=== gol_frame_streamer_flat ===
`config.mk`:
```
export PLATFORM = sky130hd
export DESIGN_NAME = gol_frame_streamer_flat
export DESIGN_NICKNAME = d
export VERILOG_FILES = /design/src/rtl/gol_pkg.sv /design/src/rtl/gol_frame_streamer_if.sv /design/src/rtl/gol_row_serializer.sv /design/src/rtl/gol_frame_streamer.sv /design/src/flat_wrapper.sv
export SDC_FILE = /design/constraint.sdc
export NUM_CORES = 1
export LEC_CHECK = 0
export CAP_MARGIN = 5
export CORE_MARGIN = 3
export CORE_UTILIZATION = 40
export DETAILED_ROUTE_END_ITERATION = 7
export GPL_TIMING_DRIVEN = 1
export PLACE_DENSITY = 0.72
export SLEW_MARGIN = 30
export SYNTH_ARGS = -nofsm -noshare
export SYNTH_HDL_FRONTEND = slang
export SYNTH_SLANG_ARGS = --single-unit
```
`constraint.sdc`:
```
create_clock -name clk -period 2.5 [get_ports clk]
set_clock_uncertainty 0.1 [all_clocks]
set_input_delay 0.5 -clock clk [delete_from_list [all_inputs] [get_ports clk]]
set_output_delay 0.5 -clock clk [all_outputs]
set_load 0.005 [all_outputs]
```
`src/rtl/gol_pkg.sv`:
```
// Shared game-of-life board constants and streamer FSM encoding.
// Imported by the streamer, the update engine and the loader.
package gol_pkg;

    localparam int GOL_WIDTH  = 32;
    localparam int GOL_HEIGHT = 32;

    localparam logic [1:0] ST_IDLE = 2'd0;
    localparam logic [1:0] ST_READ = 2'd1;
    localparam logic [1:0] ST_SEND = 2'd2;

    function automatic int row_aw(input int h);
        return (h > 2) ? $clog2(h) : 1;
    endfunction

endpackage

```
`src/rtl/gol_frame_streamer_if.sv`:
```
// Byte stream with valid/ready handshake and row/frame markers.
// The master drives data and markers, the slave drives ready.
interface gol_frame_streamer_if;

    logic [7:0] out_data;
    logic       out_valid;
    logic       out_ready;
    logic       out_sof;
    logic       out_eol;

    modport master (
        output out_data,
        output out_valid,
        output out_sof,
        output out_eol,
        input  out_ready
    );

    modport slave (
        input  out_data,
        input  out_valid,
        input  out_sof,
        input  out_eol,
        output out_ready
    );

endinterface

```
`src/rtl/gol_row_serializer.sv`:
```
// Holds one board row and presents it one byte at a time,
// least-significant byte first.
module gol_row_serializer
    import gol_pkg::*;
#(
    parameter int WIDTH = GOL_WIDTH
) (
    input  logic             clk,
    input  logic             rst_n,
    input  logic             load,
    input  logic [WIDTH-1:0] load_data,
    input  logic             advance,
    output logic [7:0]       byte_out,
    output logic             first,
    output logic             last
);

    localparam int NB = WIDTH / 8;
    localparam int IW = (NB > 1) ? $clog2(NB) : 1;

    logic [WIDTH-1:0] shreg;
    logic [IW-1:0]    idx;

    // Latch a new row or step to the next byte of the current one.
    always_ff @(posedge clk or negedge rst_n) begin
        if (!rst_n) begin
            shreg <= '0;
            idx   <= '0;
        end else if (load) begin
            shreg <= load_data;
            idx   <= '0;
        end else if (advance && !last) begin
            idx <= idx + 1'b1;
        end
    end

    assign byte_out = shreg[idx*8 +: 8];
    assign first    = (idx == '0);
    assign last     = (idx == IW'(NB - 1));

endmodule

```
`src/rtl/gol_frame_streamer.sv`:
```
// Reads the board row by row and streams every cell out as bytes
// so a host can dump each generation over the output pins.
module gol_frame_streamer
    import gol_pkg::*;
#(
    parameter int WIDTH  = GOL_WIDTH,
    parameter int HEIGHT = GOL_HEIGHT,
    parameter int ROW_AW = row_aw(HEIGHT)
) (
    input  logic              clk,
    input  logic              rst_n,
    input  logic              start,
    output logic              busy,
    output logic              rd_en,
    output logic [ROW_AW-1:0] rd_addr,
    input  logic [WIDTH-1:0]  rd_data,
    gol_frame_streamer_if.master os,
    output logic [7:0]        frame_cnt
);

    localparam logic [ROW_AW-1:0] LAST_ROW = ROW_AW'(HEIGHT - 1);

    logic [1:0] state;
    logic       valid_q;
    logic       hs;
    logic       load;
    logic       ser_first;
    logic       ser_last;
    logic [7:0] ser_byte;

    assign hs   = valid_q & os.out_ready;
    // rd_en high marks the first READ cycle; RAM data lands in the second.
    assign load = (state == ST_READ) && !rd_en;

    gol_row_serializer #(
        .WIDTH (WIDTH)
    ) u_ser (
        .clk       (clk),
        .rst_n     (rst_n),
        .load      (load),
        .load_data (rd_data),
        .advance   (hs),
        .byte_out  (ser_byte),
        .first     (ser_first),
        .last      (ser_last)
    );

    assign os.out_valid = valid_q;
    assign os.out_data  = ser_byte;
    assign os.out_sof   = valid_q && (rd_addr == '0) && ser_first;
    assign os.out_eol   = valid_q && ser_last;

    // Frame sequencing: issue row reads, present bytes, count frames.
    always_ff @(posedge clk or negedge rst_n) begin
        if (!rst_n) begin
            state     <= ST_IDLE;
            busy      <= 1'b0;
            rd_en     <= 1'b0;
            rd_addr   <= '0;
            valid_q   <= 1'b0;
            frame_cnt <= '0;
        end else begin
            rd_en <= 1'b0;
            unique case (state)
                ST_IDLE: begin
                    if (start) begin
                        rd_addr <= '0;
                        rd_en   <= 1'b1;
                        busy    <= 1'b1;
                        state   <= ST_READ;
                    end
                end
                ST_READ: begin
                    if (!rd_en) begin
                        valid_q <= 1'b1;
                        state   <= ST_SEND;
                    end
                end
                ST_SEND: begin
                    if (hs && ser_last) begin
                        valid_q <= 1'b0;
                        if (rd_addr == LAST_ROW) begin
                            frame_cnt <= frame_cnt + 8'd1;
                            busy      <= 1'b0;
                            state     <= ST_IDLE;
                        end else begin
                            rd_addr <= rd_addr + 1'b1;
                            rd_en   <= 1'b1;
                            state   <= ST_READ;
                        end
                    end
                end
                default: state <= ST_IDLE;
            endcase
        end
    end

endmodule

```
`src/flat_wrapper.sv`:
```
// flat-port wrapper written by rule: the top's interface ports become plain ports
module gol_frame_streamer_flat import gol_pkg::*;
#(
    parameter int WIDTH  = GOL_WIDTH,
    parameter int HEIGHT = GOL_HEIGHT,
    parameter int ROW_AW = row_aw(HEIGHT)
)
  (clk, rst_n, start, busy, rd_en, rd_addr, rd_data, frame_cnt, os_out_data, os_out_valid, os_out_sof, os_out_eol, os_out_ready);
  gol_frame_streamer_if os_i ();
  input  logic clk;
  input  logic rst_n;
  input  logic start;
  output logic busy;
  output logic rd_en;
  output logic [ROW_AW-1:0] rd_addr;
  input  logic [WIDTH-1:0] rd_data;
  output logic [7:0] frame_cnt;
  output wire logic [$bits(os_i.out_data)-1:0] os_out_data;
  output wire logic [$bits(os_i.out_valid)-1:0] os_out_valid;
  output wire logic [$bits(os_i.out_sof)-1:0] os_out_sof;
  output wire logic [$bits(os_i.out_eol)-1:0] os_out_eol;
  input wire logic [$bits(os_i.out_ready)-1:0] os_out_ready;
  assign os_out_data = os_i.out_data;
  assign os_out_valid = os_i.out_valid;
  assign os_out_sof = os_i.out_sof;
  assign os_out_eol = os_i.out_eol;
  assign os_i.out_ready = os_out_ready;
  gol_frame_streamer #(.WIDTH(WIDTH), .HEIGHT(HEIGHT), .ROW_AW(ROW_AW)) u_core (.clk(clk), .rst_n(rst_n), .start(start), .busy(busy), .rd_en(rd_en), .rd_addr(rd_addr), .rd_data(rd_data), .os(os_i), .frame_cnt(frame_cnt));
endmodule
```
=== serial_subtractor ===
--- src/rtl/sub_pkg.sv ---
// Shared types and sizing helpers for the bit-serial subtractor.
package sub_pkg;

  typedef enum logic [1:0] {
    IDLE,
    SHIFT,
    DONE
  } state_t;

  function automatic int cnt_w(input int width);
    return (width < 2) ? 1 : $clog2(width);
  endfunction

endpackage

--- src/rtl/full_subtractor.sv ---
// Single-bit full subtractor: d = a - b - bin, bout set when the bit borrows.
module full_subtractor (
  input  logic a,
  input  logic b,
  input  logic bin,
  output logic d,
  output logic bout
);

  assign d    = a ^ b ^ bin;
  assign bout = (~a & b) | (~(a ^ b) & bin);

endmodule

--- src/rtl/serial_subtractor.sv ---
// Bit-serial a - b - borrow_in, LSB first, one bit per clock, with valid/ready
// handshakes on both sides; result is held in DONE until accepted downstream.
module serial_subtractor
  import sub_pkg::*;
#(
  parameter int WIDTH = 8
) (
  input  logic             clk,
  input  logic             rst_n,
  input  logic             in_valid,
  output logic             in_ready,
  input  logic [WIDTH-1:0] a,
  input  logic [WIDTH-1:0] b,
  input  logic             borrow_in,
  output logic             out_valid,
  input  logic             out_ready,
  output logic [WIDTH-1:0] diff,
  output logic             borrow_out,
  output logic             overflow
);

  localparam int CW = cnt_w(WIDTH);
  localparam logic [CW-1:0] LAST = CW'(WIDTH - 1);

  state_t           state_q, state_d;
  logic [WIDTH-1:0] a_sh_q, a_sh_d;
  logic [WIDTH-1:0] b_sh_q, b_sh_d;
  logic [WIDTH-1:0] res_q, res_d;
  logic [WIDTH-1:0] diff_q, diff_d;
  logic [CW-1:0]    cnt_q, cnt_d;
  logic             br_q, br_d;
  logic             a_msb_q, a_msb_d;
  logic             b_msb_q, b_msb_d;
  logic             borrow_q, borrow_d;
  logic             ovf_q, ovf_d;
  logic             d_bit, bn_bit;

  full_subtractor u_fs (
    .a   (a_sh_q[0]),
    .b   (b_sh_q[0]),
    .bin (br_q),
    .d   (d_bit),
    .bout(bn_bit)
  );

  always_comb begin
    state_d   = state_q;
    a_sh_d    = a_sh_q;
    b_sh_d    = b_sh_q;
    res_d     = res_q;
    diff_d    = diff_q;
    cnt_d     = cnt_q;
    br_d      = br_q;
    a_msb_d   = a_msb_q;
    b_msb_d   = b_msb_q;
    borrow_d  = borrow_q;
    ovf_d     = ovf_q;
    in_ready  = 1'b0;
    out_valid = 1'b0;
    case (state_q)
      IDLE: begin
        in_ready = 1'b1;
        if (in_valid) begin
          a_sh_d  = a;
          b_sh_d  = b;
          br_d    = borrow_in;
          cnt_d   = '0;
          a_msb_d = a[WIDTH-1];
          b_msb_d = b[WIDTH-1];
          state_d = SHIFT;
        end
      end
      SHIFT: begin
        res_d  = {d_bit, res_q[WIDTH-1:1]};
        a_sh_d = a_sh_q >> 1;
        b_sh_d = b_sh_q >> 1;
        br_d   = bn_bit;
        cnt_d  = cnt_q + CW'(1);
        if (cnt_q == LAST) begin
          // The MSB result bit is d_bit itself, so overflow is judged on it directly.
          diff_d   = {d_bit, res_q[WIDTH-1:1]};
          borrow_d = bn_bit;
          ovf_d    = (a_msb_q != b_msb_q) && (d_bit != a_msb_q);
          state_d  = DONE;
        end
      end
      DONE: begin
        out_valid = 1'b1;
        if (out_ready) begin
          state_d = IDLE;
        end
      end
      default: state_d = IDLE;
    endcase
  end

  always_ff @(posedge clk) begin
    if (!rst_n) begin
      state_q  <= IDLE;
      a_sh_q   <= '0;
      b_sh_q   <= '0;
      res_q    <= '0;
      diff_q   <= '0;
      cnt_q    <= '0;
      br_q     <= 1'b0;
      a_msb_q  <= 1'b0;
      b_msb_q  <= 1'b0;
      borrow_q <= 1'b0;
      ovf_q    <= 1'b0;
    end else begin
      state_q  <= state_d;
      a_sh_q   <= a_sh_d;
      b_sh_q   <= b_sh_d;
      res_q    <= res_d;
      diff_q   <= diff_d;
      cnt_q    <= cnt_d;
      br_q     <= br_d;
      a_msb_q  <= a_msb_d;
      b_msb_q  <= b_msb_d;
      borrow_q <= borrow_d;
      ovf_q    <= ovf_d;
    end
  end

  assign diff       = diff_q;
  assign borrow_out = borrow_q;
  assign overflow   = ovf_q;

endmodule

--- config.mk ---
export PLATFORM = sky130hd
export DESIGN_NAME = serial_subtractor
export DESIGN_NICKNAME = d
export VERILOG_FILES = /design/src/rtl/sub_pkg.sv /design/src/rtl/full_subtractor.sv /design/src/rtl/serial_subtractor.sv
export SDC_FILE = /design/constraint.sdc
export NUM_CORES = 1
export LEC_CHECK = 0
export CORE_AREA = 2 2 89 91
export CTS_BUF_LIST = sky130_fd_sc_hd__clkbuf_4 sky130_fd_sc_hd__clkbuf_8 sky130_fd_sc_hd__clkbuf_16
export CTS_CLUSTER_SIZE = 16
export DETAILED_ROUTE_END_ITERATION = 10
export DIE_AREA = 0 0 91 93
export GPL_ROUTABILITY_DRIVEN = 1
export GPL_TIMING_DRIVEN = 1
export PLACE_DENSITY_LB_ADDON = 0.15
export RECOVER_POWER = 50
export SLEW_MARGIN = 20
export SYNTH_ARGS = -nofsm -noshare
export SYNTH_HDL_FRONTEND = slang
export SYNTH_SLANG_ARGS = --single-unit
--- constraint.sdc ---
create_clock -name clk -period 1.4 [get_ports clk]
set_clock_uncertainty 0.1 [all_clocks]
set_input_delay 0.28 -clock clk [delete_from_list [all_inputs] [get_ports clk]]
set_output_delay 0.28 -clock clk [all_outputs]
set_load 0.005 [all_outputs]
=== muldiv_ctrl ===
File: src/rtl/muldiv_pkg.sv
// -----------------------------------------------------------------------------
// muldiv_pkg -- shared definitions for the multiply/divide unit.
//   WIDTH_DEF : default operand / HI / LO width
//   op_e      : operation codes presented on muldiv_ctrl.op
//   state_e   : control FSM states (DIV exists only with MULDIV_DIVIDER_EN)
// Configuration macro: MULDIV_DIVIDER_EN (enables the divider).
// -----------------------------------------------------------------------------
package muldiv_pkg;

  localparam int WIDTH_DEF = 32;

  // 3'b110 and 3'b111 are reserved and ignored by the unit.
  typedef enum logic [2:0] {
    OP_MULT  = 3'b000,
    OP_MULTU = 3'b001,
    OP_DIV   = 3'b010,
    OP_DIVU  = 3'b011,
    OP_MTHI  = 3'b100,
    OP_MTLO  = 3'b101
  } op_e;

  typedef enum logic [1:0] {
    ST_IDLE = 2'd0,
    ST_MUL  = 2'd1,
    ST_FIX  = 2'd2
`ifdef MULDIV_DIVIDER_EN
    ,
    ST_DIV  = 2'd3
`endif
  } state_e;

  // Signed variants need magnitude conversion on entry and sign fix-up on exit.
  function automatic logic op_is_signed(input logic [2:0] op);
    return (op == OP_MULT) || (op == OP_DIV);
  endfunction

endpackage

File: src/rtl/muldiv_step.sv
// -----------------------------------------------------------------------------
// muldiv_step -- one iteration of the iterative multiplier / divider (comb).
//   div_mode : 0 = shift-add multiply step, 1 = restoring divide step
//   acc_i    : upper half (partial product / partial remainder)
//   lsr_i    : lower half (multiplier bits / dividend-quotient bits)
//   opnd_i   : multiplicand or divisor magnitude
//   acc_o, lsr_o : updated halves after one step
// Multiply: {acc,lsr} <- ({acc + (lsr[0] ? opnd : 0), lsr} >> 1)
// Divide  : shift {acc,lsr} left by one, subtract opnd from the upper part,
//           keep the difference and shift in 1 if no borrow, else restore.
// -----------------------------------------------------------------------------
module muldiv_step #(
  parameter int WIDTH = 32
) (
  input  logic             div_mode,
  input  logic [WIDTH-1:0] acc_i,
  input  logic [WIDTH-1:0] lsr_i,
  input  logic [WIDTH-1:0] opnd_i,
  output logic [WIDTH-1:0] acc_o,
  output logic [WIDTH-1:0] lsr_o
);

  logic [WIDTH:0] sum;
  logic [WIDTH:0] shifted;
  logic [WIDTH:0] diff;

  // NOTE: every signal assigned in an always_comb gets a value on every path
  // (defaults first or a full if/else), otherwise synthesis infers a latch.
  always_comb begin
    sum     = {1'b0, acc_i} + (lsr_i[0] ? {1'b0, opnd_i} : '0);
    shifted = {acc_i, lsr_i[WIDTH-1]};
    // Partial remainder is always < 2*opnd, so bit WIDTH of diff is exactly
    // the borrow of the trial subtraction.
    diff    = shifted - {1'b0, opnd_i};
    if (div_mode) begin
      if (!diff[WIDTH]) begin
        acc_o = diff[WIDTH-1:0];
        lsr_o = {lsr_i[WIDTH-2:0], 1'b1};
      end else begin
        acc_o = shifted[WIDTH-1:0];
        lsr_o = {lsr_i[WIDTH-2:0], 1'b0};
      end
    end else begin
      acc_o = sum[WIDTH:1];
      lsr_o = {sum[0], lsr_i[WIDTH-1:1]};
    end
  end

endmodule

File: src/rtl/muldiv_ctrl.sv
// -----------------------------------------------------------------------------
// muldiv_ctrl -- iterative HI/LO multiply/divide unit (MIPS-style).
//   clk, rst_n : rising-edge clock, asynchronous active-low reset
//   start, op  : request strobe and operation (muldiv_pkg::op_e), IDLE only
//   a, b       : rs / rt operands
//   flush      : abandon any in-flight operation, HI/LO untouched
//   busy       : unit occupied (state != IDLE)
//   done       : one-cycle pulse after HI/LO were written by mult/div
//   hi, lo     : architectural HI / LO registers
// Timing: start at edge 0 -> MUL/DIV for WIDTH cycles -> FIX -> HI/LO written
// at the FIX exit edge, done in cycle WIDTH+2. Divide by zero goes straight
// to FIX (done in cycle 2) with quotient all ones and remainder = a.
// Configuration macro: MULDIV_DIVIDER_EN -- when undefined, DIV/DIVU are
// ignored and no divider state or registers exist.
// -----------------------------------------------------------------------------
module muldiv_ctrl
  import muldiv_pkg::*;
#(
  parameter int WIDTH = WIDTH_DEF
) (
  input  logic             clk,
  input  logic             rst_n,
  input  logic             start,
  input  logic [2:0]       op,
  input  logic [WIDTH-1:0] a,
  input  logic [WIDTH-1:0] b,
  input  logic             flush,
  output logic             busy,
  output logic             done,
  output logic [WIDTH-1:0] hi,
  output logic [WIDTH-1:0] lo
);

  localparam int CNT_W = (WIDTH > 1) ? $clog2(WIDTH) : 1;
  localparam logic [CNT_W-1:0] CNT_LAST = CNT_W'(WIDTH - 1);

  state_e           state_q, state_d;
  logic [CNT_W-1:0] cnt_q, cnt_d;
  logic [WIDTH-1:0] acc_q, acc_d;     // product high half / partial remainder
  logic [WIDTH-1:0] lsr_q, lsr_d;     // multiplier bits / dividend -> quotient
  logic [WIDTH-1:0] opnd_q, opnd_d;   // multiplicand / divisor magnitude
  logic [WIDTH-1:0] hi_q, hi_d;
  logic [WIDTH-1:0] lo_q, lo_d;
  logic             neg_res_q, neg_res_d;  // negate product / quotient in FIX
  logic             done_q, done_d;
`ifdef MULDIV_DIVIDER_EN
  logic             is_div_q, is_div_d;
  logic             neg_rem_q, neg_rem_d;  // remainder takes sign of a
`endif

  // Operand magnitudes; the most-negative value maps onto itself, which is
  // the correct unsigned magnitude 2^(WIDTH-1).
  logic             sgn_op, a_neg, b_neg;
  logic [WIDTH-1:0] a_mag, b_mag;
  logic             start_ok;
  logic             step_div;
  logic [WIDTH-1:0] step_acc, step_lsr;
  logic [2*WIDTH-1:0] prod_mag, prod_fix;

  assign sgn_op   = op_is_signed(op);
  assign a_neg    = sgn_op & a[WIDTH-1];
  assign b_neg    = sgn_op & b[WIDTH-1];
  assign a_mag    = a_neg ? -a : a;
  assign b_mag    = b_neg ? -b : b;
  assign start_ok = start & ~flush;   // flush wins over a same-cycle start

  assign prod_mag = {acc_q, lsr_q};
  assign prod_fix = neg_res_q ? -prod_mag : prod_mag;

`ifdef MULDIV_DIVIDER_EN
  assign step_div = (state_q == ST_DIV);
`else
  assign step_div = 1'b0;
`endif

  muldiv_step #(.WIDTH(WIDTH)) u_step (
    .div_mode (step_div),
    .acc_i    (acc_q),
    .lsr_i    (lsr_q),
    .opnd_i   (opnd_q),
    .acc_o    (step_acc),
    .lsr_o    (step_lsr)
  );

  // ---------------------------------------------------------------- state reg
  // NOTE: sequential state uses non-blocking (<=) so every flop samples the
  // pre-edge values of the others; blocking here would create order races.
  // NOTE: datapath registers are reset too (not just control), so HI/LO and
  // all intermediate values read as 0 straight out of reset.
  always_ff @(posedge clk or negedge rst_n) begin
    if (!rst_n) begin
      state_q   <= ST_IDLE;
      cnt_q     <= '0;
      acc_q     <= '0;
      lsr_q     <= '0;
      opnd_q    <= '0;
      hi_q      <= '0;
      lo_q      <= '0;
      neg_res_q <= 1'b0;
      done_q    <= 1'b0;
`ifdef MULDIV_DIVIDER_EN
      is_div_q  <= 1'b0;
      neg_rem_q <= 1'b0;
`endif
    end else begin
      state_q   <= state_d;
      cnt_q     <= cnt_d;
      acc_q     <= acc_d;
      lsr_q     <= lsr_d;
      opnd_q    <= opnd_d;
      hi_q      <= hi_d;
      lo_q      <= lo_d;
      neg_res_q <= neg_res_d;
      done_q    <= done_d;
`ifdef MULDIV_DIVIDER_EN
      is_div_q  <= is_div_d;
      neg_rem_q <= neg_rem_d;
`endif
    end
  end

  // --------------------------------------------------------------- next state
  always_comb begin
    state_d = state_q;
    if (flush) begin
      state_d = ST_IDLE;
    end else begin
      case (state_q)
        ST_IDLE: begin
          if (start) begin
            case (op)
              OP_MULT, OP_MULTU: state_d = ST_MUL;
`ifdef MULDIV_DIVIDER_EN
              OP_DIV, OP_DIVU:   state_d = (b == '0) ? ST_FIX : ST_DIV;
`endif
              default:           state_d = ST_IDLE;
            endcase
          end
        end
        ST_MUL:  if (cnt_q == CNT_LAST) state_d = ST_FIX;
`ifdef MULDIV_DIVIDER_EN
        ST_DIV:  if (cnt_q == CNT_LAST) state_d = ST_FIX;
`endif
        ST_FIX:  state_d = ST_IDLE;
        default: state_d = ST_IDLE;
      endcase
    end
  end

  // ------------------------------------------------------- datapath / outputs
  always_comb begin
    cnt_d     = cnt_q;
    acc_d     = acc_q;
    lsr_d     = lsr_q;
    opnd_d    = opnd_q;
    hi_d      = hi_q;
    lo_d      = lo_q;
    neg_res_d = neg_res_q;
    done_d    = 1'b0;
`ifdef MULDIV_DIVIDER_EN
    is_div_d  = is_div_q;
    neg_rem_d = neg_rem_q;
`endif

    case (state_q)
      ST_IDLE: begin
        if (start_ok) begin
          case (op)
            OP_MULT, OP_MULTU: begin
              acc_d     = '0;
              lsr_d     = b_mag;
              opnd_d    = a_mag;
              neg_res_d = a_neg ^ b_neg;
              cnt_d     = '0;
`ifdef MULDIV_DIVIDER_EN
              is_div_d  = 1'b0;
              neg_rem_d = 1'b0;
`endif
            end
`ifdef MULDIV_DIVIDER_EN
            OP_DIV, OP_DIVU: begin
              is_div_d = 1'b1;
              cnt_d    = '0;
              if (b == '0) begin
                // Raw dividend as remainder, all-ones quotient, no sign fix.
                acc_d     = a;
                lsr_d     = '1;
                neg_res_d = 1'b0;
                neg_rem_d = 1'b0;
              end else begin
                acc_d     = '0;
                lsr_d     = a_mag;
                opnd_d    = b_mag;
                neg_res_d = a_neg ^ b_neg;
                neg_rem_d = a_neg;
              end
            end
`endif
            OP_MTHI: hi_d = a;
            OP_MTLO: lo_d = a;
            default: ;
          endcase
        end
      end
`ifdef MULDIV_DIVIDER_EN
      ST_MUL, ST_DIV: begin
`else
      ST_MUL: begin
`endif
        acc_d = step_acc;
        lsr_d = step_lsr;
        cnt_d = cnt_q + 1'b1;
      end
      ST_FIX: begin
        if (!flush) begin
`ifdef MULDIV_DIVIDER_EN
          if (is_div_q) begin
            lo_d = neg_res_q ? -lsr_q : lsr_q;
            hi_d = neg_rem_q ? -acc_q : acc_q;
          end else
`endif
          begin
            hi_d = prod_fix[2*WIDTH-1:WIDTH];
            lo_d = prod_fix[WIDTH-1:0];
          end
          done_d = 1'b1;
        end
      end
      default: ;
    endcase
  end

  always_comb begin
    busy = (state_q != ST_IDLE);
  end

  assign done = done_q;
  assign hi   = hi_q;
  assign lo   = lo_q;

endmodule
File: config.mk
export PLATFORM = sky130hd
export DESIGN_NAME = muldiv_ctrl
export DESIGN_NICKNAME = d
export VERILOG_FILES = /design/src/rtl/muldiv_pkg.sv /design/src/rtl/muldiv_step.sv /design/src/rtl/muldiv_ctrl.sv
export SDC_FILE = /design/constraint.sdc
export NUM_CORES = 1
export LEC_CHECK = 0
export CAP_MARGIN = 25
export CORE_MARGIN = 1.5
export CORE_UTILIZATION = 52
export CTS_CLUSTER_SIZE = 16
export DETAILED_ROUTE_END_ITERATION = 8
export HOLD_SLACK_MARGIN = 0.1
export PLACE_DENSITY = 0.81
export SLEW_MARGIN = 20
export SYNTH_ARGS = -nofsm -noshare
export SYNTH_HDL_FRONTEND = slang
export SYNTH_SLANG_ARGS = --single-unit
File: constraint.sdc
create_clock -name clk -period 3.1 [get_ports clk]
set_clock_uncertainty 0.2 [all_clocks]
set_input_delay 0.465 -clock clk [delete_from_list [all_inputs] [get_ports clk]]
set_output_delay 0.465 -clock clk [all_outputs]
set_load 0.005 [all_outputs]
=== reg_file_wb_flat ===
<file path="config.mk">
export PLATFORM = sky130hd
export DESIGN_NAME = reg_file_wb_flat
export DESIGN_NICKNAME = d
export VERILOG_FILES = /design/src/rtl/reg_file_wb_if.sv /design/src/rtl/reg_file_wb.sv /design/src/flat_wrapper.sv
export SDC_FILE = /design/constraint.sdc
export NUM_CORES = 1
export LEC_CHECK = 0
export CAP_MARGIN = 25
export CORE_MARGIN = 3
export CORE_UTILIZATION = 50
export CTS_BUF_LIST = sky130_fd_sc_hd__clkbuf_16
export CTS_CLUSTER_DIAMETER = 100
export CTS_CLUSTER_SIZE = 14
export DETAILED_ROUTE_END_ITERATION = 12
export PLACE_DENSITY = 0.77
export SYNTH_ARGS = -nofsm -noshare
export SYNTH_HDL_FRONTEND = slang
export SYNTH_SLANG_ARGS = --single-unit
</file>
<file path="constraint.sdc">
create_clock -name clk -period 1.5 [get_ports clk]
set_input_delay 0.3 -clock clk [delete_from_list [all_inputs] [get_ports clk]]
set_output_delay 0.3 -clock clk [all_outputs]
set_load 0.005 [all_outputs]
</file>
<file path="src/rtl/reg_file_wb_if.sv">
// reg_file_wb_if: control/datapath bundle between the control unit and the register file.
interface reg_file_wb_if #(parameter int WIDTH = 16);
    logic [7:0]       send_reg;
    logic             load_rega;
    logic             load_regb;
    logic             wt_reg;
    logic [3:0]       addr_reg;
    logic [1:0]       sel_mux4;
    logic [WIDTH-1:0] alu_out;
    logic [WIDTH-1:0] lmd;
    logic [WIDTH-1:0] npc;
    logic [WIDTH-1:0] reg_a;
    logic [WIDTH-1:0] reg_b;
    logic [WIDTH-1:0] wb_data;
    logic [3:0]       dbg_addr;
    logic [WIDTH-1:0] dbg_data;
    modport master (
        output send_reg, load_rega, load_regb, wt_reg, addr_reg, sel_mux4,
               alu_out, lmd, npc, dbg_addr,
        input  reg_a, reg_b, wb_data, dbg_data
    );
    modport slave (
        input  send_reg, load_rega, load_regb, wt_reg, addr_reg, sel_mux4,
               alu_out, lmd, npc, dbg_addr,
        output reg_a, reg_b, wb_data, dbg_data
    );
endinterface

</file>
<file path="src/rtl/reg_file_wb.sv">
// reg_file_wb: MIPS16 register file (R0-R7, IH, T, SP) with operand latches A/B
// and the write-back source selector.
module reg_file_wb #(
    parameter int               WIDTH   = 16,
    parameter logic [WIDTH-1:0] SP_INIT = 16'hBF00,
    parameter logic [WIDTH-1:0] IH_INIT = 16'h0000
) (
    input logic           clk,
    input logic           rst,
    reg_file_wb_if.slave  bus
);
    logic [WIDTH-1:0] file_q [16];
    logic [WIDTH-1:0] file_d [16];
    logic [WIDTH-1:0] reg_a_q, reg_a_d, reg_b_q, reg_b_d, wb_data, rd_a, rd_b, rd_dbg;

    // 4'h8..4'hC have no storage: never written, always read as zero
    function automatic logic impl(input logic [3:0] a);
        return a <= 4'h7 || a >= 4'hD;
    endfunction

    always_comb begin
        wb_data = bus.sel_mux4 == 2'd0 ? bus.alu_out :
                  bus.sel_mux4 == 2'd1 ? bus.lmd :
                  bus.sel_mux4 == 2'd2 ? bus.npc : '0;
        rd_a    = impl(bus.send_reg[7:4]) ? file_q[bus.send_reg[7:4]] : '0;
        rd_b    = impl(bus.send_reg[3:0]) ? file_q[bus.send_reg[3:0]] : '0;
        rd_dbg  = impl(bus.dbg_addr) ? file_q[bus.dbg_addr] : '0;
        file_d  = file_q;
        if (bus.wt_reg && impl(bus.addr_reg))
            file_d[bus.addr_reg] = wb_data;
        reg_a_d = bus.load_rega ? rd_a : reg_a_q;
        reg_b_d = bus.load_regb ? rd_b : reg_b_q;
    end

    // latches sample the pre-write file contents: no write-to-read forwarding
    always_ff @(posedge clk or negedge rst) begin
        if (!rst) begin
            for (int i = 0; i < 16; i++)
                file_q[i] <= '0;
            file_q[13] <= IH_INIT;
            file_q[15] <= SP_INIT;
            reg_a_q    <= '0;
            reg_b_q    <= '0;
        end else begin
            file_q  <= file_d;
            reg_a_q <= reg_a_d;
            reg_b_q <= reg_b_d;
        end
    end

    assign bus.reg_a    = reg_a_q;
    assign bus.reg_b    = reg_b_q;
    assign bus.wb_data  = wb_data;
    assign bus.dbg_data = rd_dbg;
endmodule

</file>
<file path="src/flat_wrapper.sv">
// flat-port wrapper written by rule: the top's interface ports become plain ports
module reg_file_wb_flat 
#(
    parameter int               WIDTH   = 16,
    parameter logic [WIDTH-1:0] SP_INIT = 16'hBF00,
    parameter logic [WIDTH-1:0] IH_INIT = 16'h0000
)
  (clk, rst, bus_send_reg, bus_load_rega, bus_load_regb, bus_wt_reg, bus_addr_reg, bus_sel_mux4, bus_alu_out, bus_lmd, bus_npc, bus_dbg_addr, bus_reg_a, bus_reg_b, bus_wb_data, bus_dbg_data);
  reg_file_wb_if #(.WIDTH(WIDTH)) bus_i ();
  input logic clk;
  input logic rst;
  input wire logic [$bits(bus_i.send_reg)-1:0] bus_send_reg;
  input wire logic [$bits(bus_i.load_rega)-1:0] bus_load_rega;
  input wire logic [$bits(bus_i.load_regb)-1:0] bus_load_regb;
  input wire logic [$bits(bus_i.wt_reg)-1:0] bus_wt_reg;
  input wire logic [$bits(bus_i.addr_reg)-1:0] bus_addr_reg;
  input wire logic [$bits(bus_i.sel_mux4)-1:0] bus_sel_mux4;
  input wire logic [$bits(bus_i.alu_out)-1:0] bus_alu_out;
  input wire logic [$bits(bus_i.lmd)-1:0] bus_lmd;
  input wire logic [$bits(bus_i.npc)-1:0] bus_npc;
  input wire logic [$bits(bus_i.dbg_addr)-1:0] bus_dbg_addr;
  output wire logic [$bits(bus_i.reg_a)-1:0] bus_reg_a;
  output wire logic [$bits(bus_i.reg_b)-1:0] bus_reg_b;
  output wire logic [$bits(bus_i.wb_data)-1:0] bus_wb_data;
  output wire logic [$bits(bus_i.dbg_data)-1:0] bus_dbg_data;
  assign bus_i.send_reg = bus_send_reg;
  assign bus_i.load_rega = bus_load_rega;
  assign bus_i.load_regb = bus_load_regb;
  assign bus_i.wt_reg = bus_wt_reg;
  assign bus_i.addr_reg = bus_addr_reg;
  assign bus_i.sel_mux4 = bus_sel_mux4;
  assign bus_i.alu_out = bus_alu_out;
  assign bus_i.lmd = bus_lmd;
  assign bus_i.npc = bus_npc;
  assign bus_i.dbg_addr = bus_dbg_addr;
  assign bus_reg_a = bus_i.reg_a;
  assign bus_reg_b = bus_i.reg_b;
  assign bus_wb_data = bus_i.wb_data;
  assign bus_dbg_data = bus_i.dbg_data;
  reg_file_wb #(.WIDTH(WIDTH), .SP_INIT(SP_INIT), .IH_INIT(IH_INIT)) u_core (.clk(clk), .rst(rst), .bus(bus_i));
endmodule
</file>

==> screenshots <==
Clock distribution.
(a)
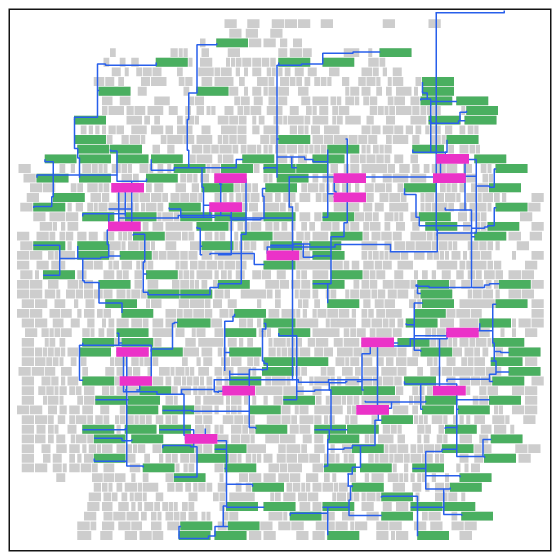
(b)
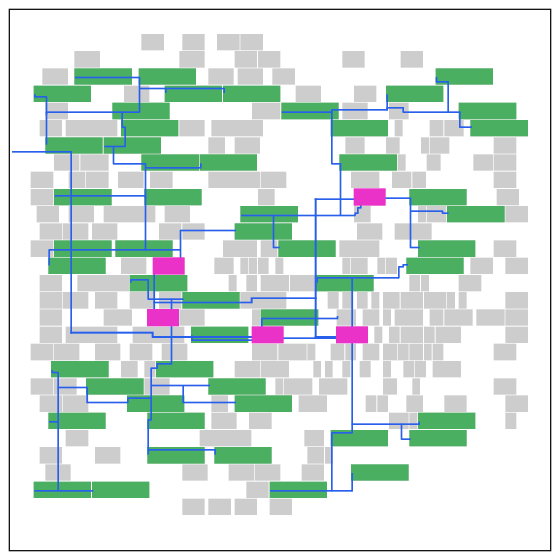
(c)
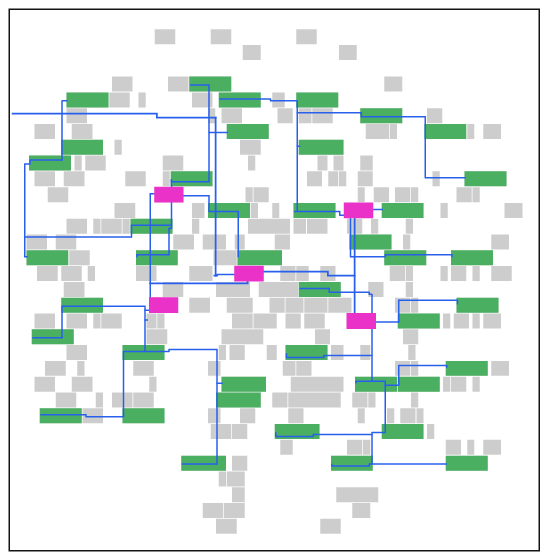
(d)
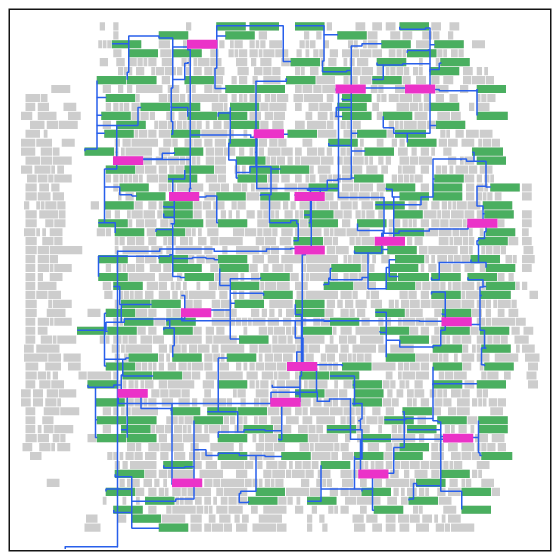
(b) is gol_frame_streamer_flat.
(d) is reg_file_wb_flat.
(c) is serial_subtractor.
(a) is muldiv_ctrl.
Of these, fewest sequential cells: (c)

Key to (a):
[flip-flops] green | count: 169
[clock wires] blue | length: 2270 um
[clock-net drivers] magenta | count: 17
routed clock nets: 18

==> reg_file_wb_flat/ff_map.png <==
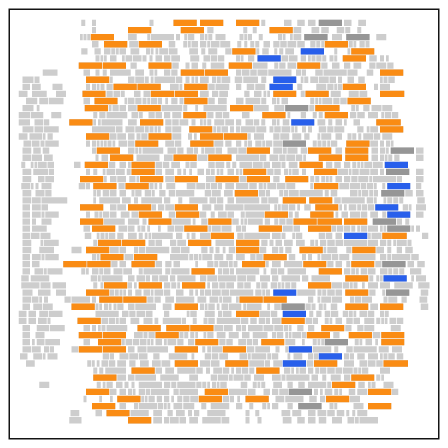
[`u_core.bus.reg_a`] blue | placed flops: 16
[`u_core.file_q`] orange | placed flops: 176 | where: spread over the die

==> flow_summary.ini, reg_file_wb_flat <==
; flow metrics
[timing]
finalSetupViolCount = 32
worst_slack_ns = -0.6771

[global_routing]
gr-total-overflow = 0

[final_layout]
syn_to_final_growth_pct = 38.69
instances_no_fill = 1991
stdcell_area_mm2 = 0.01733
final_cell_mix = 271 x buf_4, 201 x dfrtp_1, 146 x a21oi_1

[floorplanning]
dieArea_mm2 = 0.02693
fp.dieH_um = 164.1

[outcome]
run_status = finished, violations left
violations = negative setup slack

[clock_network]
root_buffer = clkbuf_16
cts_tree = built

[synthesis]
mux_share = 0.2187
netlist_instances = 1300
logic_family = multiplexers
yosysTopAreaCell = dfrtp_1

[worst_setup_path]
setup.worst_path.start = u_core.file_q[142]$_DFFE_PN0P_
critPathArrivalTime_ns = 1.88
worst-path-stages = 4
critPathCaptureType = output port

[drt]
ant_nets = 0
wl_per_cell_um = 22.35
## reg_file_wb_flat: cell type report
| class | count | area share |
|---|---|---|
| Clock buffer | 19 | 0.02743 |
| Sequential cell | 208 | 0.3008 |
| Timing Repair Buffer | 464 | 0.2470 |
| Multi-Input combinational cell | 949 | 0.3953 |
| Inverter | 16 | 0.003610 |
| Clock inverter | 11 | 0.002382 |
| Tap cell | 324 | 0.02339 |
## reg_file_wb_flat: layer usage
metal | wire length [um] | GRT usage
met3 | 5074 | 0.06683
met2 | 20270 | 0.5126
met4 | 1698 | 0.1115
met5 | 13 | 0
met1 | 17440 | 0.4358
## reg_file_wb_flat: report_power, final
group	internal [mW]	leakage (nW)	total [mW]	switching, mW
combinational	4.30	5.47	8.11	3.81
clock	2.27	0.289	4.41	2.14
sequential	6.86	2.54	7.54	0.680
total	13.4	8.30	20.1	6.63
## reg_file_wb_flat: logic make-up after synthesis
family	Yosys count
flops	208
buf+inv	143
simple gates	341
mux	240
compound gates	368
## reg_file_wb_flat: registers in the layout (all words and copies together) (netlist names)
name,count
u_core.file_q,176
u_core.bus.reg_b,16
u_core.bus.reg_a,16
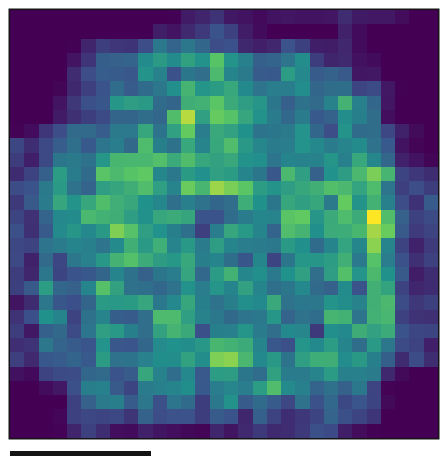
(muldiv_ctrl/route_heat.png)
The bar under the picture is 50 um long. The die is cut into 30 by 30 equal tiles; dark purple is low, yellow is high, scaled to the fullest tile. Values are wire area over tile area, all layers added.
nearly empty tiles: 13%
densest ninth of the die: center
fullest tile: 0.87
tiles over half the peak: 25%
mean over tiles: 0.29

==> flow_summary.ini, muldiv_ctrl <==
; flow metrics
[worst_setup_path]
reg2reg_to = acc_q[29]$_DFFE_PN0P_
crit_required_ns = 3.23
critPathCaptureType = register
max_stage_delay_ns = 0.40
cp_max_fo = 15

[final_layout]
n_all_buffers = 266
flop_area_mm2 = 0.004230
fin_nets = 1709
layout.area.comb_mm2 = 0.007161
fill_cells = 1656
n_antenna_cell = 0
nMultiInputCombCells = 1121

[flow_run]
maxCapViolations = 0
openroad.warnings = 28

[floorplanning]
fp.dieH_um = 152.1
fp.dieW_um = 152.1

[clock_network]
path_clk_slew_ns = 0.08
ctsHoldBuffers = 1

[timing]
hold_viol = 0
post-route-period-util = 0.9901
tightest_slew_ns = 0.7572
max_slew_margin = 0.4952
hold_ws_ns = 0.2603
finalSetupViolCount = 0
fmax_mhz = 325.8
worst_slack_ns = 0.03056

[synthesis]
xor_area_frac = 0.1061
ys_warn_count = 0
netlist_instances = 1397
aoi_share = 0.2430
yosysChipArea_mm2 = 0.01155
synth_top_cell_by_count = dfrtp_1
top_cells_by_count = 169 x dfrtp_1, 151 x nand2_1, 151 x o21ai_0
yosysTopAreaCell = dfrtp_1
synth-edff-count = 0
mux_share = 0.006497
synthSimpleGateAreaFrac = 0.2018

[pwr]
comb-power_mw = 4.74
sequentialPower_mw = 3.77
clkPwrFrac = 0.215
p_sw_frac = 0.4051
powerDensity_mw_per_mm2 = 729.2

[placement]
dp_cells = 1854
hpwlAfterDp_um = 29160
post-place-ws_ns = -0.1109

[drt]
drt-initial-drc-count = 1549
dr.pass1.iters = 7

[outcome]
run_status = finished, final reports clean

[min_path]
holdPathEnd = opnd_q[31]$_DFFE_PN0P_
holdPathStages = 2

[global_routing]
grt_pass1_vias = 11340
grt_pass1_wl_um = 62400
grt_antenna_before_repair = 0
muldiv_ctrl: metal layers:
| metal | wire length (um) | global-route usage |
|---|---|---|
| met1 | 15690 | 0.4634 |
| met5 | 0 | 0 |
| met3 | 3945 | 0.06189 |
| met4 | 1847 | 0.1516 |
| met2 | 17900 | 0.5236 |
muldiv_ctrl: worst max-delay path by stage:
stage,slack [ns],start,endpoint,depth (start not counted)
CTS,-0.03,lsr_q[0]$_DFFE_PN0P_,acc_q[29]$_DFFE_PN0P_,11
detailed placement,-0.11,lsr_q[0]$_DFFE_PN0P_,hi[8]$_DFFE_PN0P_,10
finish,0.03,lsr_q[0]$_DFFE_PN0P_,acc_q[29]$_DFFE_PN0P_,12
global placement,-0.02,a[24],opnd_q[31]$_DFFE_PN0P_,9
floorplan,0.03,lsr_q[0]$_DFFE_PN0P_,hi[6]$_DFFE_PN0P_,11
global route,-0.05,lsr_q[0]$_DFFE_PN0P_,hi[7]$_DFFE_PN0P_,8
muldiv_ctrl: worst max-delay path: cells and delay by family (launching register included):
family	cells	cell delay, ns
buffers and inverters	3	0.46
DFF	1	0.40
adders and majority gates	1	0.31
AOI/OAI and AO/OA	4	0.92
and+or+nand+nor	4	0.67
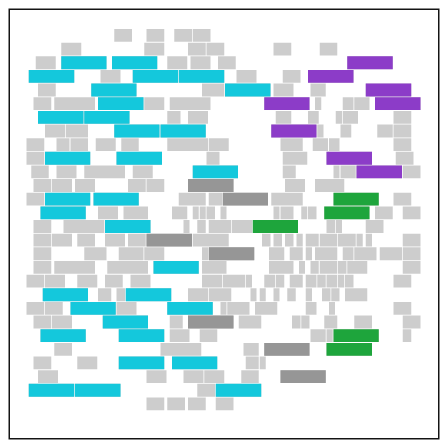
(gol_frame_streamer_flat/ff_map.png)
[`u_core.u_ser.shreg`] cyan | placed flops: 32
[`u_core.frame_cnt`] purple | placed flops: 8 | where: north-east
[`u_core.rd_addr`] green | placed flops: 5 | where: east
not colored: 7
Final Util: 0.5595
flop share of the area: 0.3882
power in sequential cells: 1.34 mW

==> flow_summary.ini, gol_frame_streamer_flat <==
; flow metrics
[worst_setup_path]
critPathArrivalTime_ns = 1.82
crit_family = buffers and inverters
cp_max_fo = 10
crit_end = os_out_data[6]
max_stage_delay_ns = 0.51
r2r-start = u_core.rd_addr[0]$_DFFE_PN0P_
cp_slowest_cell = mux4_2

[global_routing]
gr-total-overflow = 0
grt_pass1_wl_um = 8590
grt_max_degree = 35
grt_usage = 0.1486
grt_antenna_before_repair = 0

[synthesis]
synthesis.area_mm2 = 0.002516
ys_seq_share = 0.5172
netlist_instances = 189
top_cells_by_count = 52 x dfrtp_1, 35 x mux2_2, 16 x nand2_1
top_cell_area_share = 0.5172
synthFlopType = dfrtp_1
yosysChipArea_mm2 = 0.002516

[clock_network]
cts_resized = 1
h-tree-depth = 2
clock_sinks = 52
cts.path.max_buffers = 2

[final_layout]
instances_no_fill = 334
clk_share = 0.02688
flop_area_mm2 = 0.001301
largest_register = u_core.u_ser.shreg
clock_buffer_count = 5
n_all_buffers = 69
inverters_excl_clock = 8
fin_nets = 305
reg.largest.list = u_core.u_ser.shreg x32, u_core.frame_cnt x8, u_core.rd_addr x5

[pwr]
power.switching_mw = 1.059
p_comb_frac = 0.468
p_seq_frac = 0.391
internal-power_mw = 2.372
clkPwrFrac = 0.141
p_leak_nw = 1.419
p_sw_frac = 0.3086

[timing]
fin_crit_ns = 2.424
hold_ws_ns = 0.04590
hold_viol = 0
post-route-period-util = 0.9696

[placement]
io_buffers = 61
post-place-ws_ns = 0.3373

[drt]
wl_um = 5020
wl_per_cell_um = 15.03
ant_nets = 0

[floorplanning]
fp.dieH_um = 85.31
taps = 75

[outcome]
run_status = finished, final reports clean
-- gol_frame_streamer_flat: cell families after synthesis --
kind of cell               synth area share
AOI/OAI and AO/OA                   0.03879
xor gates and xnor gates            0.02785
adders and majority gates           0.05470
buffers and inverters               0.02934
DFF                                  0.5172
muxes                                0.2322
and+or+nand+nor                     0.09996
-- gol_frame_streamer_flat: placed cells by master, fill, tap and decap left out, drive strengths merged, types with 2 or more instances in the layout --
master	Yosys	routed
clkdlybuf4s50	0	57
dfrtp	52	52
mux2	35	35
nand2	16	16
ha	11	11
inv	8	9
buf	6	9
mux4	8	8
o21ai	8	8
xnor2	7	7
a21oi	5	5
clkbuf	1	5
nor2	4	4
nor3	4	4
and3	3	3
nand4	3	3
dlymetal6s2s	0	3
nand3	3	3
nor2b	2	2
-- gol_frame_streamer_flat: routing by layer --
| layer | wire length (um) | part of all wire | GRT usage | up-vias |
|---|---|---|---|---|
| li1 | - | - | - | 811 |
| met1 | 2318 | 0.46 | 0.2020 | 837 |
| met2 | 2275 | 0.45 | 0.2281 | 53 |
| met3 | 376 | 0.075 | 0.04854 | 5 |
| met4 | 50 | 0.010 | 0.04317 | 0 |
| met5 | 0 | 0 | 0 | - |
==> serial_subtractor/sizing.png <==
The bar under the picture is 20 um long.
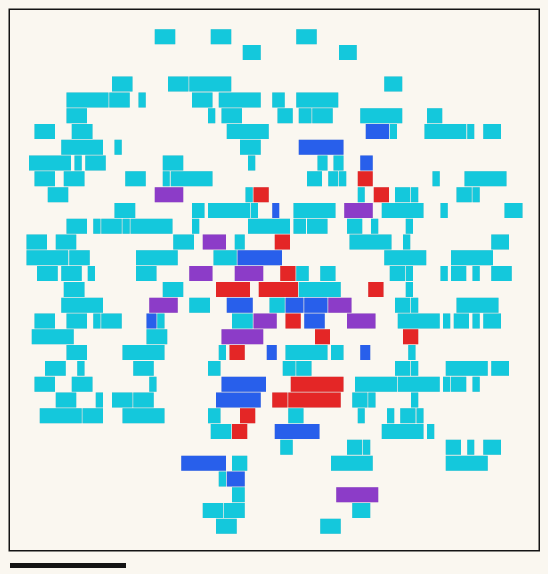
[x1 and smaller] cyan | cells: 185 | share: 80%
[x6 and larger] purple | cells: 11 | share: 4.8%
[x2] blue | cells: 17 | share: 7.4%
[x3 and x4] red | cells: 17 | share: 7.4%
count of non-CTS buffers in the layout: 53
cell area after layout: 0.002460 mm2
area grow syn2layout: 35.12%
worst setup margin: -0.01180 ns

==> flow_summary.ini, serial_subtractor <==
; flow metrics
[timing]
setup_tns_ns = -0.01642
fmax_mhz = 708.3
max_slew_margin = 0.8111
fin_crit_ns = 1.412
finalSetupViolCount = 2
worst_slack_ns = -0.01180

[floorplanning]
ios = 33
core_area_mm2 = 0.007527

[global_routing]
grt_pass1_vias = 1305
grt_pass1_wl_um = 6555

[clock_network]
path_clk_slew_ns = 0.08
cts_resized = 32
clock_sinks = 41
h-tree-depth = 2

[synthesis]
netlist_instances = 185
ys_warn_count = 0
logic_family = AND-OR/OR-AND gates
avgSynthCellArea_um2 = 9.841

[pwr]
ir_drop_v = 0.0003624
p_seq_frac = 0.535
internal-power_mw = 1.755

[final_layout]
instances_no_fill = 332
flop_area_um2 = 828.3
final-nonclk-buf-share = 0.2035

[worst_setup_path]
path_cells = inv_2, fa_1, nor2_1, a21oi_1, a21oi_1
max_stage_delay_ns = 0.58
critPathArrivalTime_ns = 1.49
crit_family = adder cells
cp_slowest_cell = fa_1

[outcome]
run_status = finished, violations left
violations = negative setup slack

[drt]
dr.pass1.iters = 6
wl_um = 3917

[placement]
hpwlAfterDp_um = 2624
place_area_mm2 = 0.002317
[serial_subtractor: path summary, 6_finish.rpt]
| path | cells after the start | startpoint | endpoint |
|---|---|---|---|
| worst min-delay path | 2 | diff[2]$_SDFFE_PN0P_ | diff[2]$_SDFFE_PN0P_ |
| worst max register to register | 5 | br_q$_SDFFE_PN0P_ | overflow$_SDFFE_PN0P_ |
| worst min register to register | 2 | diff[2]$_SDFFE_PN0P_ | diff[2]$_SDFFE_PN0P_ |
| worst max-delay path | 5 | br_q$_SDFFE_PN0P_ | overflow$_SDFFE_PN0P_ |
[serial_subtractor: metal layers]
metal,routed length (um),share of wire
met5,0,0
met2,1715,0.44
met4,45,0.011
met1,1974,0.50
met3,180,0.046
[serial_subtractor: worst register-to-register path, stage by stage (launching register included)]
cell	delay, ns
dfxtp_2	0.34
inv_2	0.04
fa_1	0.58
nor2_1	0.05
a21oi_1	0.12
a21oi_1	0.07
[serial_subtractor: power groups by stage]
stage          clock [mW]  sequential [mW]  combinational [mW]
6_report            0.737             1.25               0.351
5_1_grt             0.832             1.26               0.396
4_1_cts             0.783             1.26               0.356
3_5_place_dp            0             1.28               0.351
3_3_place_gp            0             1.28               0.347
2_1_floorplan           0             1.27               0.223

=== spi_sclk_engine ===
==> spi_sclk_engine/route_heat.png <==
The bar under the picture is 20 um long. The die is cut into 14 by 17 equal tiles; dark purple is low, yellow is high, scaled to the fullest tile. Values are wire area over tile area, all layers added.
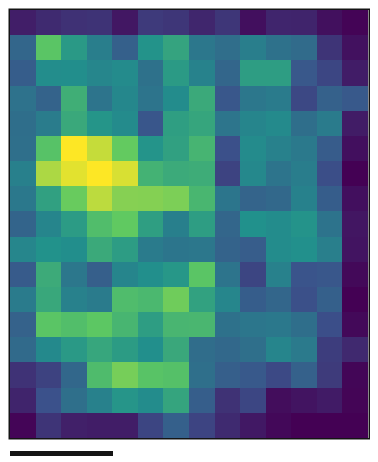

## config.mk

```make
export PLATFORM = sky130hd
export DESIGN_NAME = spi_sclk_engine
export DESIGN_NICKNAME = d
export VERILOG_FILES = /design/src/rtl/spi_sclk_engine.sv
export SDC_FILE = /design/constraint.sdc
export NUM_CORES = 1
export LEC_CHECK = 0
export CORE_ASPECT_RATIO = 1.2
export CORE_UTILIZATION = 50
export CTS_CLUSTER_DIAMETER = 120
export CTS_CLUSTER_SIZE = 40
export DETAILED_ROUTE_END_ITERATION = 16
export GPL_ROUTABILITY_DRIVEN = 0
export PLACE_DENSITY = 0.77
export SLEW_MARGIN = 25
export SYNTH_ARGS = -nofsm -noshare
export SYNTH_HDL_FRONTEND = slang
export SYNTH_SLANG_ARGS = --single-unit
```

## constraint.sdc

```tcl
create_clock -name PCLK -period 2.75 [get_ports PCLK]
set_input_delay 0.825 -clock PCLK [delete_from_list [all_inputs] [get_ports PCLK]]
set_output_delay 0.825 -clock PCLK [all_outputs]
set_load 0.1 [all_outputs]
```

## src/rtl/spi_sclk_engine.sv

```systemverilog
// rtl/spi_sclk_engine.sv - SPI serial clock and framing engine; optional inter-transfer gap via SPI_SCLK_GAP_EN
module spi_sclk_engine #(
  parameter int SPPR_W   = 3,
  parameter int SPR_W    = 3,
  parameter int DIV_W    = 12,
  parameter int MAX_BITS = 16,
  localparam int BC_W    = $clog2(MAX_BITS) + 1
) (
  input  logic              PCLK,
  input  logic              PRESETn,
  input  logic [1:0]        spi_mode,
  input  logic              spiswai,
  input  logic [SPPR_W-1:0] sppr,
  input  logic [SPR_W-1:0]  spr,
  input  logic              cpol,
  input  logic              cpha,
  input  logic              start,
  input  logic [BC_W-1:0]   bit_count,
  output logic              busy,
  output logic              done,
  output logic              ss,
  output logic              sclk,
  output logic              sample_pulse,
  output logic              shift_pulse,
  output logic [DIV_W-1:0]  BaudRateDivisor
);

  typedef enum logic [2:0] {
    S_IDLE  = 3'd0,
    S_LEAD  = 3'd1,
    S_XFER  = 3'd2,
    S_TRAIL = 3'd3
`ifdef SPI_SCLK_GAP_EN
    , S_GAP = 3'd4
`endif
  } state_t;

  state_t            state_q, state_d;
  logic              run_en;
  logic [DIV_W-1:0]  prescale;
  logic [SPR_W:0]    shamt;
  logic [DIV_W-1:0]  cnt_q;
  logic [DIV_W-1:0]  half_m1_q;
  logic [BC_W-1:0]   n_live;
  logic [BC_W-1:0]   lat_n;
  logic [BC_W:0]     edge_q;
  logic [BC_W:0]     edges_m1;
  logic              lat_cpol, lat_cpha;
  logic              sclk_q, done_q;
  logic              wrap, last_edge, accept, fire;

  // Wait mode only stalls the engine when stop-in-wait is enabled; stop modes always stall.
  assign run_en   = (spi_mode == 2'b00) || ((spi_mode == 2'b01) && !spiswai);
  assign prescale = DIV_W'(sppr) + DIV_W'(1);
  assign shamt    = {1'b0, spr} + {{SPR_W{1'b0}}, 1'b1};
  assign BaudRateDivisor = prescale << shamt;
  assign n_live   = (bit_count == '0) ? BC_W'(MAX_BITS) : bit_count;
  assign edges_m1 = {lat_n, 1'b0} - (BC_W+1)'(1);
  assign wrap      = (cnt_q == half_m1_q);
  assign last_edge = (edge_q == edges_m1);

  // Pulses announce the sclk edge that the register will produce at the next PCLK edge.
  assign fire         = run_en && (state_q == S_XFER) && wrap;
  assign sample_pulse = fire && (edge_q[0] == lat_cpha);
  assign shift_pulse  = fire && (edge_q[0] != lat_cpha);
  assign busy = (state_q != S_IDLE);
  assign ss   = !((state_q == S_LEAD) || (state_q == S_XFER) || (state_q == S_TRAIL));
  assign sclk = sclk_q;
  assign done = done_q;

  // State register.
  always_ff @(posedge PCLK or negedge PRESETn) begin
    if (!PRESETn) state_q <= S_IDLE;
    else          state_q <= state_d;
  end

  // Next-state logic; nothing advances while the engine is stalled.
  always_comb begin
    state_d = state_q;
    accept  = 1'b0;
    if (run_en) begin
      case (state_q)
        S_IDLE:  if (start) begin state_d = S_LEAD; accept = 1'b1; end
        S_LEAD:  if (wrap) state_d = S_XFER;
        S_XFER:  if (wrap && last_edge) state_d = S_TRAIL;
`ifdef SPI_SCLK_GAP_EN
        S_TRAIL: if (wrap) state_d = S_GAP;
        S_GAP:   if (wrap && edge_q[0]) state_d = S_IDLE;
`else
        S_TRAIL: if (wrap) state_d = S_IDLE;
`endif
        default: state_d = S_IDLE;
      endcase
    end
  end

  // Half-period counter, edge counter, sclk register, latched transfer settings and done.
  always_ff @(posedge PCLK or negedge PRESETn) begin
    if (!PRESETn) begin
      cnt_q     <= '0;
      edge_q    <= '0;
      sclk_q    <= 1'b0;
      done_q    <= 1'b0;
      half_m1_q <= '0;
      lat_n     <= '0;
      lat_cpol  <= 1'b0;
      lat_cpha  <= 1'b0;
    end else begin
      done_q <= (state_d == S_IDLE) && (state_q != S_IDLE);
      if (run_en) begin
        case (state_q)
          S_IDLE: begin
            cnt_q  <= '0;
            edge_q <= '0;
            sclk_q <= cpol;
            if (accept) begin
              half_m1_q <= {1'b0, BaudRateDivisor[DIV_W-1:1]} - DIV_W'(1);
              lat_n     <= n_live;
              lat_cpol  <= cpol;
              lat_cpha  <= cpha;
            end
          end
          S_XFER: begin
            if (wrap) begin
              cnt_q  <= '0;
              sclk_q <= ~sclk_q;
              edge_q <= last_edge ? '0 : edge_q + (BC_W+1)'(1);
            end else begin
              cnt_q <= cnt_q + DIV_W'(1);
            end
          end
`ifdef SPI_SCLK_GAP_EN
          S_GAP: begin
            sclk_q <= lat_cpol;
            cnt_q  <= wrap ? '0 : cnt_q + DIV_W'(1);
            if (wrap) edge_q <= edge_q + (BC_W+1)'(1);
          end
`endif
          default: begin
            sclk_q <= lat_cpol;
            edge_q <= '0;
            cnt_q  <= wrap ? '0 : cnt_q + DIV_W'(1);
          end
        endcase
      end
    end
  end

endmodule

```

=== apb_slave_regfile ===
<file path="src/rtl/apb_slave_regfile.sv">
// apb_slave_regfile: APB responder holding NUM_REGS 32-bit registers.
// Register 0 is a read-only ID word. Registers 1..NUM_REGS-1 are read/write.
// Every access phase is stretched by WAIT_STATES cycles.
// Optional feature macro: APB_SLV_PSLVERR_EN.
// - When it is defined, decode errors are reported on pslverr.
// - When it is not defined, erroring transfers are silently ignored.
// In both builds an erroring write is dropped and an erroring read returns 0.
//
// Handshake: a transfer is one setup cycle (sel=1, penable=0), then access
// cycles (sel=1, penable=1) until pready=1. pready is only meaningful while sel
// is held. pslverr is qualified by pready. Dropping sel before pready aborts
// the transfer with no side effects.
module apb_slave_regfile #(
    parameter int unsigned NUM_REGS    = 16,
    parameter int unsigned WAIT_STATES = 0,
    parameter int unsigned SEL_IDX     = 0,
    parameter logic [31:0] ID_VALUE    = 32'hA5B0_0001
) (
    input  logic        hclk,
    input  logic        hreset,
    input  logic [2:0]  psel,
    input  logic        penable,
    input  logic        pwrite,
    input  logic [31:0] paddr,
    input  logic [31:0] pwdata,
    output logic [31:0] prdata,
    output logic        pready,
    output logic        pslverr
);
    localparam int unsigned AW = $clog2(NUM_REGS);

    // The WAIT state is ACCESS with a non-zero counter, so it is kept as its own state.
    typedef enum logic [1:0] {ST_IDLE, ST_ACCESS, ST_WAIT} state_t;

    state_t         state, state_nxt;
    logic [2:0]     cnt, cnt_nxt;
    logic           write_q, err_q;
    logic [AW-1:0]  idx_q;
    logic [31:0]    regs [NUM_REGS];

    logic           sel, setup, addr_err, do_write;
    logic [AW-1:0]  idx;
    logic [31:0]    rd_data;
    logic           unused_psel;

    assign sel   = psel[SEL_IDX];
    assign setup = (state == ST_IDLE) && sel && !penable;
    assign idx   = paddr[AW+1:2];

    // The address is out of range when any bit above the register window is set.
    // The register count is a power of two.
    assign addr_err = (paddr[1:0] != 2'b00) || (paddr[31:AW+2] != '0) ||
                      (pwrite && (idx == '0));

    assign rd_data     = (idx == '0) ? ID_VALUE : regs[idx];
    assign unused_psel = ^psel;

    // Completion is combinational on the held select, so an abort never shows pready.
    assign pready   = (state == ST_ACCESS) && sel;
    assign do_write = pready && write_q && !err_q;

`ifdef APB_SLV_PSLVERR_EN
    assign pslverr = pready && err_q;
`else
    assign pslverr = 1'b0;
`endif

    // Next-state and wait-counter logic.
    always_comb begin
        state_nxt = state;
        cnt_nxt   = cnt;
        case (state)
            ST_IDLE: begin
                if (setup) begin
                    cnt_nxt   = 3'(WAIT_STATES);
                    state_nxt = (WAIT_STATES == 0) ? ST_ACCESS : ST_WAIT;
                end
            end
            ST_WAIT: begin
                if (!sel) begin
                    state_nxt = ST_IDLE;
                    cnt_nxt   = '0;
                end else begin
                    cnt_nxt = cnt - 3'd1;
                    if (cnt == 3'd1) begin
                        state_nxt = ST_ACCESS;
                    end
                end
            end
            ST_ACCESS: begin
                state_nxt = ST_IDLE;
            end
            default: begin
                state_nxt = ST_IDLE;
                cnt_nxt   = '0;
            end
        endcase
    end

    // State and counter registers.
    always_ff @(posedge hclk or posedge hreset) begin
        if (hreset) begin
            state <= ST_IDLE;
            cnt   <= '0;
        end else begin
            state <= state_nxt;
            cnt   <= cnt_nxt;
        end
    end

    // Capture the transfer attributes and the read data in the setup phase.
    always_ff @(posedge hclk or posedge hreset) begin
        if (hreset) begin
            write_q <= 1'b0;
            err_q   <= 1'b0;
            idx_q   <= '0;
            prdata  <= '0;
        end else if (setup) begin
            write_q <= pwrite;
            err_q   <= addr_err;
            idx_q   <= idx;
            if (!pwrite) begin
                prdata <= addr_err ? 32'h0 : rd_data;
            end
        end
    end

    // Register bank write.
    // Index 0 is never written, because writes to it are decode errors.
    always_ff @(posedge hclk or posedge hreset) begin
        if (hreset) begin
            for (int i = 0; i < NUM_REGS; i++) begin
                regs[i] <= '0;
            end
        end else if (do_write) begin
            regs[idx_q] <= pwdata;
        end
    end

endmodule

</file>
<file path="config.mk">
export PLATFORM = sky130hd
export DESIGN_NAME = apb_slave_regfile
export DESIGN_NICKNAME = d
export VERILOG_FILES = /design/src/rtl/apb_slave_regfile.sv
export SDC_FILE = /design/constraint.sdc
export NUM_CORES = 1
export LEC_CHECK = 0
export CORE_ASPECT_RATIO = 1.4
export CORE_MARGIN = 2
export CORE_UTILIZATION = 40
export DETAILED_ROUTE_END_ITERATION = 6
export PLACE_DENSITY = 0.54
export SYNTH_ARGS = -nofsm -noshare
export SYNTH_HDL_FRONTEND = slang
export SYNTH_SLANG_ARGS = --single-unit
</file>
<file path="constraint.sdc">
create_clock -name hclk -period 21.3 [get_ports hclk]
set_input_delay 2.13 -clock hclk [delete_from_list [all_inputs] [get_ports hclk]]
set_output_delay 2.13 -clock hclk [all_outputs]
set_load 0.02 [all_outputs]
</file>
=== mem_burst_ctrl ===
===== src/rtl/mem_burst_ctrl.sv =====
// Burst controller for a single mem_sram bank: turns line-granular read/write burst requests
// into per-line sram strobes, with one-cycle read return and done/err status pulses.
module mem_burst_ctrl #(
  parameter logic [3:0] BANK_ID = 4'd0
) (
  input  logic         clk,
  input  logic         rst_n,

  input  logic         req_valid,
  output logic         req_ready,
  input  logic         req_write,
  input  logic [18:0]  req_addr,
  input  logic [4:0]   req_len,

  input  logic [255:0] wr_data,
  input  logic         wr_valid,
  output logic         wr_ready,

  output logic [255:0] rd_data,
  output logic         rd_valid,

  output logic         done,
  output logic         err,

  output logic         sram_cs,
  output logic         sram_read,
  output logic         sram_write,
  output logic [18:0]  sram_addr,
  output logic [3:0]   sram_id,
  output logic [255:0] sram_wdata,
  input  logic [255:0] sram_rdata
);

  typedef enum logic [1:0] {StIdle, StWr, StRd} state_e;

  state_e      state_q, state_d;
  logic [9:0]  line_q, line_d;
  logic [4:0]  beat_q, beat_d;
  logic        rd_valid_q, rd_valid_d;
  logic        done_q, done_d;
  logic        err_q, err_d;

  logic        accept;
  logic        bank_hit;
  logic        last_beat;

  assign accept    = req_valid && req_ready;
  assign bank_hit  = (req_addr[18:15] == BANK_ID);
  assign last_beat = (beat_q == 5'd0);

  // State register
  always_ff @(posedge clk or negedge rst_n) begin
    if (!rst_n) begin
      state_q    <= StIdle;
      line_q     <= '0;
      beat_q     <= '0;
      rd_valid_q <= 1'b0;
      done_q     <= 1'b0;
      err_q      <= 1'b0;
    end else begin
      state_q    <= state_d;
      line_q     <= line_d;
      beat_q     <= beat_d;
      rd_valid_q <= rd_valid_d;
      done_q     <= done_d;
      err_q      <= err_d;
    end
  end

  // Next-state logic
  always_comb begin
    state_d    = state_q;
    line_d     = line_q;
    beat_d     = beat_q;
    rd_valid_d = (state_q == StRd);
    done_d     = 1'b0;
    err_d      = 1'b0;
    unique case (state_q)
      StIdle: begin
        if (accept) begin
          if (bank_hit) begin
            line_d  = req_addr[14:5];
            beat_d  = req_len;
            state_d = req_write ? StWr : StRd;
          end else begin
            err_d = 1'b1;
          end
        end
      end
      StWr: begin
        if (wr_valid) begin
          // Line counter is 10 bits wide, so it wraps inside the bank by construction
          line_d = line_q + 10'd1;
          beat_d = beat_q - 5'd1;
          if (last_beat) begin
            state_d = StIdle;
            done_d  = 1'b1;
          end
        end
      end
      StRd: begin
        line_d = line_q + 10'd1;
        beat_d = beat_q - 5'd1;
        if (last_beat) begin
          state_d = StIdle;
          // Registered alongside the last rd_valid, so both pulse together
          done_d  = 1'b1;
        end
      end
      default: state_d = StIdle;
    endcase
  end

  // Outputs
  always_comb begin
    req_ready  = rst_n && (state_q == StIdle);
    wr_ready   = (state_q == StWr);
    sram_write = (state_q == StWr) && wr_valid;
    sram_read  = (state_q == StRd);
    sram_cs    = sram_read | sram_write;
    sram_wdata = (state_q == StWr) ? wr_data : '0;
    // Address and id are held at zero while reset is asserted
    sram_addr  = rst_n ? {BANK_ID, line_q, 5'b0} : '0;
    sram_id    = rst_n ? BANK_ID : '0;
    rd_valid   = rd_valid_q;
    rd_data    = rd_valid_q ? sram_rdata : '0;
    done       = done_q;
    err        = err_q;
  end

endmodule


===== config.mk =====
export PLATFORM = sky130hd
export DESIGN_NAME = mem_burst_ctrl
export DESIGN_NICKNAME = d
export VERILOG_FILES = /design/src/rtl/mem_burst_ctrl.sv
export SDC_FILE = /design/constraint.sdc
export NUM_CORES = 1
export LEC_CHECK = 0
export ABC_CLOCK_PERIOD_IN_PS = 2300
export CORE_AREA = 2 2 427 429
export DETAILED_ROUTE_END_ITERATION = 8
export DIE_AREA = 0 0 429 431
export SLEW_MARGIN = 20
export SYNTH_ARGS = -nofsm -noshare
export SYNTH_HDL_FRONTEND = slang
export SYNTH_SLANG_ARGS = --single-unit
export TNS_END_PERCENT = 10

===== constraint.sdc =====
create_clock -name clk -period 2.3 [get_ports clk]
set_input_delay 0.575 -clock clk [delete_from_list [all_inputs] [get_ports clk]]
set_output_delay 0.575 -clock clk [all_outputs]
set_load 0.02 [all_outputs]

=== instr_fetch_unit ===
File: src/rtl/instr_fetch_unit.sv
// instr_fetch_unit: fetch/decode front end; reads the instruction at pc, resolves the indirect operand, hands ir+eff_addr to the control unit.
// Latency: with zero-wait memory ir_valid comes 2 cycles after entering FETCH (direct) or 3 (indirect); each memory wait cycle adds one.
// Backpressure: ir/eff_addr/ind_bit held until ir_ready; no new fetch before the handshake. Optional macro FETCH_TIMEOUT_EN adds a memory timeout fault.
module instr_fetch_unit #(
  parameter int                ADDR_W   = 12,
  parameter int                DATA_W   = 16,
  parameter logic [ADDR_W-1:0] RESET_PC = '0
) (
  input  logic              clk,
  input  logic              reset_n,
  output logic              mem_req,
  output logic [ADDR_W-1:0] mem_addr,
  input  logic [DATA_W-1:0] mem_rdata,
  input  logic              mem_ack,
  output logic [DATA_W-1:0] ir,
  output logic              ir_valid,
  input  logic              ir_ready,
  output logic [ADDR_W-1:0] eff_addr,
  output logic              ind_bit,
  input  logic              pc_load,
  input  logic [ADDR_W-1:0] pc_load_val,
  input  logic              pc_skip,
  input  logic              halt,
  output logic [ADDR_W-1:0] pc,
  output logic              o_fault
);

  typedef enum logic [2:0] {
    IDLE   = 3'd0,
    FETCH  = 3'd1,
    DECODE = 3'd2,
    IND    = 3'd3,
    ISSUE  = 3'd4,
    HALTED = 3'd5
  } state_t;

  state_t state;
  state_t state_nxt;

  logic handshake;
  logic mem_ref;
  logic is_indirect;
  logic timeout;

  // Opcode 7 is register-reference / I/O: its bit 15 never selects indirection.
  assign mem_ref     = (ir[14:12] != 3'd7);
  assign is_indirect = mem_ref && ir[15];
  assign handshake   = (state == ISSUE) && ir_ready;

`ifdef FETCH_TIMEOUT_EN
  logic [7:0] wait_cnt;

  // The same cycle that would fault still accepts a late ack.
  assign timeout = mem_req && !mem_ack && (wait_cnt == 8'hFF);

  // Wait counter restarts whenever no request is outstanding or one completes.
  always_ff @(posedge clk or negedge reset_n) begin
    if (!reset_n) begin
      wait_cnt <= 8'h00;
    end else if (!mem_req || mem_ack) begin
      wait_cnt <= 8'h00;
    end else begin
      wait_cnt <= wait_cnt + 8'h01;
    end
  end

  // Sticky fault flag: only reset clears it.
  always_ff @(posedge clk or negedge reset_n) begin
    if (!reset_n) begin
      o_fault <= 1'b0;
    end else if (timeout) begin
      o_fault <= 1'b1;
    end
  end
`else
  assign timeout = 1'b0;
  assign o_fault = 1'b0;
`endif

  // State register.
  always_ff @(posedge clk or negedge reset_n) begin
    if (!reset_n) begin
      state <= IDLE;
    end else begin
      state <= state_nxt;
    end
  end

  // Next-state and Moore outputs; memory request/address are purely state-decoded.
  always_comb begin
    state_nxt = state;
    mem_req   = 1'b0;
    mem_addr  = '0;
    ir_valid  = 1'b0;
    case (state)
      IDLE: begin
        state_nxt = FETCH;
      end
      FETCH: begin
        mem_req  = 1'b1;
        mem_addr = pc;
        if (mem_ack) begin
          state_nxt = DECODE;
        end else if (timeout) begin
          state_nxt = HALTED;
        end
      end
      DECODE: begin
        state_nxt = is_indirect ? IND : ISSUE;
      end
      IND: begin
        mem_req  = 1'b1;
        mem_addr = ir[ADDR_W-1:0];
        if (mem_ack) begin
          state_nxt = ISSUE;
        end else if (timeout) begin
          state_nxt = HALTED;
        end
      end
      ISSUE: begin
        ir_valid = 1'b1;
        if (ir_ready) begin
          state_nxt = halt ? HALTED : FETCH;
        end
      end
      HALTED: begin
        state_nxt = HALTED;
      end
      default: begin
        state_nxt = IDLE;
      end
    endcase
  end

  // Program counter: post-increment on fetch, then branch/skip applied at the handshake.
  always_ff @(posedge clk or negedge reset_n) begin
    if (!reset_n) begin
      pc <= RESET_PC;
    end else if (state == FETCH && mem_ack) begin
      pc <= pc + 1'b1;
    end else if (handshake) begin
      if (pc_load) begin
        pc <= pc_load_val;
      end else if (pc_skip) begin
        pc <= pc + 1'b1;
      end
    end
  end

  // Instruction register: captured once per fetch, held through ISSUE.
  always_ff @(posedge clk or negedge reset_n) begin
    if (!reset_n) begin
      ir <= '0;
    end else if (state == FETCH && mem_ack) begin
      ir <= mem_rdata;
    end
  end

  // Effective address and indirect flag: direct path resolves in DECODE, indirect in IND.
  always_ff @(posedge clk or negedge reset_n) begin
    if (!reset_n) begin
      eff_addr <= '0;
      ind_bit  <= 1'b0;
    end else if (state == DECODE) begin
      ind_bit <= is_indirect;
      if (!is_indirect) begin
        eff_addr <= ir[ADDR_W-1:0];
      end
    end else if (state == IND && mem_ack) begin
      eff_addr <= mem_rdata[ADDR_W-1:0];
    end
  end

endmodule
File: config.mk
export PLATFORM = sky130hd
export DESIGN_NAME = instr_fetch_unit
export DESIGN_NICKNAME = d
export VERILOG_FILES = /design/src/rtl/instr_fetch_unit.sv
export SDC_FILE = /design/constraint.sdc
export NUM_CORES = 1
export LEC_CHECK = 0
export CAP_MARGIN = 20
export CORE_ASPECT_RATIO = 1.2
export CORE_MARGIN = 2
export CORE_UTILIZATION = 44
export CTS_CLUSTER_SIZE = 8
export DETAILED_ROUTE_END_ITERATION = 8
export PLACE_DENSITY = 0.91
export SLEW_MARGIN = 30
export SYNTH_ARGS = -nofsm -noshare
export SYNTH_HDL_FRONTEND = slang
export SYNTH_SLANG_ARGS = --single-unit
File: constraint.sdc
create_clock -name clk -period 2.25 [get_ports clk]
set_input_delay 0.45 -clock clk [delete_from_list [all_inputs] [get_ports clk]]
set_output_delay 0.45 -clock clk [all_outputs]
set_load 0.01 [all_outputs]

## Gallery

Clock distribution.
panel A
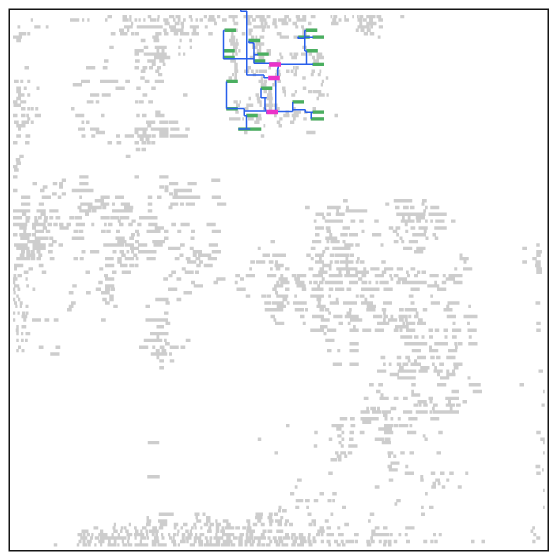
panel B
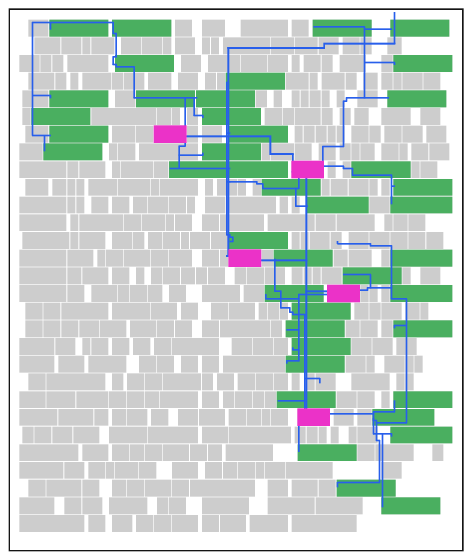
panel C
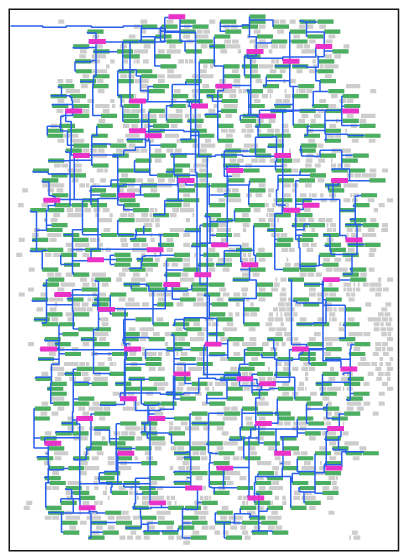
panel D
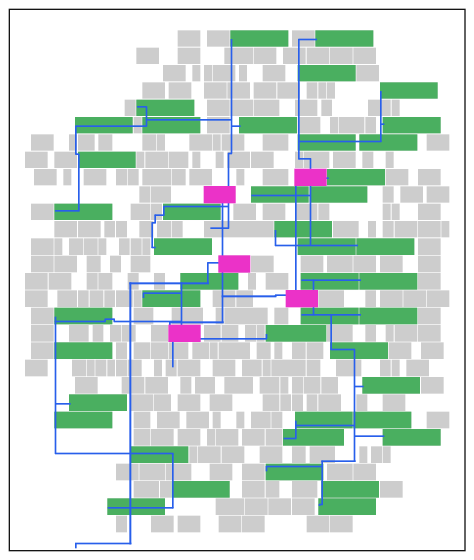
spi_sclk_engine -> panel B
apb_slave_regfile -> panel C
instr_fetch_unit -> panel D
mem_burst_ctrl -> panel A

==> mem_burst_ctrl/m4.png <==
The bar under the picture is 100 um long. Supply wires on this layer in gray.
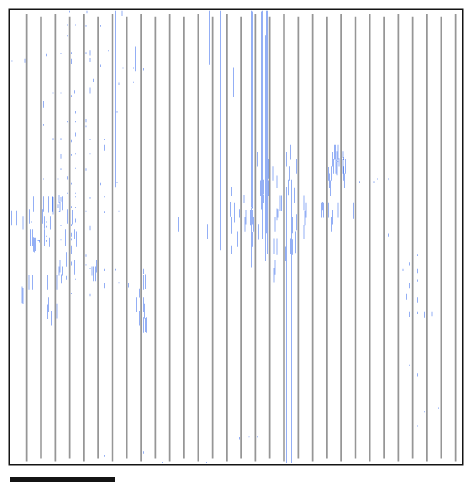
longest straight run: 269 um
share of all routed wire: 3.0%
nets with wire on the layer: 242

==> mem_burst_ctrl/placed.png <==
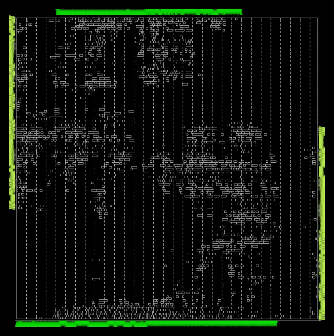
Layout Cells excl Fill: 4234
registers: 20
n_taps: 2370
Final Util: 0.1202
flop share of the area: 0.02328

==> flow_summary.ini, mem_burst_ctrl <==
; flow metrics
[final_layout]
inverters_excl_clock = 6
fill_cells = 20620
final_cell_mix = 532 x clkdlybuf4s50_1, 421 x and2_1, 287 x buf_12
syn_to_final_growth_pct = 344.7
n_antenna_cell = 53
dominant_cells = buffers
n_all_buffers = 1136

[outcome]
run_status = finished, violations left
violations = negative setup slack

[timing]
worst_slack_ns = -0.04464
finalSetupViolCount = 79
hold_ws_ns = 0.5190

[drt]
vias = 11040
highest_layer = met5
wl_um = 152200
drt-met1-wl_um = 40980

[clock_network]
worstSkewPairLatency_ns = 0.26
h-tree-depth = 1
cts_resized = 501
cts_made_buffers = 3

[synthesis]
yosys_cells = 735
ys_ff = 20
ys_warn_count = 0
top_cells_by_area = and2_1 67%, dfrtp_1 10%, clkbuf_1 4.7%, buf_4 2.0%, ha_1 1.3%

[pwr]
internal-power_mw = 6.808
top_power_group = combinational cells
sequentialPower_mw = 0.666

[floorplanning]
core_area_mm2 = 0.1802
fp_util = 0.02704

[global_routing]
grt.met3_usage = 0.09242
use_met1 = 0.1249

[flow_run]
maxCapViolations = 0

[placement]
place.gp.congestion = 0.9815
place_area_mm2 = 0.02143
hpwlAfterDp_um = 144600
==> mem_burst_ctrl: logic make-up (layout without fill, tap and decap cells) <==
family | count (synthesis) | count (layout) | synth area share
compound gates | 51 | 51 | 0.07527
fa+ha+maj | 5 | 5 | 0.01284
buf+inv | 82 | 1146 | 0.07372
flops | 20 | 20 | 0.1027
mux | 2 | 2 | 0.004110
other cells | 1 | 66 | 0.0007699
simple gates | 574 | 574 | 0.7305
==> mem_burst_ctrl: sequential cells by signal (all words and copies together), names as in the netlist <==
name	cells
line_q	10
rd_valid	1
state_q	2
done	1
beat_q	5
err	1
==> mem_burst_ctrl: final timing paths <==
kind	start	endpoint	slack, ns
min reg2reg	beat_q[0]$_DFFE_PN0P_	beat_q[0]$_DFFE_PN0P_	0.52
max in group asynchronous	rst_n	beat_q[4]$_DFFE_PN0P_	1.18
min in group asynchronous	rst_n	rd_valid$_DFF_PN0_	0.74
max reg2reg	state_q[0]$_DFFE_PN0P_	line_q[4]$_DFFE_PN0P_	0.16
max	state_q[1]$_DFFE_PN0P_	sram_wdata[201]	-0.04
min	beat_q[0]$_DFFE_PN0P_	beat_q[0]$_DFFE_PN0P_	0.52
==> apb_slave_regfile/ff_map.png <==
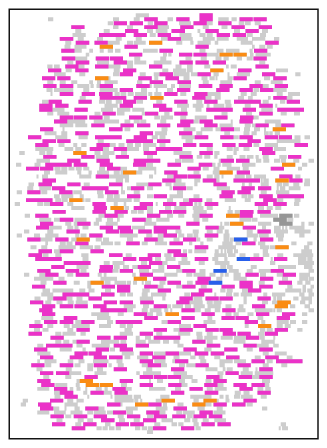
[`regs`] magenta | placed flops: 504 | where: spread over the die
[`idx_q`] blue | placed flops: 4 | where: east
[`prdata`] orange | placed flops: 32 | where: spread over the die
Reg area: 0.01359 mm2
flop share of the area: 0.4870
Final Util: 0.4611
power in sequential cells: 1.05 mW

==> flow_summary.ini, apb_slave_regfile <==
; flow metrics
[synthesis]
top_cells_by_area = dfrtp_1 56%, mux2_2 23%, mux4_2 9.5%, mux2i_1 2.1%, clkbuf_1 1.2%
ys_ff = 543
synth-edff-count = 0

[worst_setup_path]
crit_top_cell = clkdlybuf4s50_1
cp_max_fo = 3
r2r-start = state[0]$_DFFE_PP0P_
crit_buf_inv = 2

[global_routing]
grt.met3_usage = 0.03283
use_met2 = 0.3501
use_met1 = 0.2617

[timing]
setup_tns_ns = 0
grt_setup_unrepaired = no
fmax_mhz = 182.5
drv_slew = 0
hold_viol = 0
post-route-period-util = 0.2573

[min_path]
holdPathStages = 1
holdPathEnd = regs[127]$_DFFE_PP0P_

[pwr]
top_power_group = registers
p_clk_mw = 0.953

[final_layout]
fill_cells = 5446
nMultiInputCombCells = 896
clk_share = 0.06314

[placement]
io_buffers = 101
hpwlAfterDp_um = 33170

[outcome]
run_status = finished, final reports clean
-- apb_slave_regfile: through the flow --
step,hold slack [ns],cells
final,0.4854,2488
after global routing,0.5088,2488
after CTS,0.4904,2488
after detailed placement,0.4756,2392
after global placement,0.4637,2392
after floorplan,0.4524,1587
-- apb_slave_regfile: synthesized netlist by cell type, types with 12 or more instances --
| master | instances |
|---|---|
| nor2b_1 | 24 |
| mux4_2 | 103 |
| o22ai_1 | 17 |
| buf_1 | 17 |
| nand2_1 | 35 |
| mux2_2 | 508 |
| mux2_1 | 16 |
| o31ai_1 | 17 |
| buf_2 | 37 |
| dfrtp_1 | 543 |
| and2_1 | 18 |
| a211oi_1 | 18 |
| nor2_1 | 12 |
| a32o_1 | 13 |
| clkbuf_1 | 78 |
| mux2i_1 | 52 |
-- apb_slave_regfile: state kept, by name, summed over array words and instances, names as in the netlist --
signal / count
state: 1
idx_q: 4
prdata: 32
write_q: 1
err_q: 1
regs: 504
-- apb_slave_regfile: layer usage --
layer	wire length, um	vias to the layer above
met5	42	-
met4	1248	6
li1	-	5962
met3	2260	93
met1	26400	7434
met2	31110	241
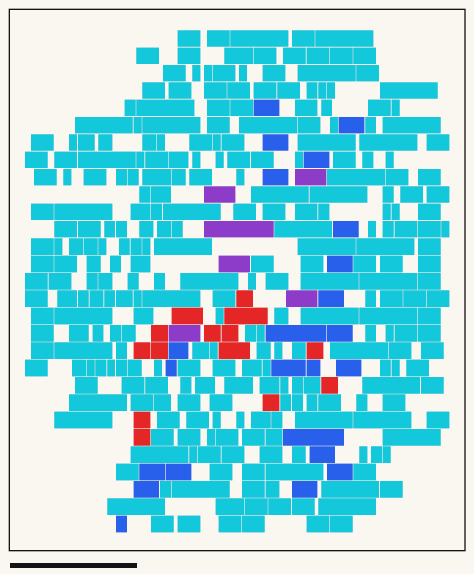
(instr_fetch_unit/sizing.png)
The bar under the picture is 20 um long.
[x3 and x4] red | cells: 14 | share: 4.3%
[x1 and smaller] cyan | cells: 282 | share: 87%
[x2] blue | cells: 23 | share: 7.1%
[x6 and larger] purple | cells: 6 | share: 1.8%

==> flow_summary.ini, instr_fetch_unit <==
; flow metrics
[worst_setup_path]
crit_type = register to output port
crit_family = buffers and inverters
max_stage_delay_ns = 0.55
rrSetupSlack_ns = 0.43

[synthesis]
yosysChipArea_mm2 = 0.002389
yosys_cells = 233
yosysUniqueCellTypes = 42
fa_ha_area_frac = 0.005238
synth-edff-count = 0
aoi_share = 0.1697

[outcome]
run_status = finished, final reports clean

[drt]
drcViolationCount = 0
wl_per_cell_um = 16.33
dr.pass1.iters = 4
drt-met1-wl_um = 2571
routed_via_density = 5.530
wl_um = 6319
highest_layer = met4

[pwr]
p_sw_frac = 0.3820
p_seq_frac = 0.334
comb-power_mw = 2.73
ir_drop_v = 0.0008581
powerDensity_mw_per_mm2 = 1440

[floorplanning]
num_rows = 29

[global_routing]
grt.met3_usage = 0.03481
grt_pass1_wl_um = 10540
grt-busiest-layer = met2

[final_layout]
drive_gt1_frac = 0.1323
instances_no_fill = 387
n_antenna_cell = 0
syn_to_final_growth_pct = 45.05

[timing]
grt_setup_unrepaired = no
drv_slew = 0
fin_skew_ns = 0.009733
worst_slack_ns = 0.06457

[flow_run]
openroad.warnings = 26

[clock_network]
cts_setup_buffers = 0
h-tree-depth = 2
worstSkewPairLatency_ns = 0.29
-- instr_fetch_unit: area by class of cell --
cell class                 instances  area share
clock buffer                       6     0.02095
inverter                           6    0.006501
multi-input combinational        167      0.3406
timing repair buffer             100      0.2810
sequential                        44      0.3185
clock inverter                     2     0.01011
tap                               62     0.02239
-- instr_fetch_unit: worst paths after layout --
kind                                 startpoint                   end  cells past startpoint
max                        state[1]$_DFFE_PN0P_           mem_addr[3]                      4
min                                     reset_n     pc[4]$_DFFE_PN0P_                      2
max reg2reg                state[1]$_DFFE_PN0P_    pc[10]$_DFFE_PN0P_                      6
min reg2reg                 ind_bit$_DFFE_PN0P_   ind_bit$_DFFE_PN0P_                      2
max in group asynchronous               reset_n  state[2]$_DFFE_PN0P_                      2
min in group clk            ind_bit$_DFFE_PN0P_   ind_bit$_DFFE_PN0P_                      2
-- instr_fetch_unit: flip-flops by register name (all words and copies together), names as in the netlist --
name      cells
eff_addr     12
pc           12
ir           16
ind_bit       1
state         3
-- instr_fetch_unit: repair_timing --
| action | 4_1_cts | 5_1_grt |
|---|---|---|
| endpoints found under the setup margin | 13 | 13 |
| gates resized | 3 | 4 |
| endpoints found under the hold margin | 0 | 0 |
==> spi_sclk_engine/placed.png <==
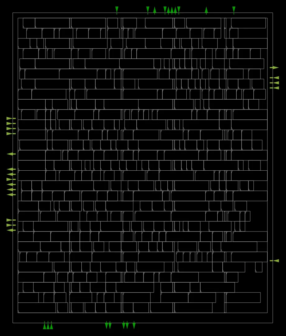
n_taps: 62
core area: 0.005261 mm2
Layout Cells excl Fill: 510

## Picture notes: spi_sclk_engine/route_heat.png
densest ninth of the die: west
mean over tiles: 0.32
tiles over half the peak: 29%
emptiest ninth of the die: south-east
fullest tile: 0.81
nearly empty tiles: 3.8%
vias: 3198
GRT Total Usage: 0.3366
routed wire length per instance: 21.51 um
final WL: 10970 um

==> flow_summary.ini, spi_sclk_engine <==
; flow metrics
[clock_network]
path_clk_slew_ns = 0.09
cts_tree = built

[global_routing]
gr-total-overflow = 0
use_met2 = 0.6019
grt_antenna_before_repair = 0
grt_pass1_wl_um = 15160
grt.met3_usage = 0.04854

[pwr]
sequentialPower_mw = 0.989
p_clk_mw = 0.405
clkPwrFrac = 0.143
p_leak_nw = 2.034
p_comb_frac = 0.506
ir_drop_v = 0.0005464

[outcome]
violations = negative setup slack
run_status = finished, violations left

[synthesis]
netlist_instances = 317
synth_top_cell_by_count = nand2_1
yosysChipArea_mm2 = 0.002735
ys_ff = 42
synthesis.area_mm2 = 0.002735

[flow_run]
openroad.warnings = 29

[drt]
routed_via_density = 6.271
wl_met2_um = 5575
route.met3.wl_um = 698
ant_nets = 0
drt-met1-wl_um = 3933

[min_path]
holdPathStages = 2
holdPathEnd = lat_cpol$_DFFE_PN0P_

[final_layout]
final-nonclk-buf-share = 0.2763
n_antenna_cell = 0
syn_to_final_growth_pct = 70.04
flop_area_mm2 = 0.001059
final_cell_mix = 84 x buf_4, 40 x nand2_1, 36 x dfrtp_1
stdcell_area_mm2 = 0.004651
clk_share = 0.01856

[worst_setup_path]
crit_required_ns = 1.93
rrSetupSlack_ns = 0.57
cp-start-kind = input pin
crit_buf_inv = 2
cp_max_fo = 3
critPathCaptureType = output port

[timing]
setup_tns_ns = -2.850
worst_slack_ns = -0.3246
finalSetupViolCount = 12
max_slew_margin = 0.3960
fmax_mhz = 325.2
tightest_slew_ns = 0.9059
hold_viol = 0

[floorplanning]
fp.dieH_um = 83.02

[placement]
post-place-ws_ns = -0.7872
## spi_sclk_engine: repair_timing
action,in CTS,in global routing
resized,71,37
pin swaps,30,31
buffers inserted,30,15
setup endpoints to repair,23,20
## spi_sclk_engine: logic make-up (layout without fill, tap and decap cells)
group,Yosys count,count (layout),synth area share
multiplexers,2,2,0.007320
flip-flops,42,42,0.3843
XOR/XNOR,37,37,0.1185
buffers and inverters,24,155,0.03431
AND-OR/OR-AND,71,71,0.1802
AND/OR/NAND/NOR,135,135,0.2480
adder cells (fa/ha/maj),6,6,0.02745
## spi_sclk_engine: worst max path at each step
| stage | start | endpoint | slack (ns) | cells past startpoint |
|---|---|---|---|---|
| finish | sppr[0] | BaudRateDivisor[9] | -0.32 | 7 |
| detailed placement | sppr[0] | BaudRateDivisor[9] | -0.79 | 8 |
| CTS | spr[1] | BaudRateDivisor[8] | -0.26 | 8 |
| global placement | sppr[0] | BaudRateDivisor[9] | -0.74 | 8 |
| floorplan | sppr[1] | BaudRateDivisor[5] | -0.66 | 3 |
| global route | sppr[0] | BaudRateDivisor[9] | -0.35 | 7 |

=== ddma_ctrl ===
==> ddma_ctrl/placed.png <==
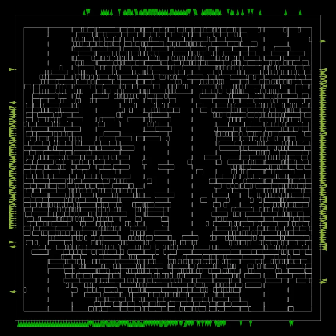

===== config.mk =====
export PLATFORM = sky130hd
export DESIGN_NAME = ddma_ctrl
export DESIGN_NICKNAME = d
export VERILOG_FILES = /design/src/rtl/ddma_ctrl.sv
export SDC_FILE = /design/constraint.sdc
export NUM_CORES = 1
export LEC_CHECK = 0
export ABC_AREA = 1
export CELL_PAD_IN_SITES_DETAIL_PLACEMENT = 0
export CELL_PAD_IN_SITES_GLOBAL_PLACEMENT = 1
export CORE_MARGIN = 5
export CORE_UTILIZATION = 36
export CTS_CLUSTER_SIZE = 25
export DETAILED_ROUTE_END_ITERATION = 6
export HOLD_SLACK_MARGIN = 0.12
export PLACE_DENSITY = 0.9
export SYNTH_ARGS = -nofsm -noshare
export SYNTH_HDL_FRONTEND = slang
export SYNTH_SLANG_ARGS = --single-unit
export TNS_END_PERCENT = 1

===== constraint.sdc =====
create_clock -name clock -period 2.8 [get_ports clock]
set_clock_uncertainty 0.1 [all_clocks]
set_input_delay 0.56 -clock clock [delete_from_list [all_inputs] [get_ports clock]]
set_output_delay 0.56 -clock clock [all_outputs]
set_load 0.02 [all_outputs]

===== src/rtl/ddma_ctrl.sv =====
// ddma_ctrl: CPU-facing control/status slave for the double DMA.
// Latches DMA IRQ edges into maskable pending bits and orders both handshakes.
module ddma_ctrl #(
    parameter int MEMORY_BUS_WIDTH   = 32,
    parameter int INTERLEAVING_GRAIN = 3
) (
    input  logic                        clock,
    input  logic                        reset,
    input  logic [5:0]                  bus_addr_in,
    input  logic [MEMORY_BUS_WIDTH-1:0] bus_data_in,
    input  logic                        bus_wr_in,
    input  logic                        bus_rd_in,
    output logic [MEMORY_BUS_WIDTH-1:0] bus_data_out,
    output logic                        bus_ready_out,
    output logic                        irq_out,
    output logic                        send_cmd_out,
    output logic [MEMORY_BUS_WIDTH-1:0] send_addr_out,
    output logic [MEMORY_BUS_WIDTH-1:0] send_size_out,
    output logic [MEMORY_BUS_WIDTH-1:0] send_dest_out,
    output logic [MEMORY_BUS_WIDTH-1:0] recv_cmd_out,
    output logic [MEMORY_BUS_WIDTH-1:0] recv_addr_out,
    input  logic                        irq_send_in,
    input  logic                        irq_recv_size_in,
    input  logic                        irq_recv_hshk_in,
    input  logic [MEMORY_BUS_WIDTH-1:0] recv_size_in,
    input  logic [MEMORY_BUS_WIDTH-1:0] state_send_in,
    input  logic [MEMORY_BUS_WIDTH-1:0] state_recv_in
);

    localparam int W = MEMORY_BUS_WIDTH;

    typedef enum logic [2:0] {
        S_IDLE    = 3'd0,
        S_BUSY    = 3'd1,
        S_DONE    = 3'd2,
        S_RELEASE = 3'd3
    } send_st_e;

    typedef enum logic [2:0] {
        R_WAIT_SIZE = 3'd0,
        R_SIZE      = 3'd1,
        R_DATA      = 3'd2,
        R_HSHK      = 3'd3,
        R_CLEAR     = 3'd4
    } recv_st_e;

    localparam logic [3:0] A_SEND_ADDR = 4'd0;
    localparam logic [3:0] A_SEND_SIZE = 4'd1;
    localparam logic [3:0] A_SEND_DEST = 4'd2;
    localparam logic [3:0] A_CMD       = 4'd3;
    localparam logic [3:0] A_RECV_ADDR = 4'd4;
    localparam logic [3:0] A_RECV_SIZE = 4'd5;
    localparam logic [3:0] A_STATUS    = 4'd6;
    localparam logic [3:0] A_PENDING   = 4'd7;
    localparam logic [3:0] A_MASK      = 4'd8;
    localparam logic [3:0] A_GRAIN     = 4'd9;

    send_st_e     send_q;
    recv_st_e     recv_q;
    logic         send_cmd_q;
    logic         toggle_q;
    logic [W-1:0] send_addr_q;
    logic [W-1:0] send_size_q;
    logic [W-1:0] send_dest_q;
    logic [W-1:0] recv_addr_q;
    logic [W-1:0] recv_size_q;
    logic [W-1:0] grain_q;
    logic [2:0]   pend_q;
    logic [2:0]   pend_d;
    logic [2:0]   mask_q;
    logic         err_send_q;
    logic         err_send_d;
    logic         err_recv_q;
    logic         err_recv_d;
    logic         irq_send_q;
    logic         irq_rsize_q;
    logic         irq_rhshk_q;
    logic [W-1:0] rdata_d;
    logic [W-1:0] rdata_q;
    logic         ready_q;

    logic [3:0] idx;
    logic       wr;
    logic       rd;
    logic       cmd_wr;
    logic       pend_wr;
    logic       cmd_start;
    logic       cmd_sack;
    logic       cmd_rack;
    logic [2:0] edge_v;
    logic       send_err_set;
    logic       recv_err_set;
    logic       send_cfg_open;
    logic       recv_cfg_open;

    assign idx       = bus_addr_in[5:2];
    assign wr        = bus_wr_in;
    assign rd        = bus_rd_in & ~bus_wr_in;
    assign cmd_wr    = wr && (idx == A_CMD);
    assign pend_wr   = wr && (idx == A_PENDING);
    assign cmd_start = cmd_wr & bus_data_in[0];
    assign cmd_sack  = cmd_wr & bus_data_in[1];
    assign cmd_rack  = cmd_wr & bus_data_in[2];

    assign edge_v = {irq_recv_hshk_in & ~irq_rhshk_q,
                     irq_recv_size_in & ~irq_rsize_q,
                     irq_send_in      & ~irq_send_q};

    assign send_err_set = (cmd_start && send_q != S_IDLE) ||
                          (cmd_sack  && send_q != S_DONE);
    assign recv_err_set = cmd_rack && !(recv_q == R_SIZE || recv_q == R_HSHK);

    assign send_cfg_open = (send_q == S_IDLE);
    assign recv_cfg_open = !(recv_q == R_DATA || recv_q == R_HSHK);

    // Edge sets are applied after the w1c mask so a coincident set wins.
    always_comb begin
        pend_d     = pend_q;
        err_send_d = err_send_q;
        err_recv_d = err_recv_q;
        if (pend_wr) begin
            pend_d = pend_q & ~bus_data_in[2:0];
            if (bus_data_in[3]) err_send_d = 1'b0;
            if (bus_data_in[4]) err_recv_d = 1'b0;
        end
        pend_d = pend_d | edge_v;
        if (send_err_set) err_send_d = 1'b1;
        if (recv_err_set) err_recv_d = 1'b1;
    end

    always_comb begin
        rdata_d = '0;
        case (idx)
            A_SEND_ADDR: rdata_d = send_addr_q;
            A_SEND_SIZE: rdata_d = send_size_q;
            A_SEND_DEST: rdata_d = send_dest_q;
            A_RECV_ADDR: rdata_d = recv_addr_q;
            A_RECV_SIZE: rdata_d = recv_size_q;
            A_STATUS: begin
                rdata_d[2:0]   = send_q;
                rdata_d[6:4]   = recv_q;
                rdata_d[8]     = err_send_q;
                rdata_d[9]     = err_recv_q;
                rdata_d[18:16] = state_send_in[2:0];
                rdata_d[22:20] = state_recv_in[2:0];
            end
            A_PENDING:   rdata_d[2:0] = pend_q;
            A_MASK:      rdata_d[2:0] = mask_q;
            A_GRAIN:     rdata_d = grain_q;
            default:     rdata_d = '0;
        endcase
    end

    always_ff @(posedge clock or negedge reset) begin
        if (!reset) begin
            rdata_q <= '0;
            ready_q <= 1'b0;
        end else begin
            ready_q <= bus_rd_in | bus_wr_in;
            if (rd) rdata_q <= rdata_d;
        end
    end

    always_ff @(posedge clock or negedge reset) begin
        if (!reset) begin
            send_addr_q <= '0;
            send_size_q <= '0;
            send_dest_q <= '0;
            recv_addr_q <= '0;
            mask_q      <= '0;
            grain_q     <= W'(INTERLEAVING_GRAIN);
        end else begin
            if (wr && send_cfg_open && idx == A_SEND_ADDR) send_addr_q <= bus_data_in;
            if (wr && send_cfg_open && idx == A_SEND_SIZE) send_size_q <= bus_data_in;
            if (wr && send_cfg_open && idx == A_SEND_DEST) send_dest_q <= bus_data_in;
            if (wr && recv_cfg_open && idx == A_RECV_ADDR) recv_addr_q <= bus_data_in;
            if (wr && idx == A_MASK) mask_q <= bus_data_in[2:0];
        end
    end

    always_ff @(posedge clock or negedge reset) begin
        if (!reset) begin
            irq_send_q  <= 1'b0;
            irq_rsize_q <= 1'b0;
            irq_rhshk_q <= 1'b0;
            pend_q      <= '0;
            err_send_q  <= 1'b0;
            err_recv_q  <= 1'b0;
        end else begin
            irq_send_q  <= irq_send_in;
            irq_rsize_q <= irq_recv_size_in;
            irq_rhshk_q <= irq_recv_hshk_in;
            pend_q      <= pend_d;
            err_send_q  <= err_send_d;
            err_recv_q  <= err_recv_d;
        end
    end

    always_ff @(posedge clock or negedge reset) begin
        if (!reset) begin
            send_q     <= S_IDLE;
            send_cmd_q <= 1'b0;
        end else begin
            case (send_q)
                S_IDLE: if (cmd_start) begin
                    send_cmd_q <= 1'b1;
                    send_q     <= S_BUSY;
                end
                S_BUSY: if (edge_v[0]) send_q <= S_DONE;
                S_DONE: if (cmd_sack) begin
                    send_cmd_q <= 1'b0;
                    send_q     <= S_RELEASE;
                end
                S_RELEASE: if (!irq_send_in) send_q <= S_IDLE;
                default: begin
                    send_cmd_q <= 1'b0;
                    send_q     <= S_IDLE;
                end
            endcase
        end
    end

    // Each toggle needs a fresh DMA edge first, so it stays stable for many cycles.
    always_ff @(posedge clock or negedge reset) begin
        if (!reset) begin
            recv_q      <= R_WAIT_SIZE;
            toggle_q    <= 1'b0;
            recv_size_q <= '0;
        end else begin
            case (recv_q)
                R_WAIT_SIZE: if (edge_v[1]) begin
                    recv_size_q <= recv_size_in;
                    recv_q      <= R_SIZE;
                end
                R_SIZE: if (cmd_rack) begin
                    toggle_q <= ~toggle_q;
                    recv_q   <= R_DATA;
                end
                R_DATA: if (edge_v[2]) recv_q <= R_HSHK;
                R_HSHK: if (cmd_rack) begin
                    toggle_q <= ~toggle_q;
                    recv_q   <= R_CLEAR;
                end
                R_CLEAR: if (!irq_recv_hshk_in) recv_q <= R_WAIT_SIZE;
                default: recv_q <= R_WAIT_SIZE;
            endcase
        end
    end

    assign bus_data_out  = rdata_q;
    assign bus_ready_out = ready_q;
    assign irq_out       = |(pend_q & mask_q);
    assign send_cmd_out  = send_cmd_q;
    assign send_addr_out = send_addr_q;
    assign send_size_out = send_size_q;
    assign send_dest_out = send_dest_q;
    assign recv_addr_out = recv_addr_q;
    assign recv_cmd_out  = {{(W-1){1'b0}}, toggle_q};

    logic unused_bits;
    assign unused_bits = ^{bus_addr_in[1:0], state_send_in[W-1:3], state_recv_in[W-1:3]};

endmodule


=== ng_tpg ===
==> config.mk <==
export PLATFORM = sky130hd
export DESIGN_NAME = ng_tpg
export DESIGN_NICKNAME = d
export VERILOG_FILES = /design/src/rtl/ng_tpg.sv
export SDC_FILE = /design/constraint.sdc
export NUM_CORES = 1
export LEC_CHECK = 0
export CAP_MARGIN = 20
export CORE_MARGIN = 2
export CORE_UTILIZATION = 48
export DETAILED_ROUTE_END_ITERATION = 10
export GPL_ROUTABILITY_DRIVEN = 0
export PLACE_DENSITY = 0.77
export SYNTH_ARGS = -nofsm -noshare
export SYNTH_HDL_FRONTEND = slang
export SYNTH_SLANG_ARGS = --single-unit
export TNS_END_PERCENT = 100
==> constraint.sdc <==
create_clock -name CLK2 -period 1.9 [get_ports CLK2]
set_clock_uncertainty 0.1 [all_clocks]
set_input_delay 0.38 -clock CLK2 [delete_from_list [all_inputs] [get_ports CLK2]]
set_output_delay 0.38 -clock CLK2 [all_outputs]
set_load 0.05 [all_outputs]
==> src/rtl/ng_tpg.sv <==
// ng_tpg: time pulse generator for the ng_AGC core.
// Produces the 4-bit TPG code (Standby, PowerOn, TP1..TP12, SRLSE, WAIT)
// that drives the CPM decoder, and counts completed memory cycles.
// Panel inputs (RUN, STEP, INST, STBY) are asynchronous and pass through a
// SYNC_STAGES-deep synchronizer; STRT and SNI are already synchronous.
// SYNC_STAGES must be 2 or 3.
module ng_tpg #(
  parameter int SYNC_STAGES = 2
) (
  input  logic       CLK2,
  input  logic       NPURST,
  input  logic       STRT,
  input  logic       SNI,
  input  logic       RUN,
  input  logic       STEP,
  input  logic       INST,
  input  logic       STBY,
  output logic [3:0] TPG,
  output logic       STOPPED,
  output logic [7:0] MCT_CNT
);

  // Encoding is fixed: the CPM decoder depends on these exact values.
  typedef enum logic [3:0] {
    ST_STANDBY = 4'd0,
    ST_POWERON = 4'd1,
    ST_TP1     = 4'd2,
    ST_TP2     = 4'd3,
    ST_TP3     = 4'd4,
    ST_TP4     = 4'd5,
    ST_TP5     = 4'd6,
    ST_TP6     = 4'd7,
    ST_TP7     = 4'd8,
    ST_TP8     = 4'd9,
    ST_TP9     = 4'd10,
    ST_TP10    = 4'd11,
    ST_TP11    = 4'd12,
    ST_TP12    = 4'd13,
    ST_SRLSE   = 4'd14,
    ST_WAIT    = 4'd15
  } state_t;

  state_t state_q;
  state_t state_d;

  // Each stage holds {stby, inst, step, run}; stage SYNC_STAGES-1 is the
  // synchronized output.
  logic [SYNC_STAGES-1:0][3:0] sync_q;
  logic                        run_s;
  logic                        step_s;
  logic                        inst_s;
  logic                        stby_s;
  logic [7:0]                  mct_q;

  // Panel synchronizer chain: shift the raw panel levels in every edge.
  // NOTE: the synchronizer flops are reset too, so a stale panel level cannot
  // leak through in the first edges after power-up reset.
  always_ff @(posedge CLK2 or negedge NPURST) begin
    if (!NPURST) begin
      sync_q <= '0;
    end else begin
      // NOTE: non-blocking assignments keep every register sampling the
      // pre-edge values, so stage order in the code does not matter.
      sync_q <= {sync_q[SYNC_STAGES-2:0], {STBY, INST, STEP, RUN}};
    end
  end

  assign {stby_s, inst_s, step_s, run_s} = sync_q[SYNC_STAGES-1];

  // State register.
  always_ff @(posedge CLK2 or negedge NPURST) begin
    if (!NPURST) begin
      state_q <= ST_STANDBY;
    end else begin
      state_q <= state_d;
    end
  end

  // Next-state logic: power-on, TP sequencing and the panel stops.
  always_comb begin
    // NOTE: defaulting state_d first means every path assigns it, so no
    // latch can be inferred when a branch below leaves it untouched.
    state_d = state_q;
    case (state_q)
      ST_STANDBY: begin
        if (STRT && !stby_s) state_d = ST_POWERON;
      end
      ST_POWERON: state_d = ST_TP1;
      ST_TP12: begin
        if (stby_s)              state_d = ST_STANDBY;
        else if (run_s)          state_d = ST_TP1;
        // Mid-instruction: keep going, stops happen only at instruction ends.
        else if (inst_s && !SNI) state_d = ST_TP1;
        else                     state_d = ST_SRLSE;
      end
      ST_SRLSE: begin
        if (stby_s)      state_d = ST_STANDBY;
        else if (run_s)  state_d = ST_TP1;
        else if (!step_s) state_d = ST_WAIT;
      end
      ST_WAIT: begin
        if (stby_s)               state_d = ST_STANDBY;
        else if (run_s || step_s) state_d = ST_TP1;
      end
      // TP1..TP11 advance unconditionally; STBY never truncates a cycle.
      default: state_d = state_t'(state_q + 4'd1);
    endcase
  end

  // Memory cycle counter: counts every edge spent in TP12, wraps at 255.
  always_ff @(posedge CLK2 or negedge NPURST) begin
    if (!NPURST) begin
      mct_q <= 8'd0;
    end else if (state_q == ST_TP12) begin
      mct_q <= mct_q + 8'd1;
    end
  end

  assign TPG     = state_q;
  assign STOPPED = (state_q == ST_STANDBY) || (state_q == ST_SRLSE) ||
                   (state_q == ST_WAIT);
  assign MCT_CNT = mct_q;

endmodule

=== multicycle_control_unit ===
==> src/rtl/multicycle_control_unit.sv <==
// Multicycle MIPS controller: Moore FSM sequencing each instruction over 3-5 cycles,
// with memory wait states, optional extended opcodes, illegal flag and retire counter.
module multicycle_control_unit #(
  parameter bit MEM_WAIT = 1'b1,
  parameter bit EXT_OPS  = 1'b1,
  parameter int CNT_W    = 32
) (
  input  logic             clk,
  input  logic             rst_n,
  input  logic [5:0]       opcode,
  input  logic [5:0]       funct,
  input  logic             zero,
  input  logic             mem_ready,
  output logic             IorD,
  output logic             MemtoReg,
  output logic             RegDst,
  output logic             ALUSrcA,
  output logic             ZeroExt,
  output logic [1:0]       ALUSrcB,
  output logic [1:0]       PCSrc,
  output logic [2:0]       ALUControl,
  output logic             IRWrite,
  output logic             RegWrite,
  output logic             MemWrite,
  output logic             PCEn,
  output logic             illegal,
  output logic [CNT_W-1:0] instr_count,
  output logic [3:0]       state
);

  typedef enum logic [3:0] {
    S_FETCH  = 4'd0,  S_DECODE = 4'd1,  S_MEMADR = 4'd2,  S_MEMRD = 4'd3,
    S_MEMWB  = 4'd4,  S_MEMWR  = 4'd5,  S_EXEC   = 4'd6,  S_ALUWB = 4'd7,
    S_BRANCH = 4'd8,  S_IEXEC  = 4'd9,  S_IMMWB  = 4'd10, S_JUMP  = 4'd11
  } state_t;

  localparam logic [5:0] OP_RTYPE = 6'b000000, OP_LW   = 6'b100011, OP_SW   = 6'b101011,
                         OP_BEQ   = 6'b000100, OP_BNE  = 6'b000101, OP_ADDI = 6'b001000,
                         OP_ANDI  = 6'b001100, OP_ORI  = 6'b001101, OP_SLTI = 6'b001010,
                         OP_J     = 6'b000010;

  state_t cur, nxt;
  logic   ready, retire;
  logic   ir_w, reg_w, mem_w, pc_en, ill;

  assign ready = MEM_WAIT ? mem_ready : 1'b1;
  assign state = cur;

  always_ff @(posedge clk) begin
    if (!rst_n) begin
      cur         <= S_FETCH;
      instr_count <= '0;
    end else begin
      cur <= nxt;
      if (retire) instr_count <= instr_count + CNT_W'(1);
    end
  end

  always_comb begin
    nxt        = cur;
    retire     = 1'b0;
    IorD       = 1'b0;
    MemtoReg   = 1'b0;
    RegDst     = 1'b0;
    ALUSrcA    = 1'b0;
    ZeroExt    = 1'b0;
    ALUSrcB    = 2'b00;
    PCSrc      = 2'b00;
    ALUControl = 3'b010;
    ir_w       = 1'b0;
    reg_w      = 1'b0;
    mem_w      = 1'b0;
    pc_en      = 1'b0;
    ill        = 1'b0;
    case (cur)
      S_FETCH: begin
        ALUSrcB = 2'b01;
        ir_w    = ready;
        pc_en   = ready;
        if (ready) nxt = S_DECODE;
      end
      S_DECODE: begin
        ALUSrcB = 2'b11;
        if (opcode == OP_LW || opcode == OP_SW)               nxt = S_MEMADR;
        else if (opcode == OP_RTYPE)                          nxt = S_EXEC;
        else if (opcode == OP_BEQ || (EXT_OPS && opcode == OP_BNE)) nxt = S_BRANCH;
        else if (opcode == OP_ADDI || (EXT_OPS && (opcode == OP_ANDI ||
                 opcode == OP_ORI || opcode == OP_SLTI)))     nxt = S_IEXEC;
        else if (opcode == OP_J)                              nxt = S_JUMP;
        else begin
          ill = 1'b1;
          nxt = S_FETCH;
        end
      end
      S_MEMADR: begin
        ALUSrcA = 1'b1;
        ALUSrcB = 2'b10;
        nxt     = (opcode == OP_SW) ? S_MEMWR : S_MEMRD;
      end
      S_MEMRD: begin
        IorD = 1'b1;
        if (ready) nxt = S_MEMWB;
      end
      S_MEMWB: begin
        MemtoReg = 1'b1;
        reg_w    = 1'b1;
        retire   = 1'b1;
        nxt      = S_FETCH;
      end
      S_MEMWR: begin
        // MemWrite stays high for the whole dwell; the store retires on the ready cycle
        IorD  = 1'b1;
        mem_w = 1'b1;
        if (ready) begin
          retire = 1'b1;
          nxt    = S_FETCH;
        end
      end
      S_EXEC: begin
        ALUSrcA = 1'b1;
        nxt     = S_ALUWB;
        case (funct)
          6'b100000: ALUControl = 3'b010;
          6'b100010: ALUControl = 3'b100;
          6'b101010: ALUControl = 3'b110;
          6'b011100: ALUControl = 3'b101;
          6'b100100: if (EXT_OPS) ALUControl = 3'b000; else begin ill = 1'b1; nxt = S_FETCH; end
          6'b100101: if (EXT_OPS) ALUControl = 3'b001; else begin ill = 1'b1; nxt = S_FETCH; end
          default: begin
            ill = 1'b1;
            nxt = S_FETCH;
          end
        endcase
      end
      S_ALUWB: begin
        RegDst = 1'b1;
        reg_w  = 1'b1;
        retire = 1'b1;
        nxt    = S_FETCH;
      end
      S_BRANCH: begin
        ALUSrcA    = 1'b1;
        ALUControl = 3'b100;
        PCSrc      = 2'b01;
        pc_en      = (EXT_OPS && opcode == OP_BNE) ? ~zero : zero;
        retire     = 1'b1;
        nxt        = S_FETCH;
      end
      S_IEXEC: begin
        ALUSrcA = 1'b1;
        ALUSrcB = 2'b10;
        nxt     = S_IMMWB;
        case (opcode)
          OP_ANDI: begin ALUControl = 3'b000; ZeroExt = 1'b1; end
          OP_ORI:  begin ALUControl = 3'b001; ZeroExt = 1'b1; end
          OP_SLTI: ALUControl = 3'b110;
          default: ALUControl = 3'b010;
        endcase
      end
      S_IMMWB: begin
        reg_w  = 1'b1;
        retire = 1'b1;
        nxt    = S_FETCH;
      end
      S_JUMP: begin
        PCSrc  = 2'b10;
        pc_en  = 1'b1;
        retire = 1'b1;
        nxt    = S_FETCH;
      end
      default: nxt = S_FETCH;
    endcase
  end

  // Strobes are suppressed while reset is held so an aborted instruction writes nothing
  assign IRWrite  = ir_w  & rst_n;
  assign RegWrite = reg_w & rst_n;
  assign MemWrite = mem_w & rst_n;
  assign PCEn     = pc_en & rst_n;
  assign illegal  = ill   & rst_n;

endmodule

==> config.mk <==
export PLATFORM = sky130hd
export DESIGN_NAME = multicycle_control_unit
export DESIGN_NICKNAME = d
export VERILOG_FILES = /design/src/rtl/multicycle_control_unit.sv
export SDC_FILE = /design/constraint.sdc
export NUM_CORES = 1
export LEC_CHECK = 0
export CAP_MARGIN = 20
export CORE_MARGIN = 2
export CORE_UTILIZATION = 36
export CTS_BUF_LIST = sky130_fd_sc_hd__clkbuf_4 sky130_fd_sc_hd__clkbuf_8
export DETAILED_ROUTE_END_ITERATION = 7
export GPL_ROUTABILITY_DRIVEN = 1
export HOLD_SLACK_MARGIN = 0.05
export PLACE_DENSITY = 0.6
export SLEW_MARGIN = 10
export SYNTH_ARGS = -nofsm -noshare
export SYNTH_HDL_FRONTEND = slang
export SYNTH_SLANG_ARGS = --single-unit
==> constraint.sdc <==
create_clock -name clk -period 3.8 [get_ports clk]
set_clock_uncertainty 0.2 [all_clocks]
set_input_delay 0.76 -clock clk [delete_from_list [all_inputs] [get_ports clk]]
set_output_delay 0.76 -clock clk [all_outputs]
set_load 0.03 [all_outputs]
==> ng_tpg/route_heat.png <==
The bar under the picture is 10 um long. The die is cut into 10 by 10 equal tiles; dark purple is low, yellow is high, scaled to the fullest tile. Values are wire area over tile area, all layers added.
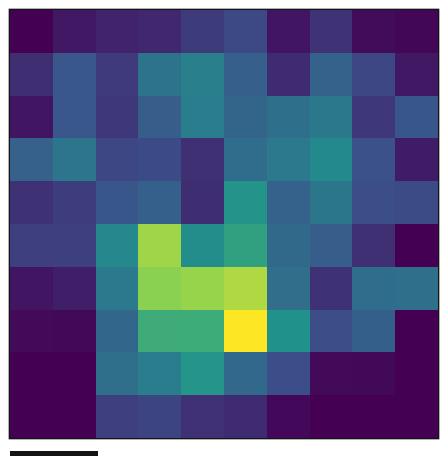
nearly empty tiles: 12%
emptiest ninth of the die: south-east
tiles over half the peak: 11%
fullest tile: 0.46

==> flow_summary.ini, ng_tpg <==
; flow metrics
[outcome]
run_status = finished, final reports clean

[timing]
max_slew_margin = 0.7302
grt_setup_unrepaired = yes
fin_crit_ns = 1.851
hold_viol = 0

[worst_setup_path]
cp_slowest_cell = dfrtp_2
path_cells = inv_4, ha_4, nor2_4, o21ai_4, buf_12
r2r-start = TPG[0]$_DFFE_PN0P_
r2r_cells = 5
max_stage_delay_ns = 0.47

[global_routing]
grt_usage = 0.1593

[drt]
drt-initial-drc-count = 15
routed_via_density = 5.316
vias = 707
wl_per_cell_um = 13.12

[clock_network]
root_buffer = clkbuf_4
clock_sinks = 20

[pwr]
ir_drop_v = 0.001123

[placement]
place_area_mm2 = 0.001171

[final_layout]
fill_cells = 136

[synthesis]
yosysTopAreaCell = dfrtp_1
yosysChipArea_um2 = 947.2
avgSynthCellArea_um2 = 11.84
netlist_instances = 80
ys_ff = 20

[floorplanning]
fp.dieH_um = 48.42
ng_tpg: where the power goes:
group          switching, mW  leakage, nW  total [mW]  internal (mW)
Sequential             0.111        0.250       0.608          0.497
Combinational          0.590        0.304        1.05          0.456
Clock                  0.123       0.0210       0.240          0.117
Total                  0.825        0.575        1.89           1.07
ng_tpg: logic make-up after synthesis:
family          after synthesis  synth area share
compound gates               10           0.08323
mux                           4           0.04491
fa+ha+maj                     5           0.06605
xor+xnor                      9           0.08323
simple gates                 27            0.1625
buf+inv                       5           0.03171
flops                        20            0.5284
ng_tpg: per-layer routing:
| metal | up-vias | share of wire | GRT usage |
|---|---|---|---|
| met5 | - | 0 | 0 |
| met4 | 0 | 0.013 | 0.08095 |
| met3 | 4 | 0.056 | 0.03086 |
| met2 | 24 | 0.49 | 0.2477 |
| met1 | 346 | 0.44 | 0.2140 |
| li1 | 333 | - | - |
ng_tpg: final cells by class:
class,count,area share
clock buffer,4,0.02838
inverter,3,0.01076
multi-input combinational,55,0.3748
sequential,20,0.3953
tap,27,0.02642
timing repair buffer,24,0.1644
ng_tpg: timing repair:
item                       in CTS  in global routing
buffers inserted                1                  1
pin swaps                       0                  2
resized                         8                  8
cloned                          0                  0
setup endpoints to repair       1                  2
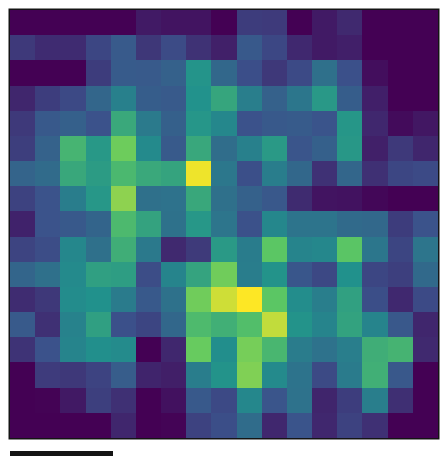
(multicycle_control_unit/route_heat.png)
The bar under the picture is 20 um long. The die is cut into 17 by 17 equal tiles; dark purple is low, yellow is high, scaled to the fullest tile. Values are wire area over tile area, all layers added.
emptiest ninth of the die: north-east
mean over tiles: 0.14
fullest tile: 0.47
nearly empty tiles: 13%
tiles over half the peak: 19%
final WL: 6299 um
GRT Total Usage: 0.1852

==> flow_summary.ini, multicycle_control_unit <==
; flow metrics
[outcome]
run_status = finished, final reports clean

[final_layout]
instances_no_fill = 442
fill_cells = 606

[pwr]
power_mw = 0.7440
internal-power_mw = 0.5526

[clock_network]
cts.path.max_buffers = 2
clock_sinks = 36
cts_tree = built

[timing]
setup_tns_ns = 0
finalSetupViolCount = 0

[synthesis]
async_flop_share = 0
top_cells_by_count = 36 x dfxtp_1, 35 x nor2_1, 25 x a21oi_1
avgSynthCellArea_um2 = 7.536

[worst_setup_path]
cp_slowest_cell = clkdlybuf4s50_1
cp-start-kind = input pin
r2r_cells = 5
crit_end = ALUControl[2]

[global_routing]
grt_antenna_before_repair = 0
grt-busiest-layer = met2

[drt]
highest_layer = met4

[floorplanning]
fp.dieW_um = 83.12
==> multicycle_control_unit: worst reg2reg max path, delay by kind of cell (launching register included) <==
| family | cells | cell delay (ns) |
|---|---|---|
| compound gates | 2 | 0.48 |
| flops | 1 | 0.70 |
| simple gates | 3 | 0.99 |
==> multicycle_control_unit: layout make-up <==
cell class / count / area, um2 / share of cell area
multi-input cells: 242 / 1433 / 0.4645
clock inverters: 1 / 5.005 / 0.001623
flip-flops and latches: 36 / 720.7 / 0.2337
well taps: 75 / 93.84 / 0.03043
clock buffers: 6 / 76.32 / 0.02475
inverters: 8 / 30.03 / 0.009736
repair buffers: 74 / 725.7 / 0.2353
==> multicycle_control_unit: sequential cells by signal (all words and copies together), names as in the netlist <==
| name | cells |
|---|---|
| instr_count | 32 |
| state | 4 |
==> multicycle_control_unit: cell usage in the layout (no fill, tap or decap), drive strengths merged, types with 7 or more instances in the layout <==
cell type and instances:
xor2 7, or3 12, nor2 35, nand2b 8, nor4 12, clkdlybuf4s50 64
o21ai 18, nand3 16, dfxtp 36, xnor2 15, buf 8, a21oi 25
inv 7, nand2 22, nor3 13, nand4 9
==> ddma_ctrl/clock_wires.png <==
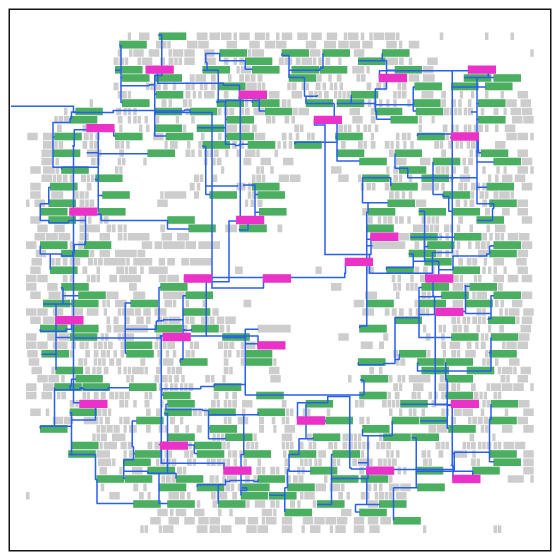
[clock-net drivers] magenta | count: 25
[flip-flops] green | count: 211
[clock wires] blue | length: 2930 um
flops lie: spread over the die
routed clock nets: 26
clock power share: 0.227
Insertion Delay late pin: 0.52 ns
Clock group: 3.21 mW

## Picture notes: ddma_ctrl/placed.png
Layout Cells excl Fill: 1809
n_taps: 341
registers: 211
Final Util: 0.5033
Rows: 60

==> flow_summary.ini, ddma_ctrl <==
; flow metrics
[synthesis]
ys_warn_count = 32
avgSynthCellArea_um2 = 8.182
top_cell_area_share = 0.5333
top_cells_by_count = 343 x nand2_1, 211 x dfrtp_1, 146 x nand3_1
synth-edff-count = 0
yosysTopAreaCell = dfrtp_1

[final_layout]
n_antenna_cell = 0

[placement]
post-place-ws_ns = 0.2488

[clock_network]
cts_made_buffers = 25
cts_tree = built
root_buffer = clkbuf_16

[drt]
dr.pass1.iters = 5
vias = 8917
drcViolationCount = 0

[timing]
setup_tns_ns = 0
tightest_slew_ns = 0.5717
finalSetupViolCount = 0
worst_slack_ns = 0.4688
post-route-period-util = 0.8326

[worst_setup_path]
critPathArrivalTime_ns = 1.67
crit_buf_inv = 1
crit_type = register to output port

[global_routing]
grt_max_degree = 72
grt_usage = 0.2072

[min_path]
hold_class = register to register
holdPathEnd = pend_q[1]$_DFF_PN0_

[outcome]
run_status = finished, final reports clean
[ddma_ctrl: power breakdown]
group | switching (mW) | total (mW) | internal, mW
sequential | 0.996 | 5.33 | 4.34
combinational | 3.02 | 5.61 | 2.59
clock | 1.26 | 3.21 | 1.95
[ddma_ctrl: sequential cells by signal (all words and copies together), names as in the netlist]
name / count
send_cmd_out: 1
recv_size_q: 32
irq_rhshk_q: 1
bus_ready_out: 1
recv_q: 3
recv_addr_out: 32
err_send_q: 1
send_size_out: 32
send_q: 2
mask_q: 3
irq_send_q: 1
irq_rsize_q: 1
toggle_q: 1
err_recv_q: 1
bus_data_out: 32
pend_q: 3
send_addr_out: 32
send_dest_out: 32
[ddma_ctrl: metal layers]
metal | track usage | share of wire
met5 | 0 | 0.0015
met4 | 0.05393 | 0.026
met2 | 0.3390 | 0.47
met1 | 0.2800 | 0.43
met3 | 0.04628 | 0.071
[ddma_ctrl: timing repair]
| action | 4_1_cts | 5_1_grt |
|---|---|---|
| setup endpoints to repair | 0 | 0 |
| hold buffers | 1 | 0 |
| endpoints found under the hold margin | 65 | 0 |


==> gallery <==
Sizing map.
image #1
The bar under the picture is 20 um long.
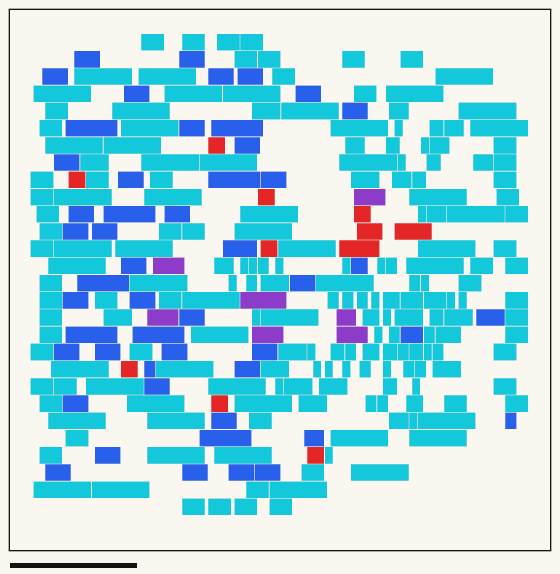
image #2
The bar under the picture is 50 um long.
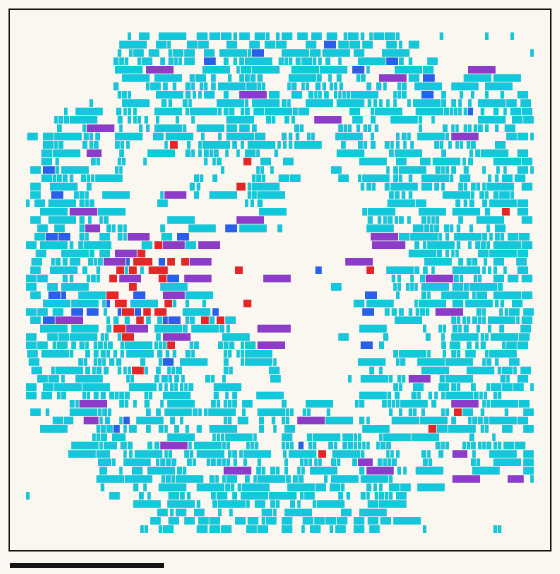
image #3
The bar under the picture is 10 um long.
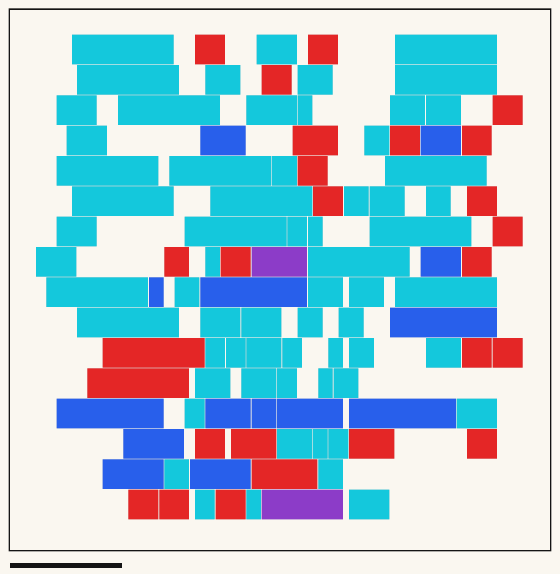
image #4
The bar under the picture is 20 um long.
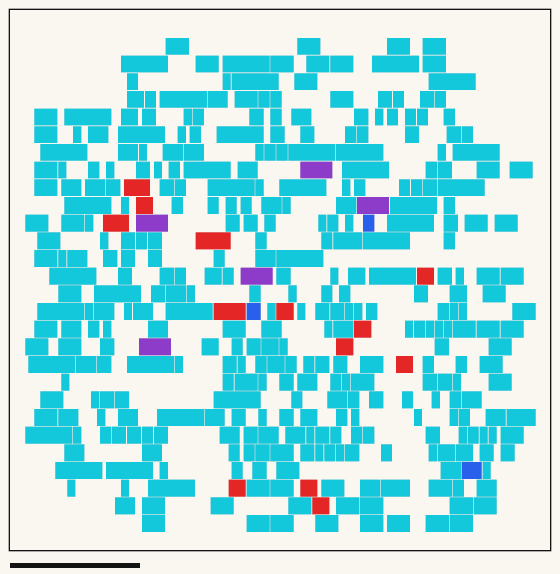
image #5
The bar under the picture is 50 um long.
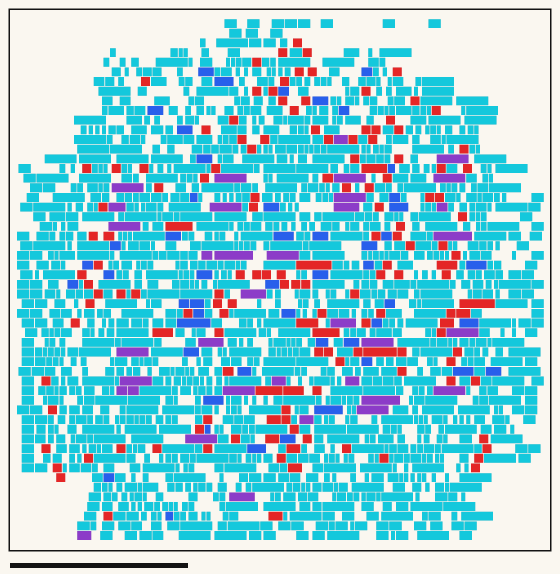
- largest die: image #2
- smallest die: image #3
- multicycle_control_unit = image #4
- ddma_ctrl = image #2
- ng_tpg = image #3
- muldiv_ctrl = image #5
- gol_frame_streamer_flat = image #1

Key to image #3:
[x1 and smaller] cyan | cells: 64 | share: 60%
[x2] blue | cells: 14 | share: 13%
[x3 and x4] red | cells: 26 | share: 25%
[x6 and larger] purple | cells: 2 | share: 1.9%


==> notes/layouts.md <==
Pictures saved along the way, in no particular order.

Routed metal per tile.
shot_01.png
The bar under the picture is 20 um long. The die is cut into 17 by 17 equal tiles; dark purple is low, yellow is high, scaled to the fullest tile. Values are wire area over tile area, all layers added.
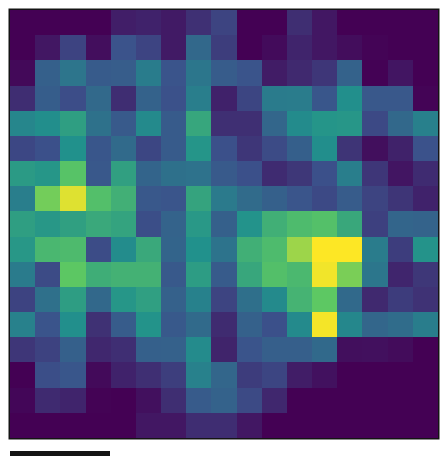
shot_02.png
The bar under the picture is 50 um long. The die is cut into 33 by 33 equal tiles; dark purple is low, yellow is high, scaled to the fullest tile. Values are wire area over tile area, all layers added.
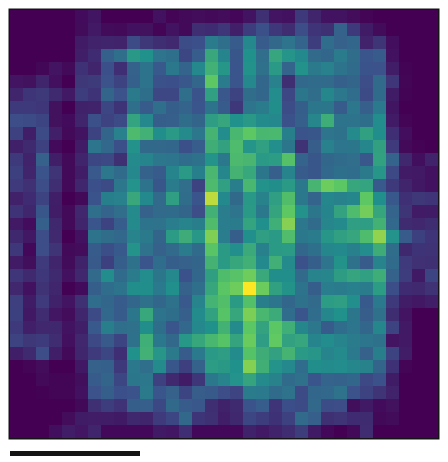
shot_03.png
The bar under the picture is 20 um long. The die is cut into 14 by 17 equal tiles; dark purple is low, yellow is high, scaled to the fullest tile. Values are wire area over tile area, all layers added.
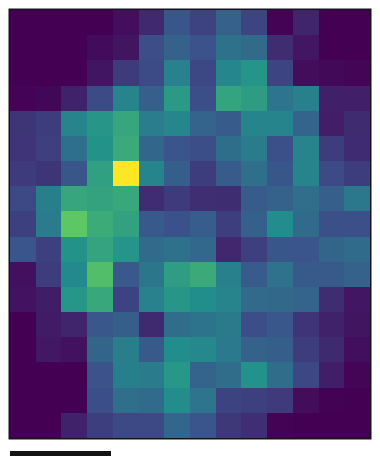
shot_04.png
The bar under the picture is 100 um long. The die is cut into 21 by 22 equal tiles; dark purple is low, yellow is high, scaled to the fullest tile. Values are wire area over tile area, all layers added.
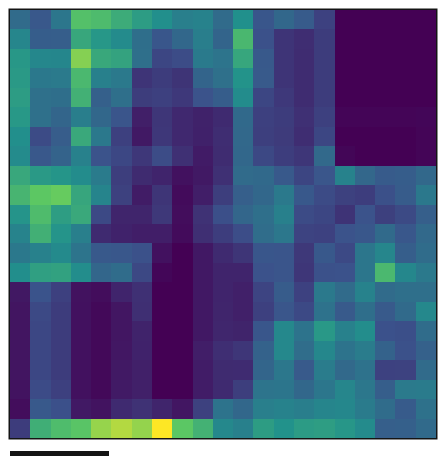
shot_05.png
The bar under the picture is 50 um long. The die is cut into 35 by 35 equal tiles; dark purple is low, yellow is high, scaled to the fullest tile. Values are wire area over tile area, all layers added.
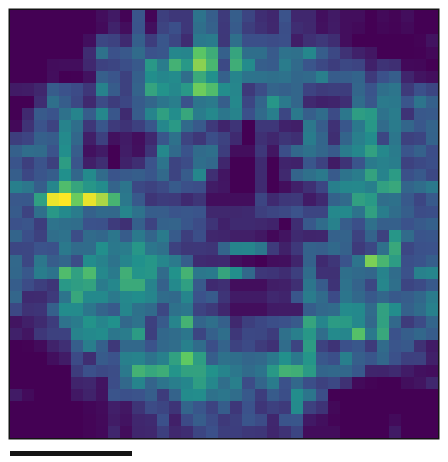
shot_06.png
The bar under the picture is 20 um long. The die is cut into 18 by 19 equal tiles; dark purple is low, yellow is high, scaled to the fullest tile. Values are wire area over tile area, all layers added.
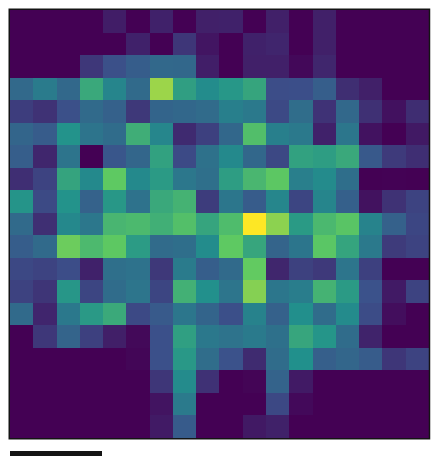
- largest die: shot_04.png
serial_subtractor -> shot_06.png
gol_frame_streamer_flat -> shot_01.png
ddma_ctrl -> shot_05.png
mem_burst_ctrl -> shot_04.png
reg_file_wb_flat -> shot_02.png
instr_fetch_unit -> shot_03.png

Key to shot_06.png:
tiles over half the peak: 16%
fullest tile: 0.29
densest ninth of the die: center
mean over tiles: 0.072
nearly empty tiles: 27%

Power is estimated from default activity; no workload was simulated.
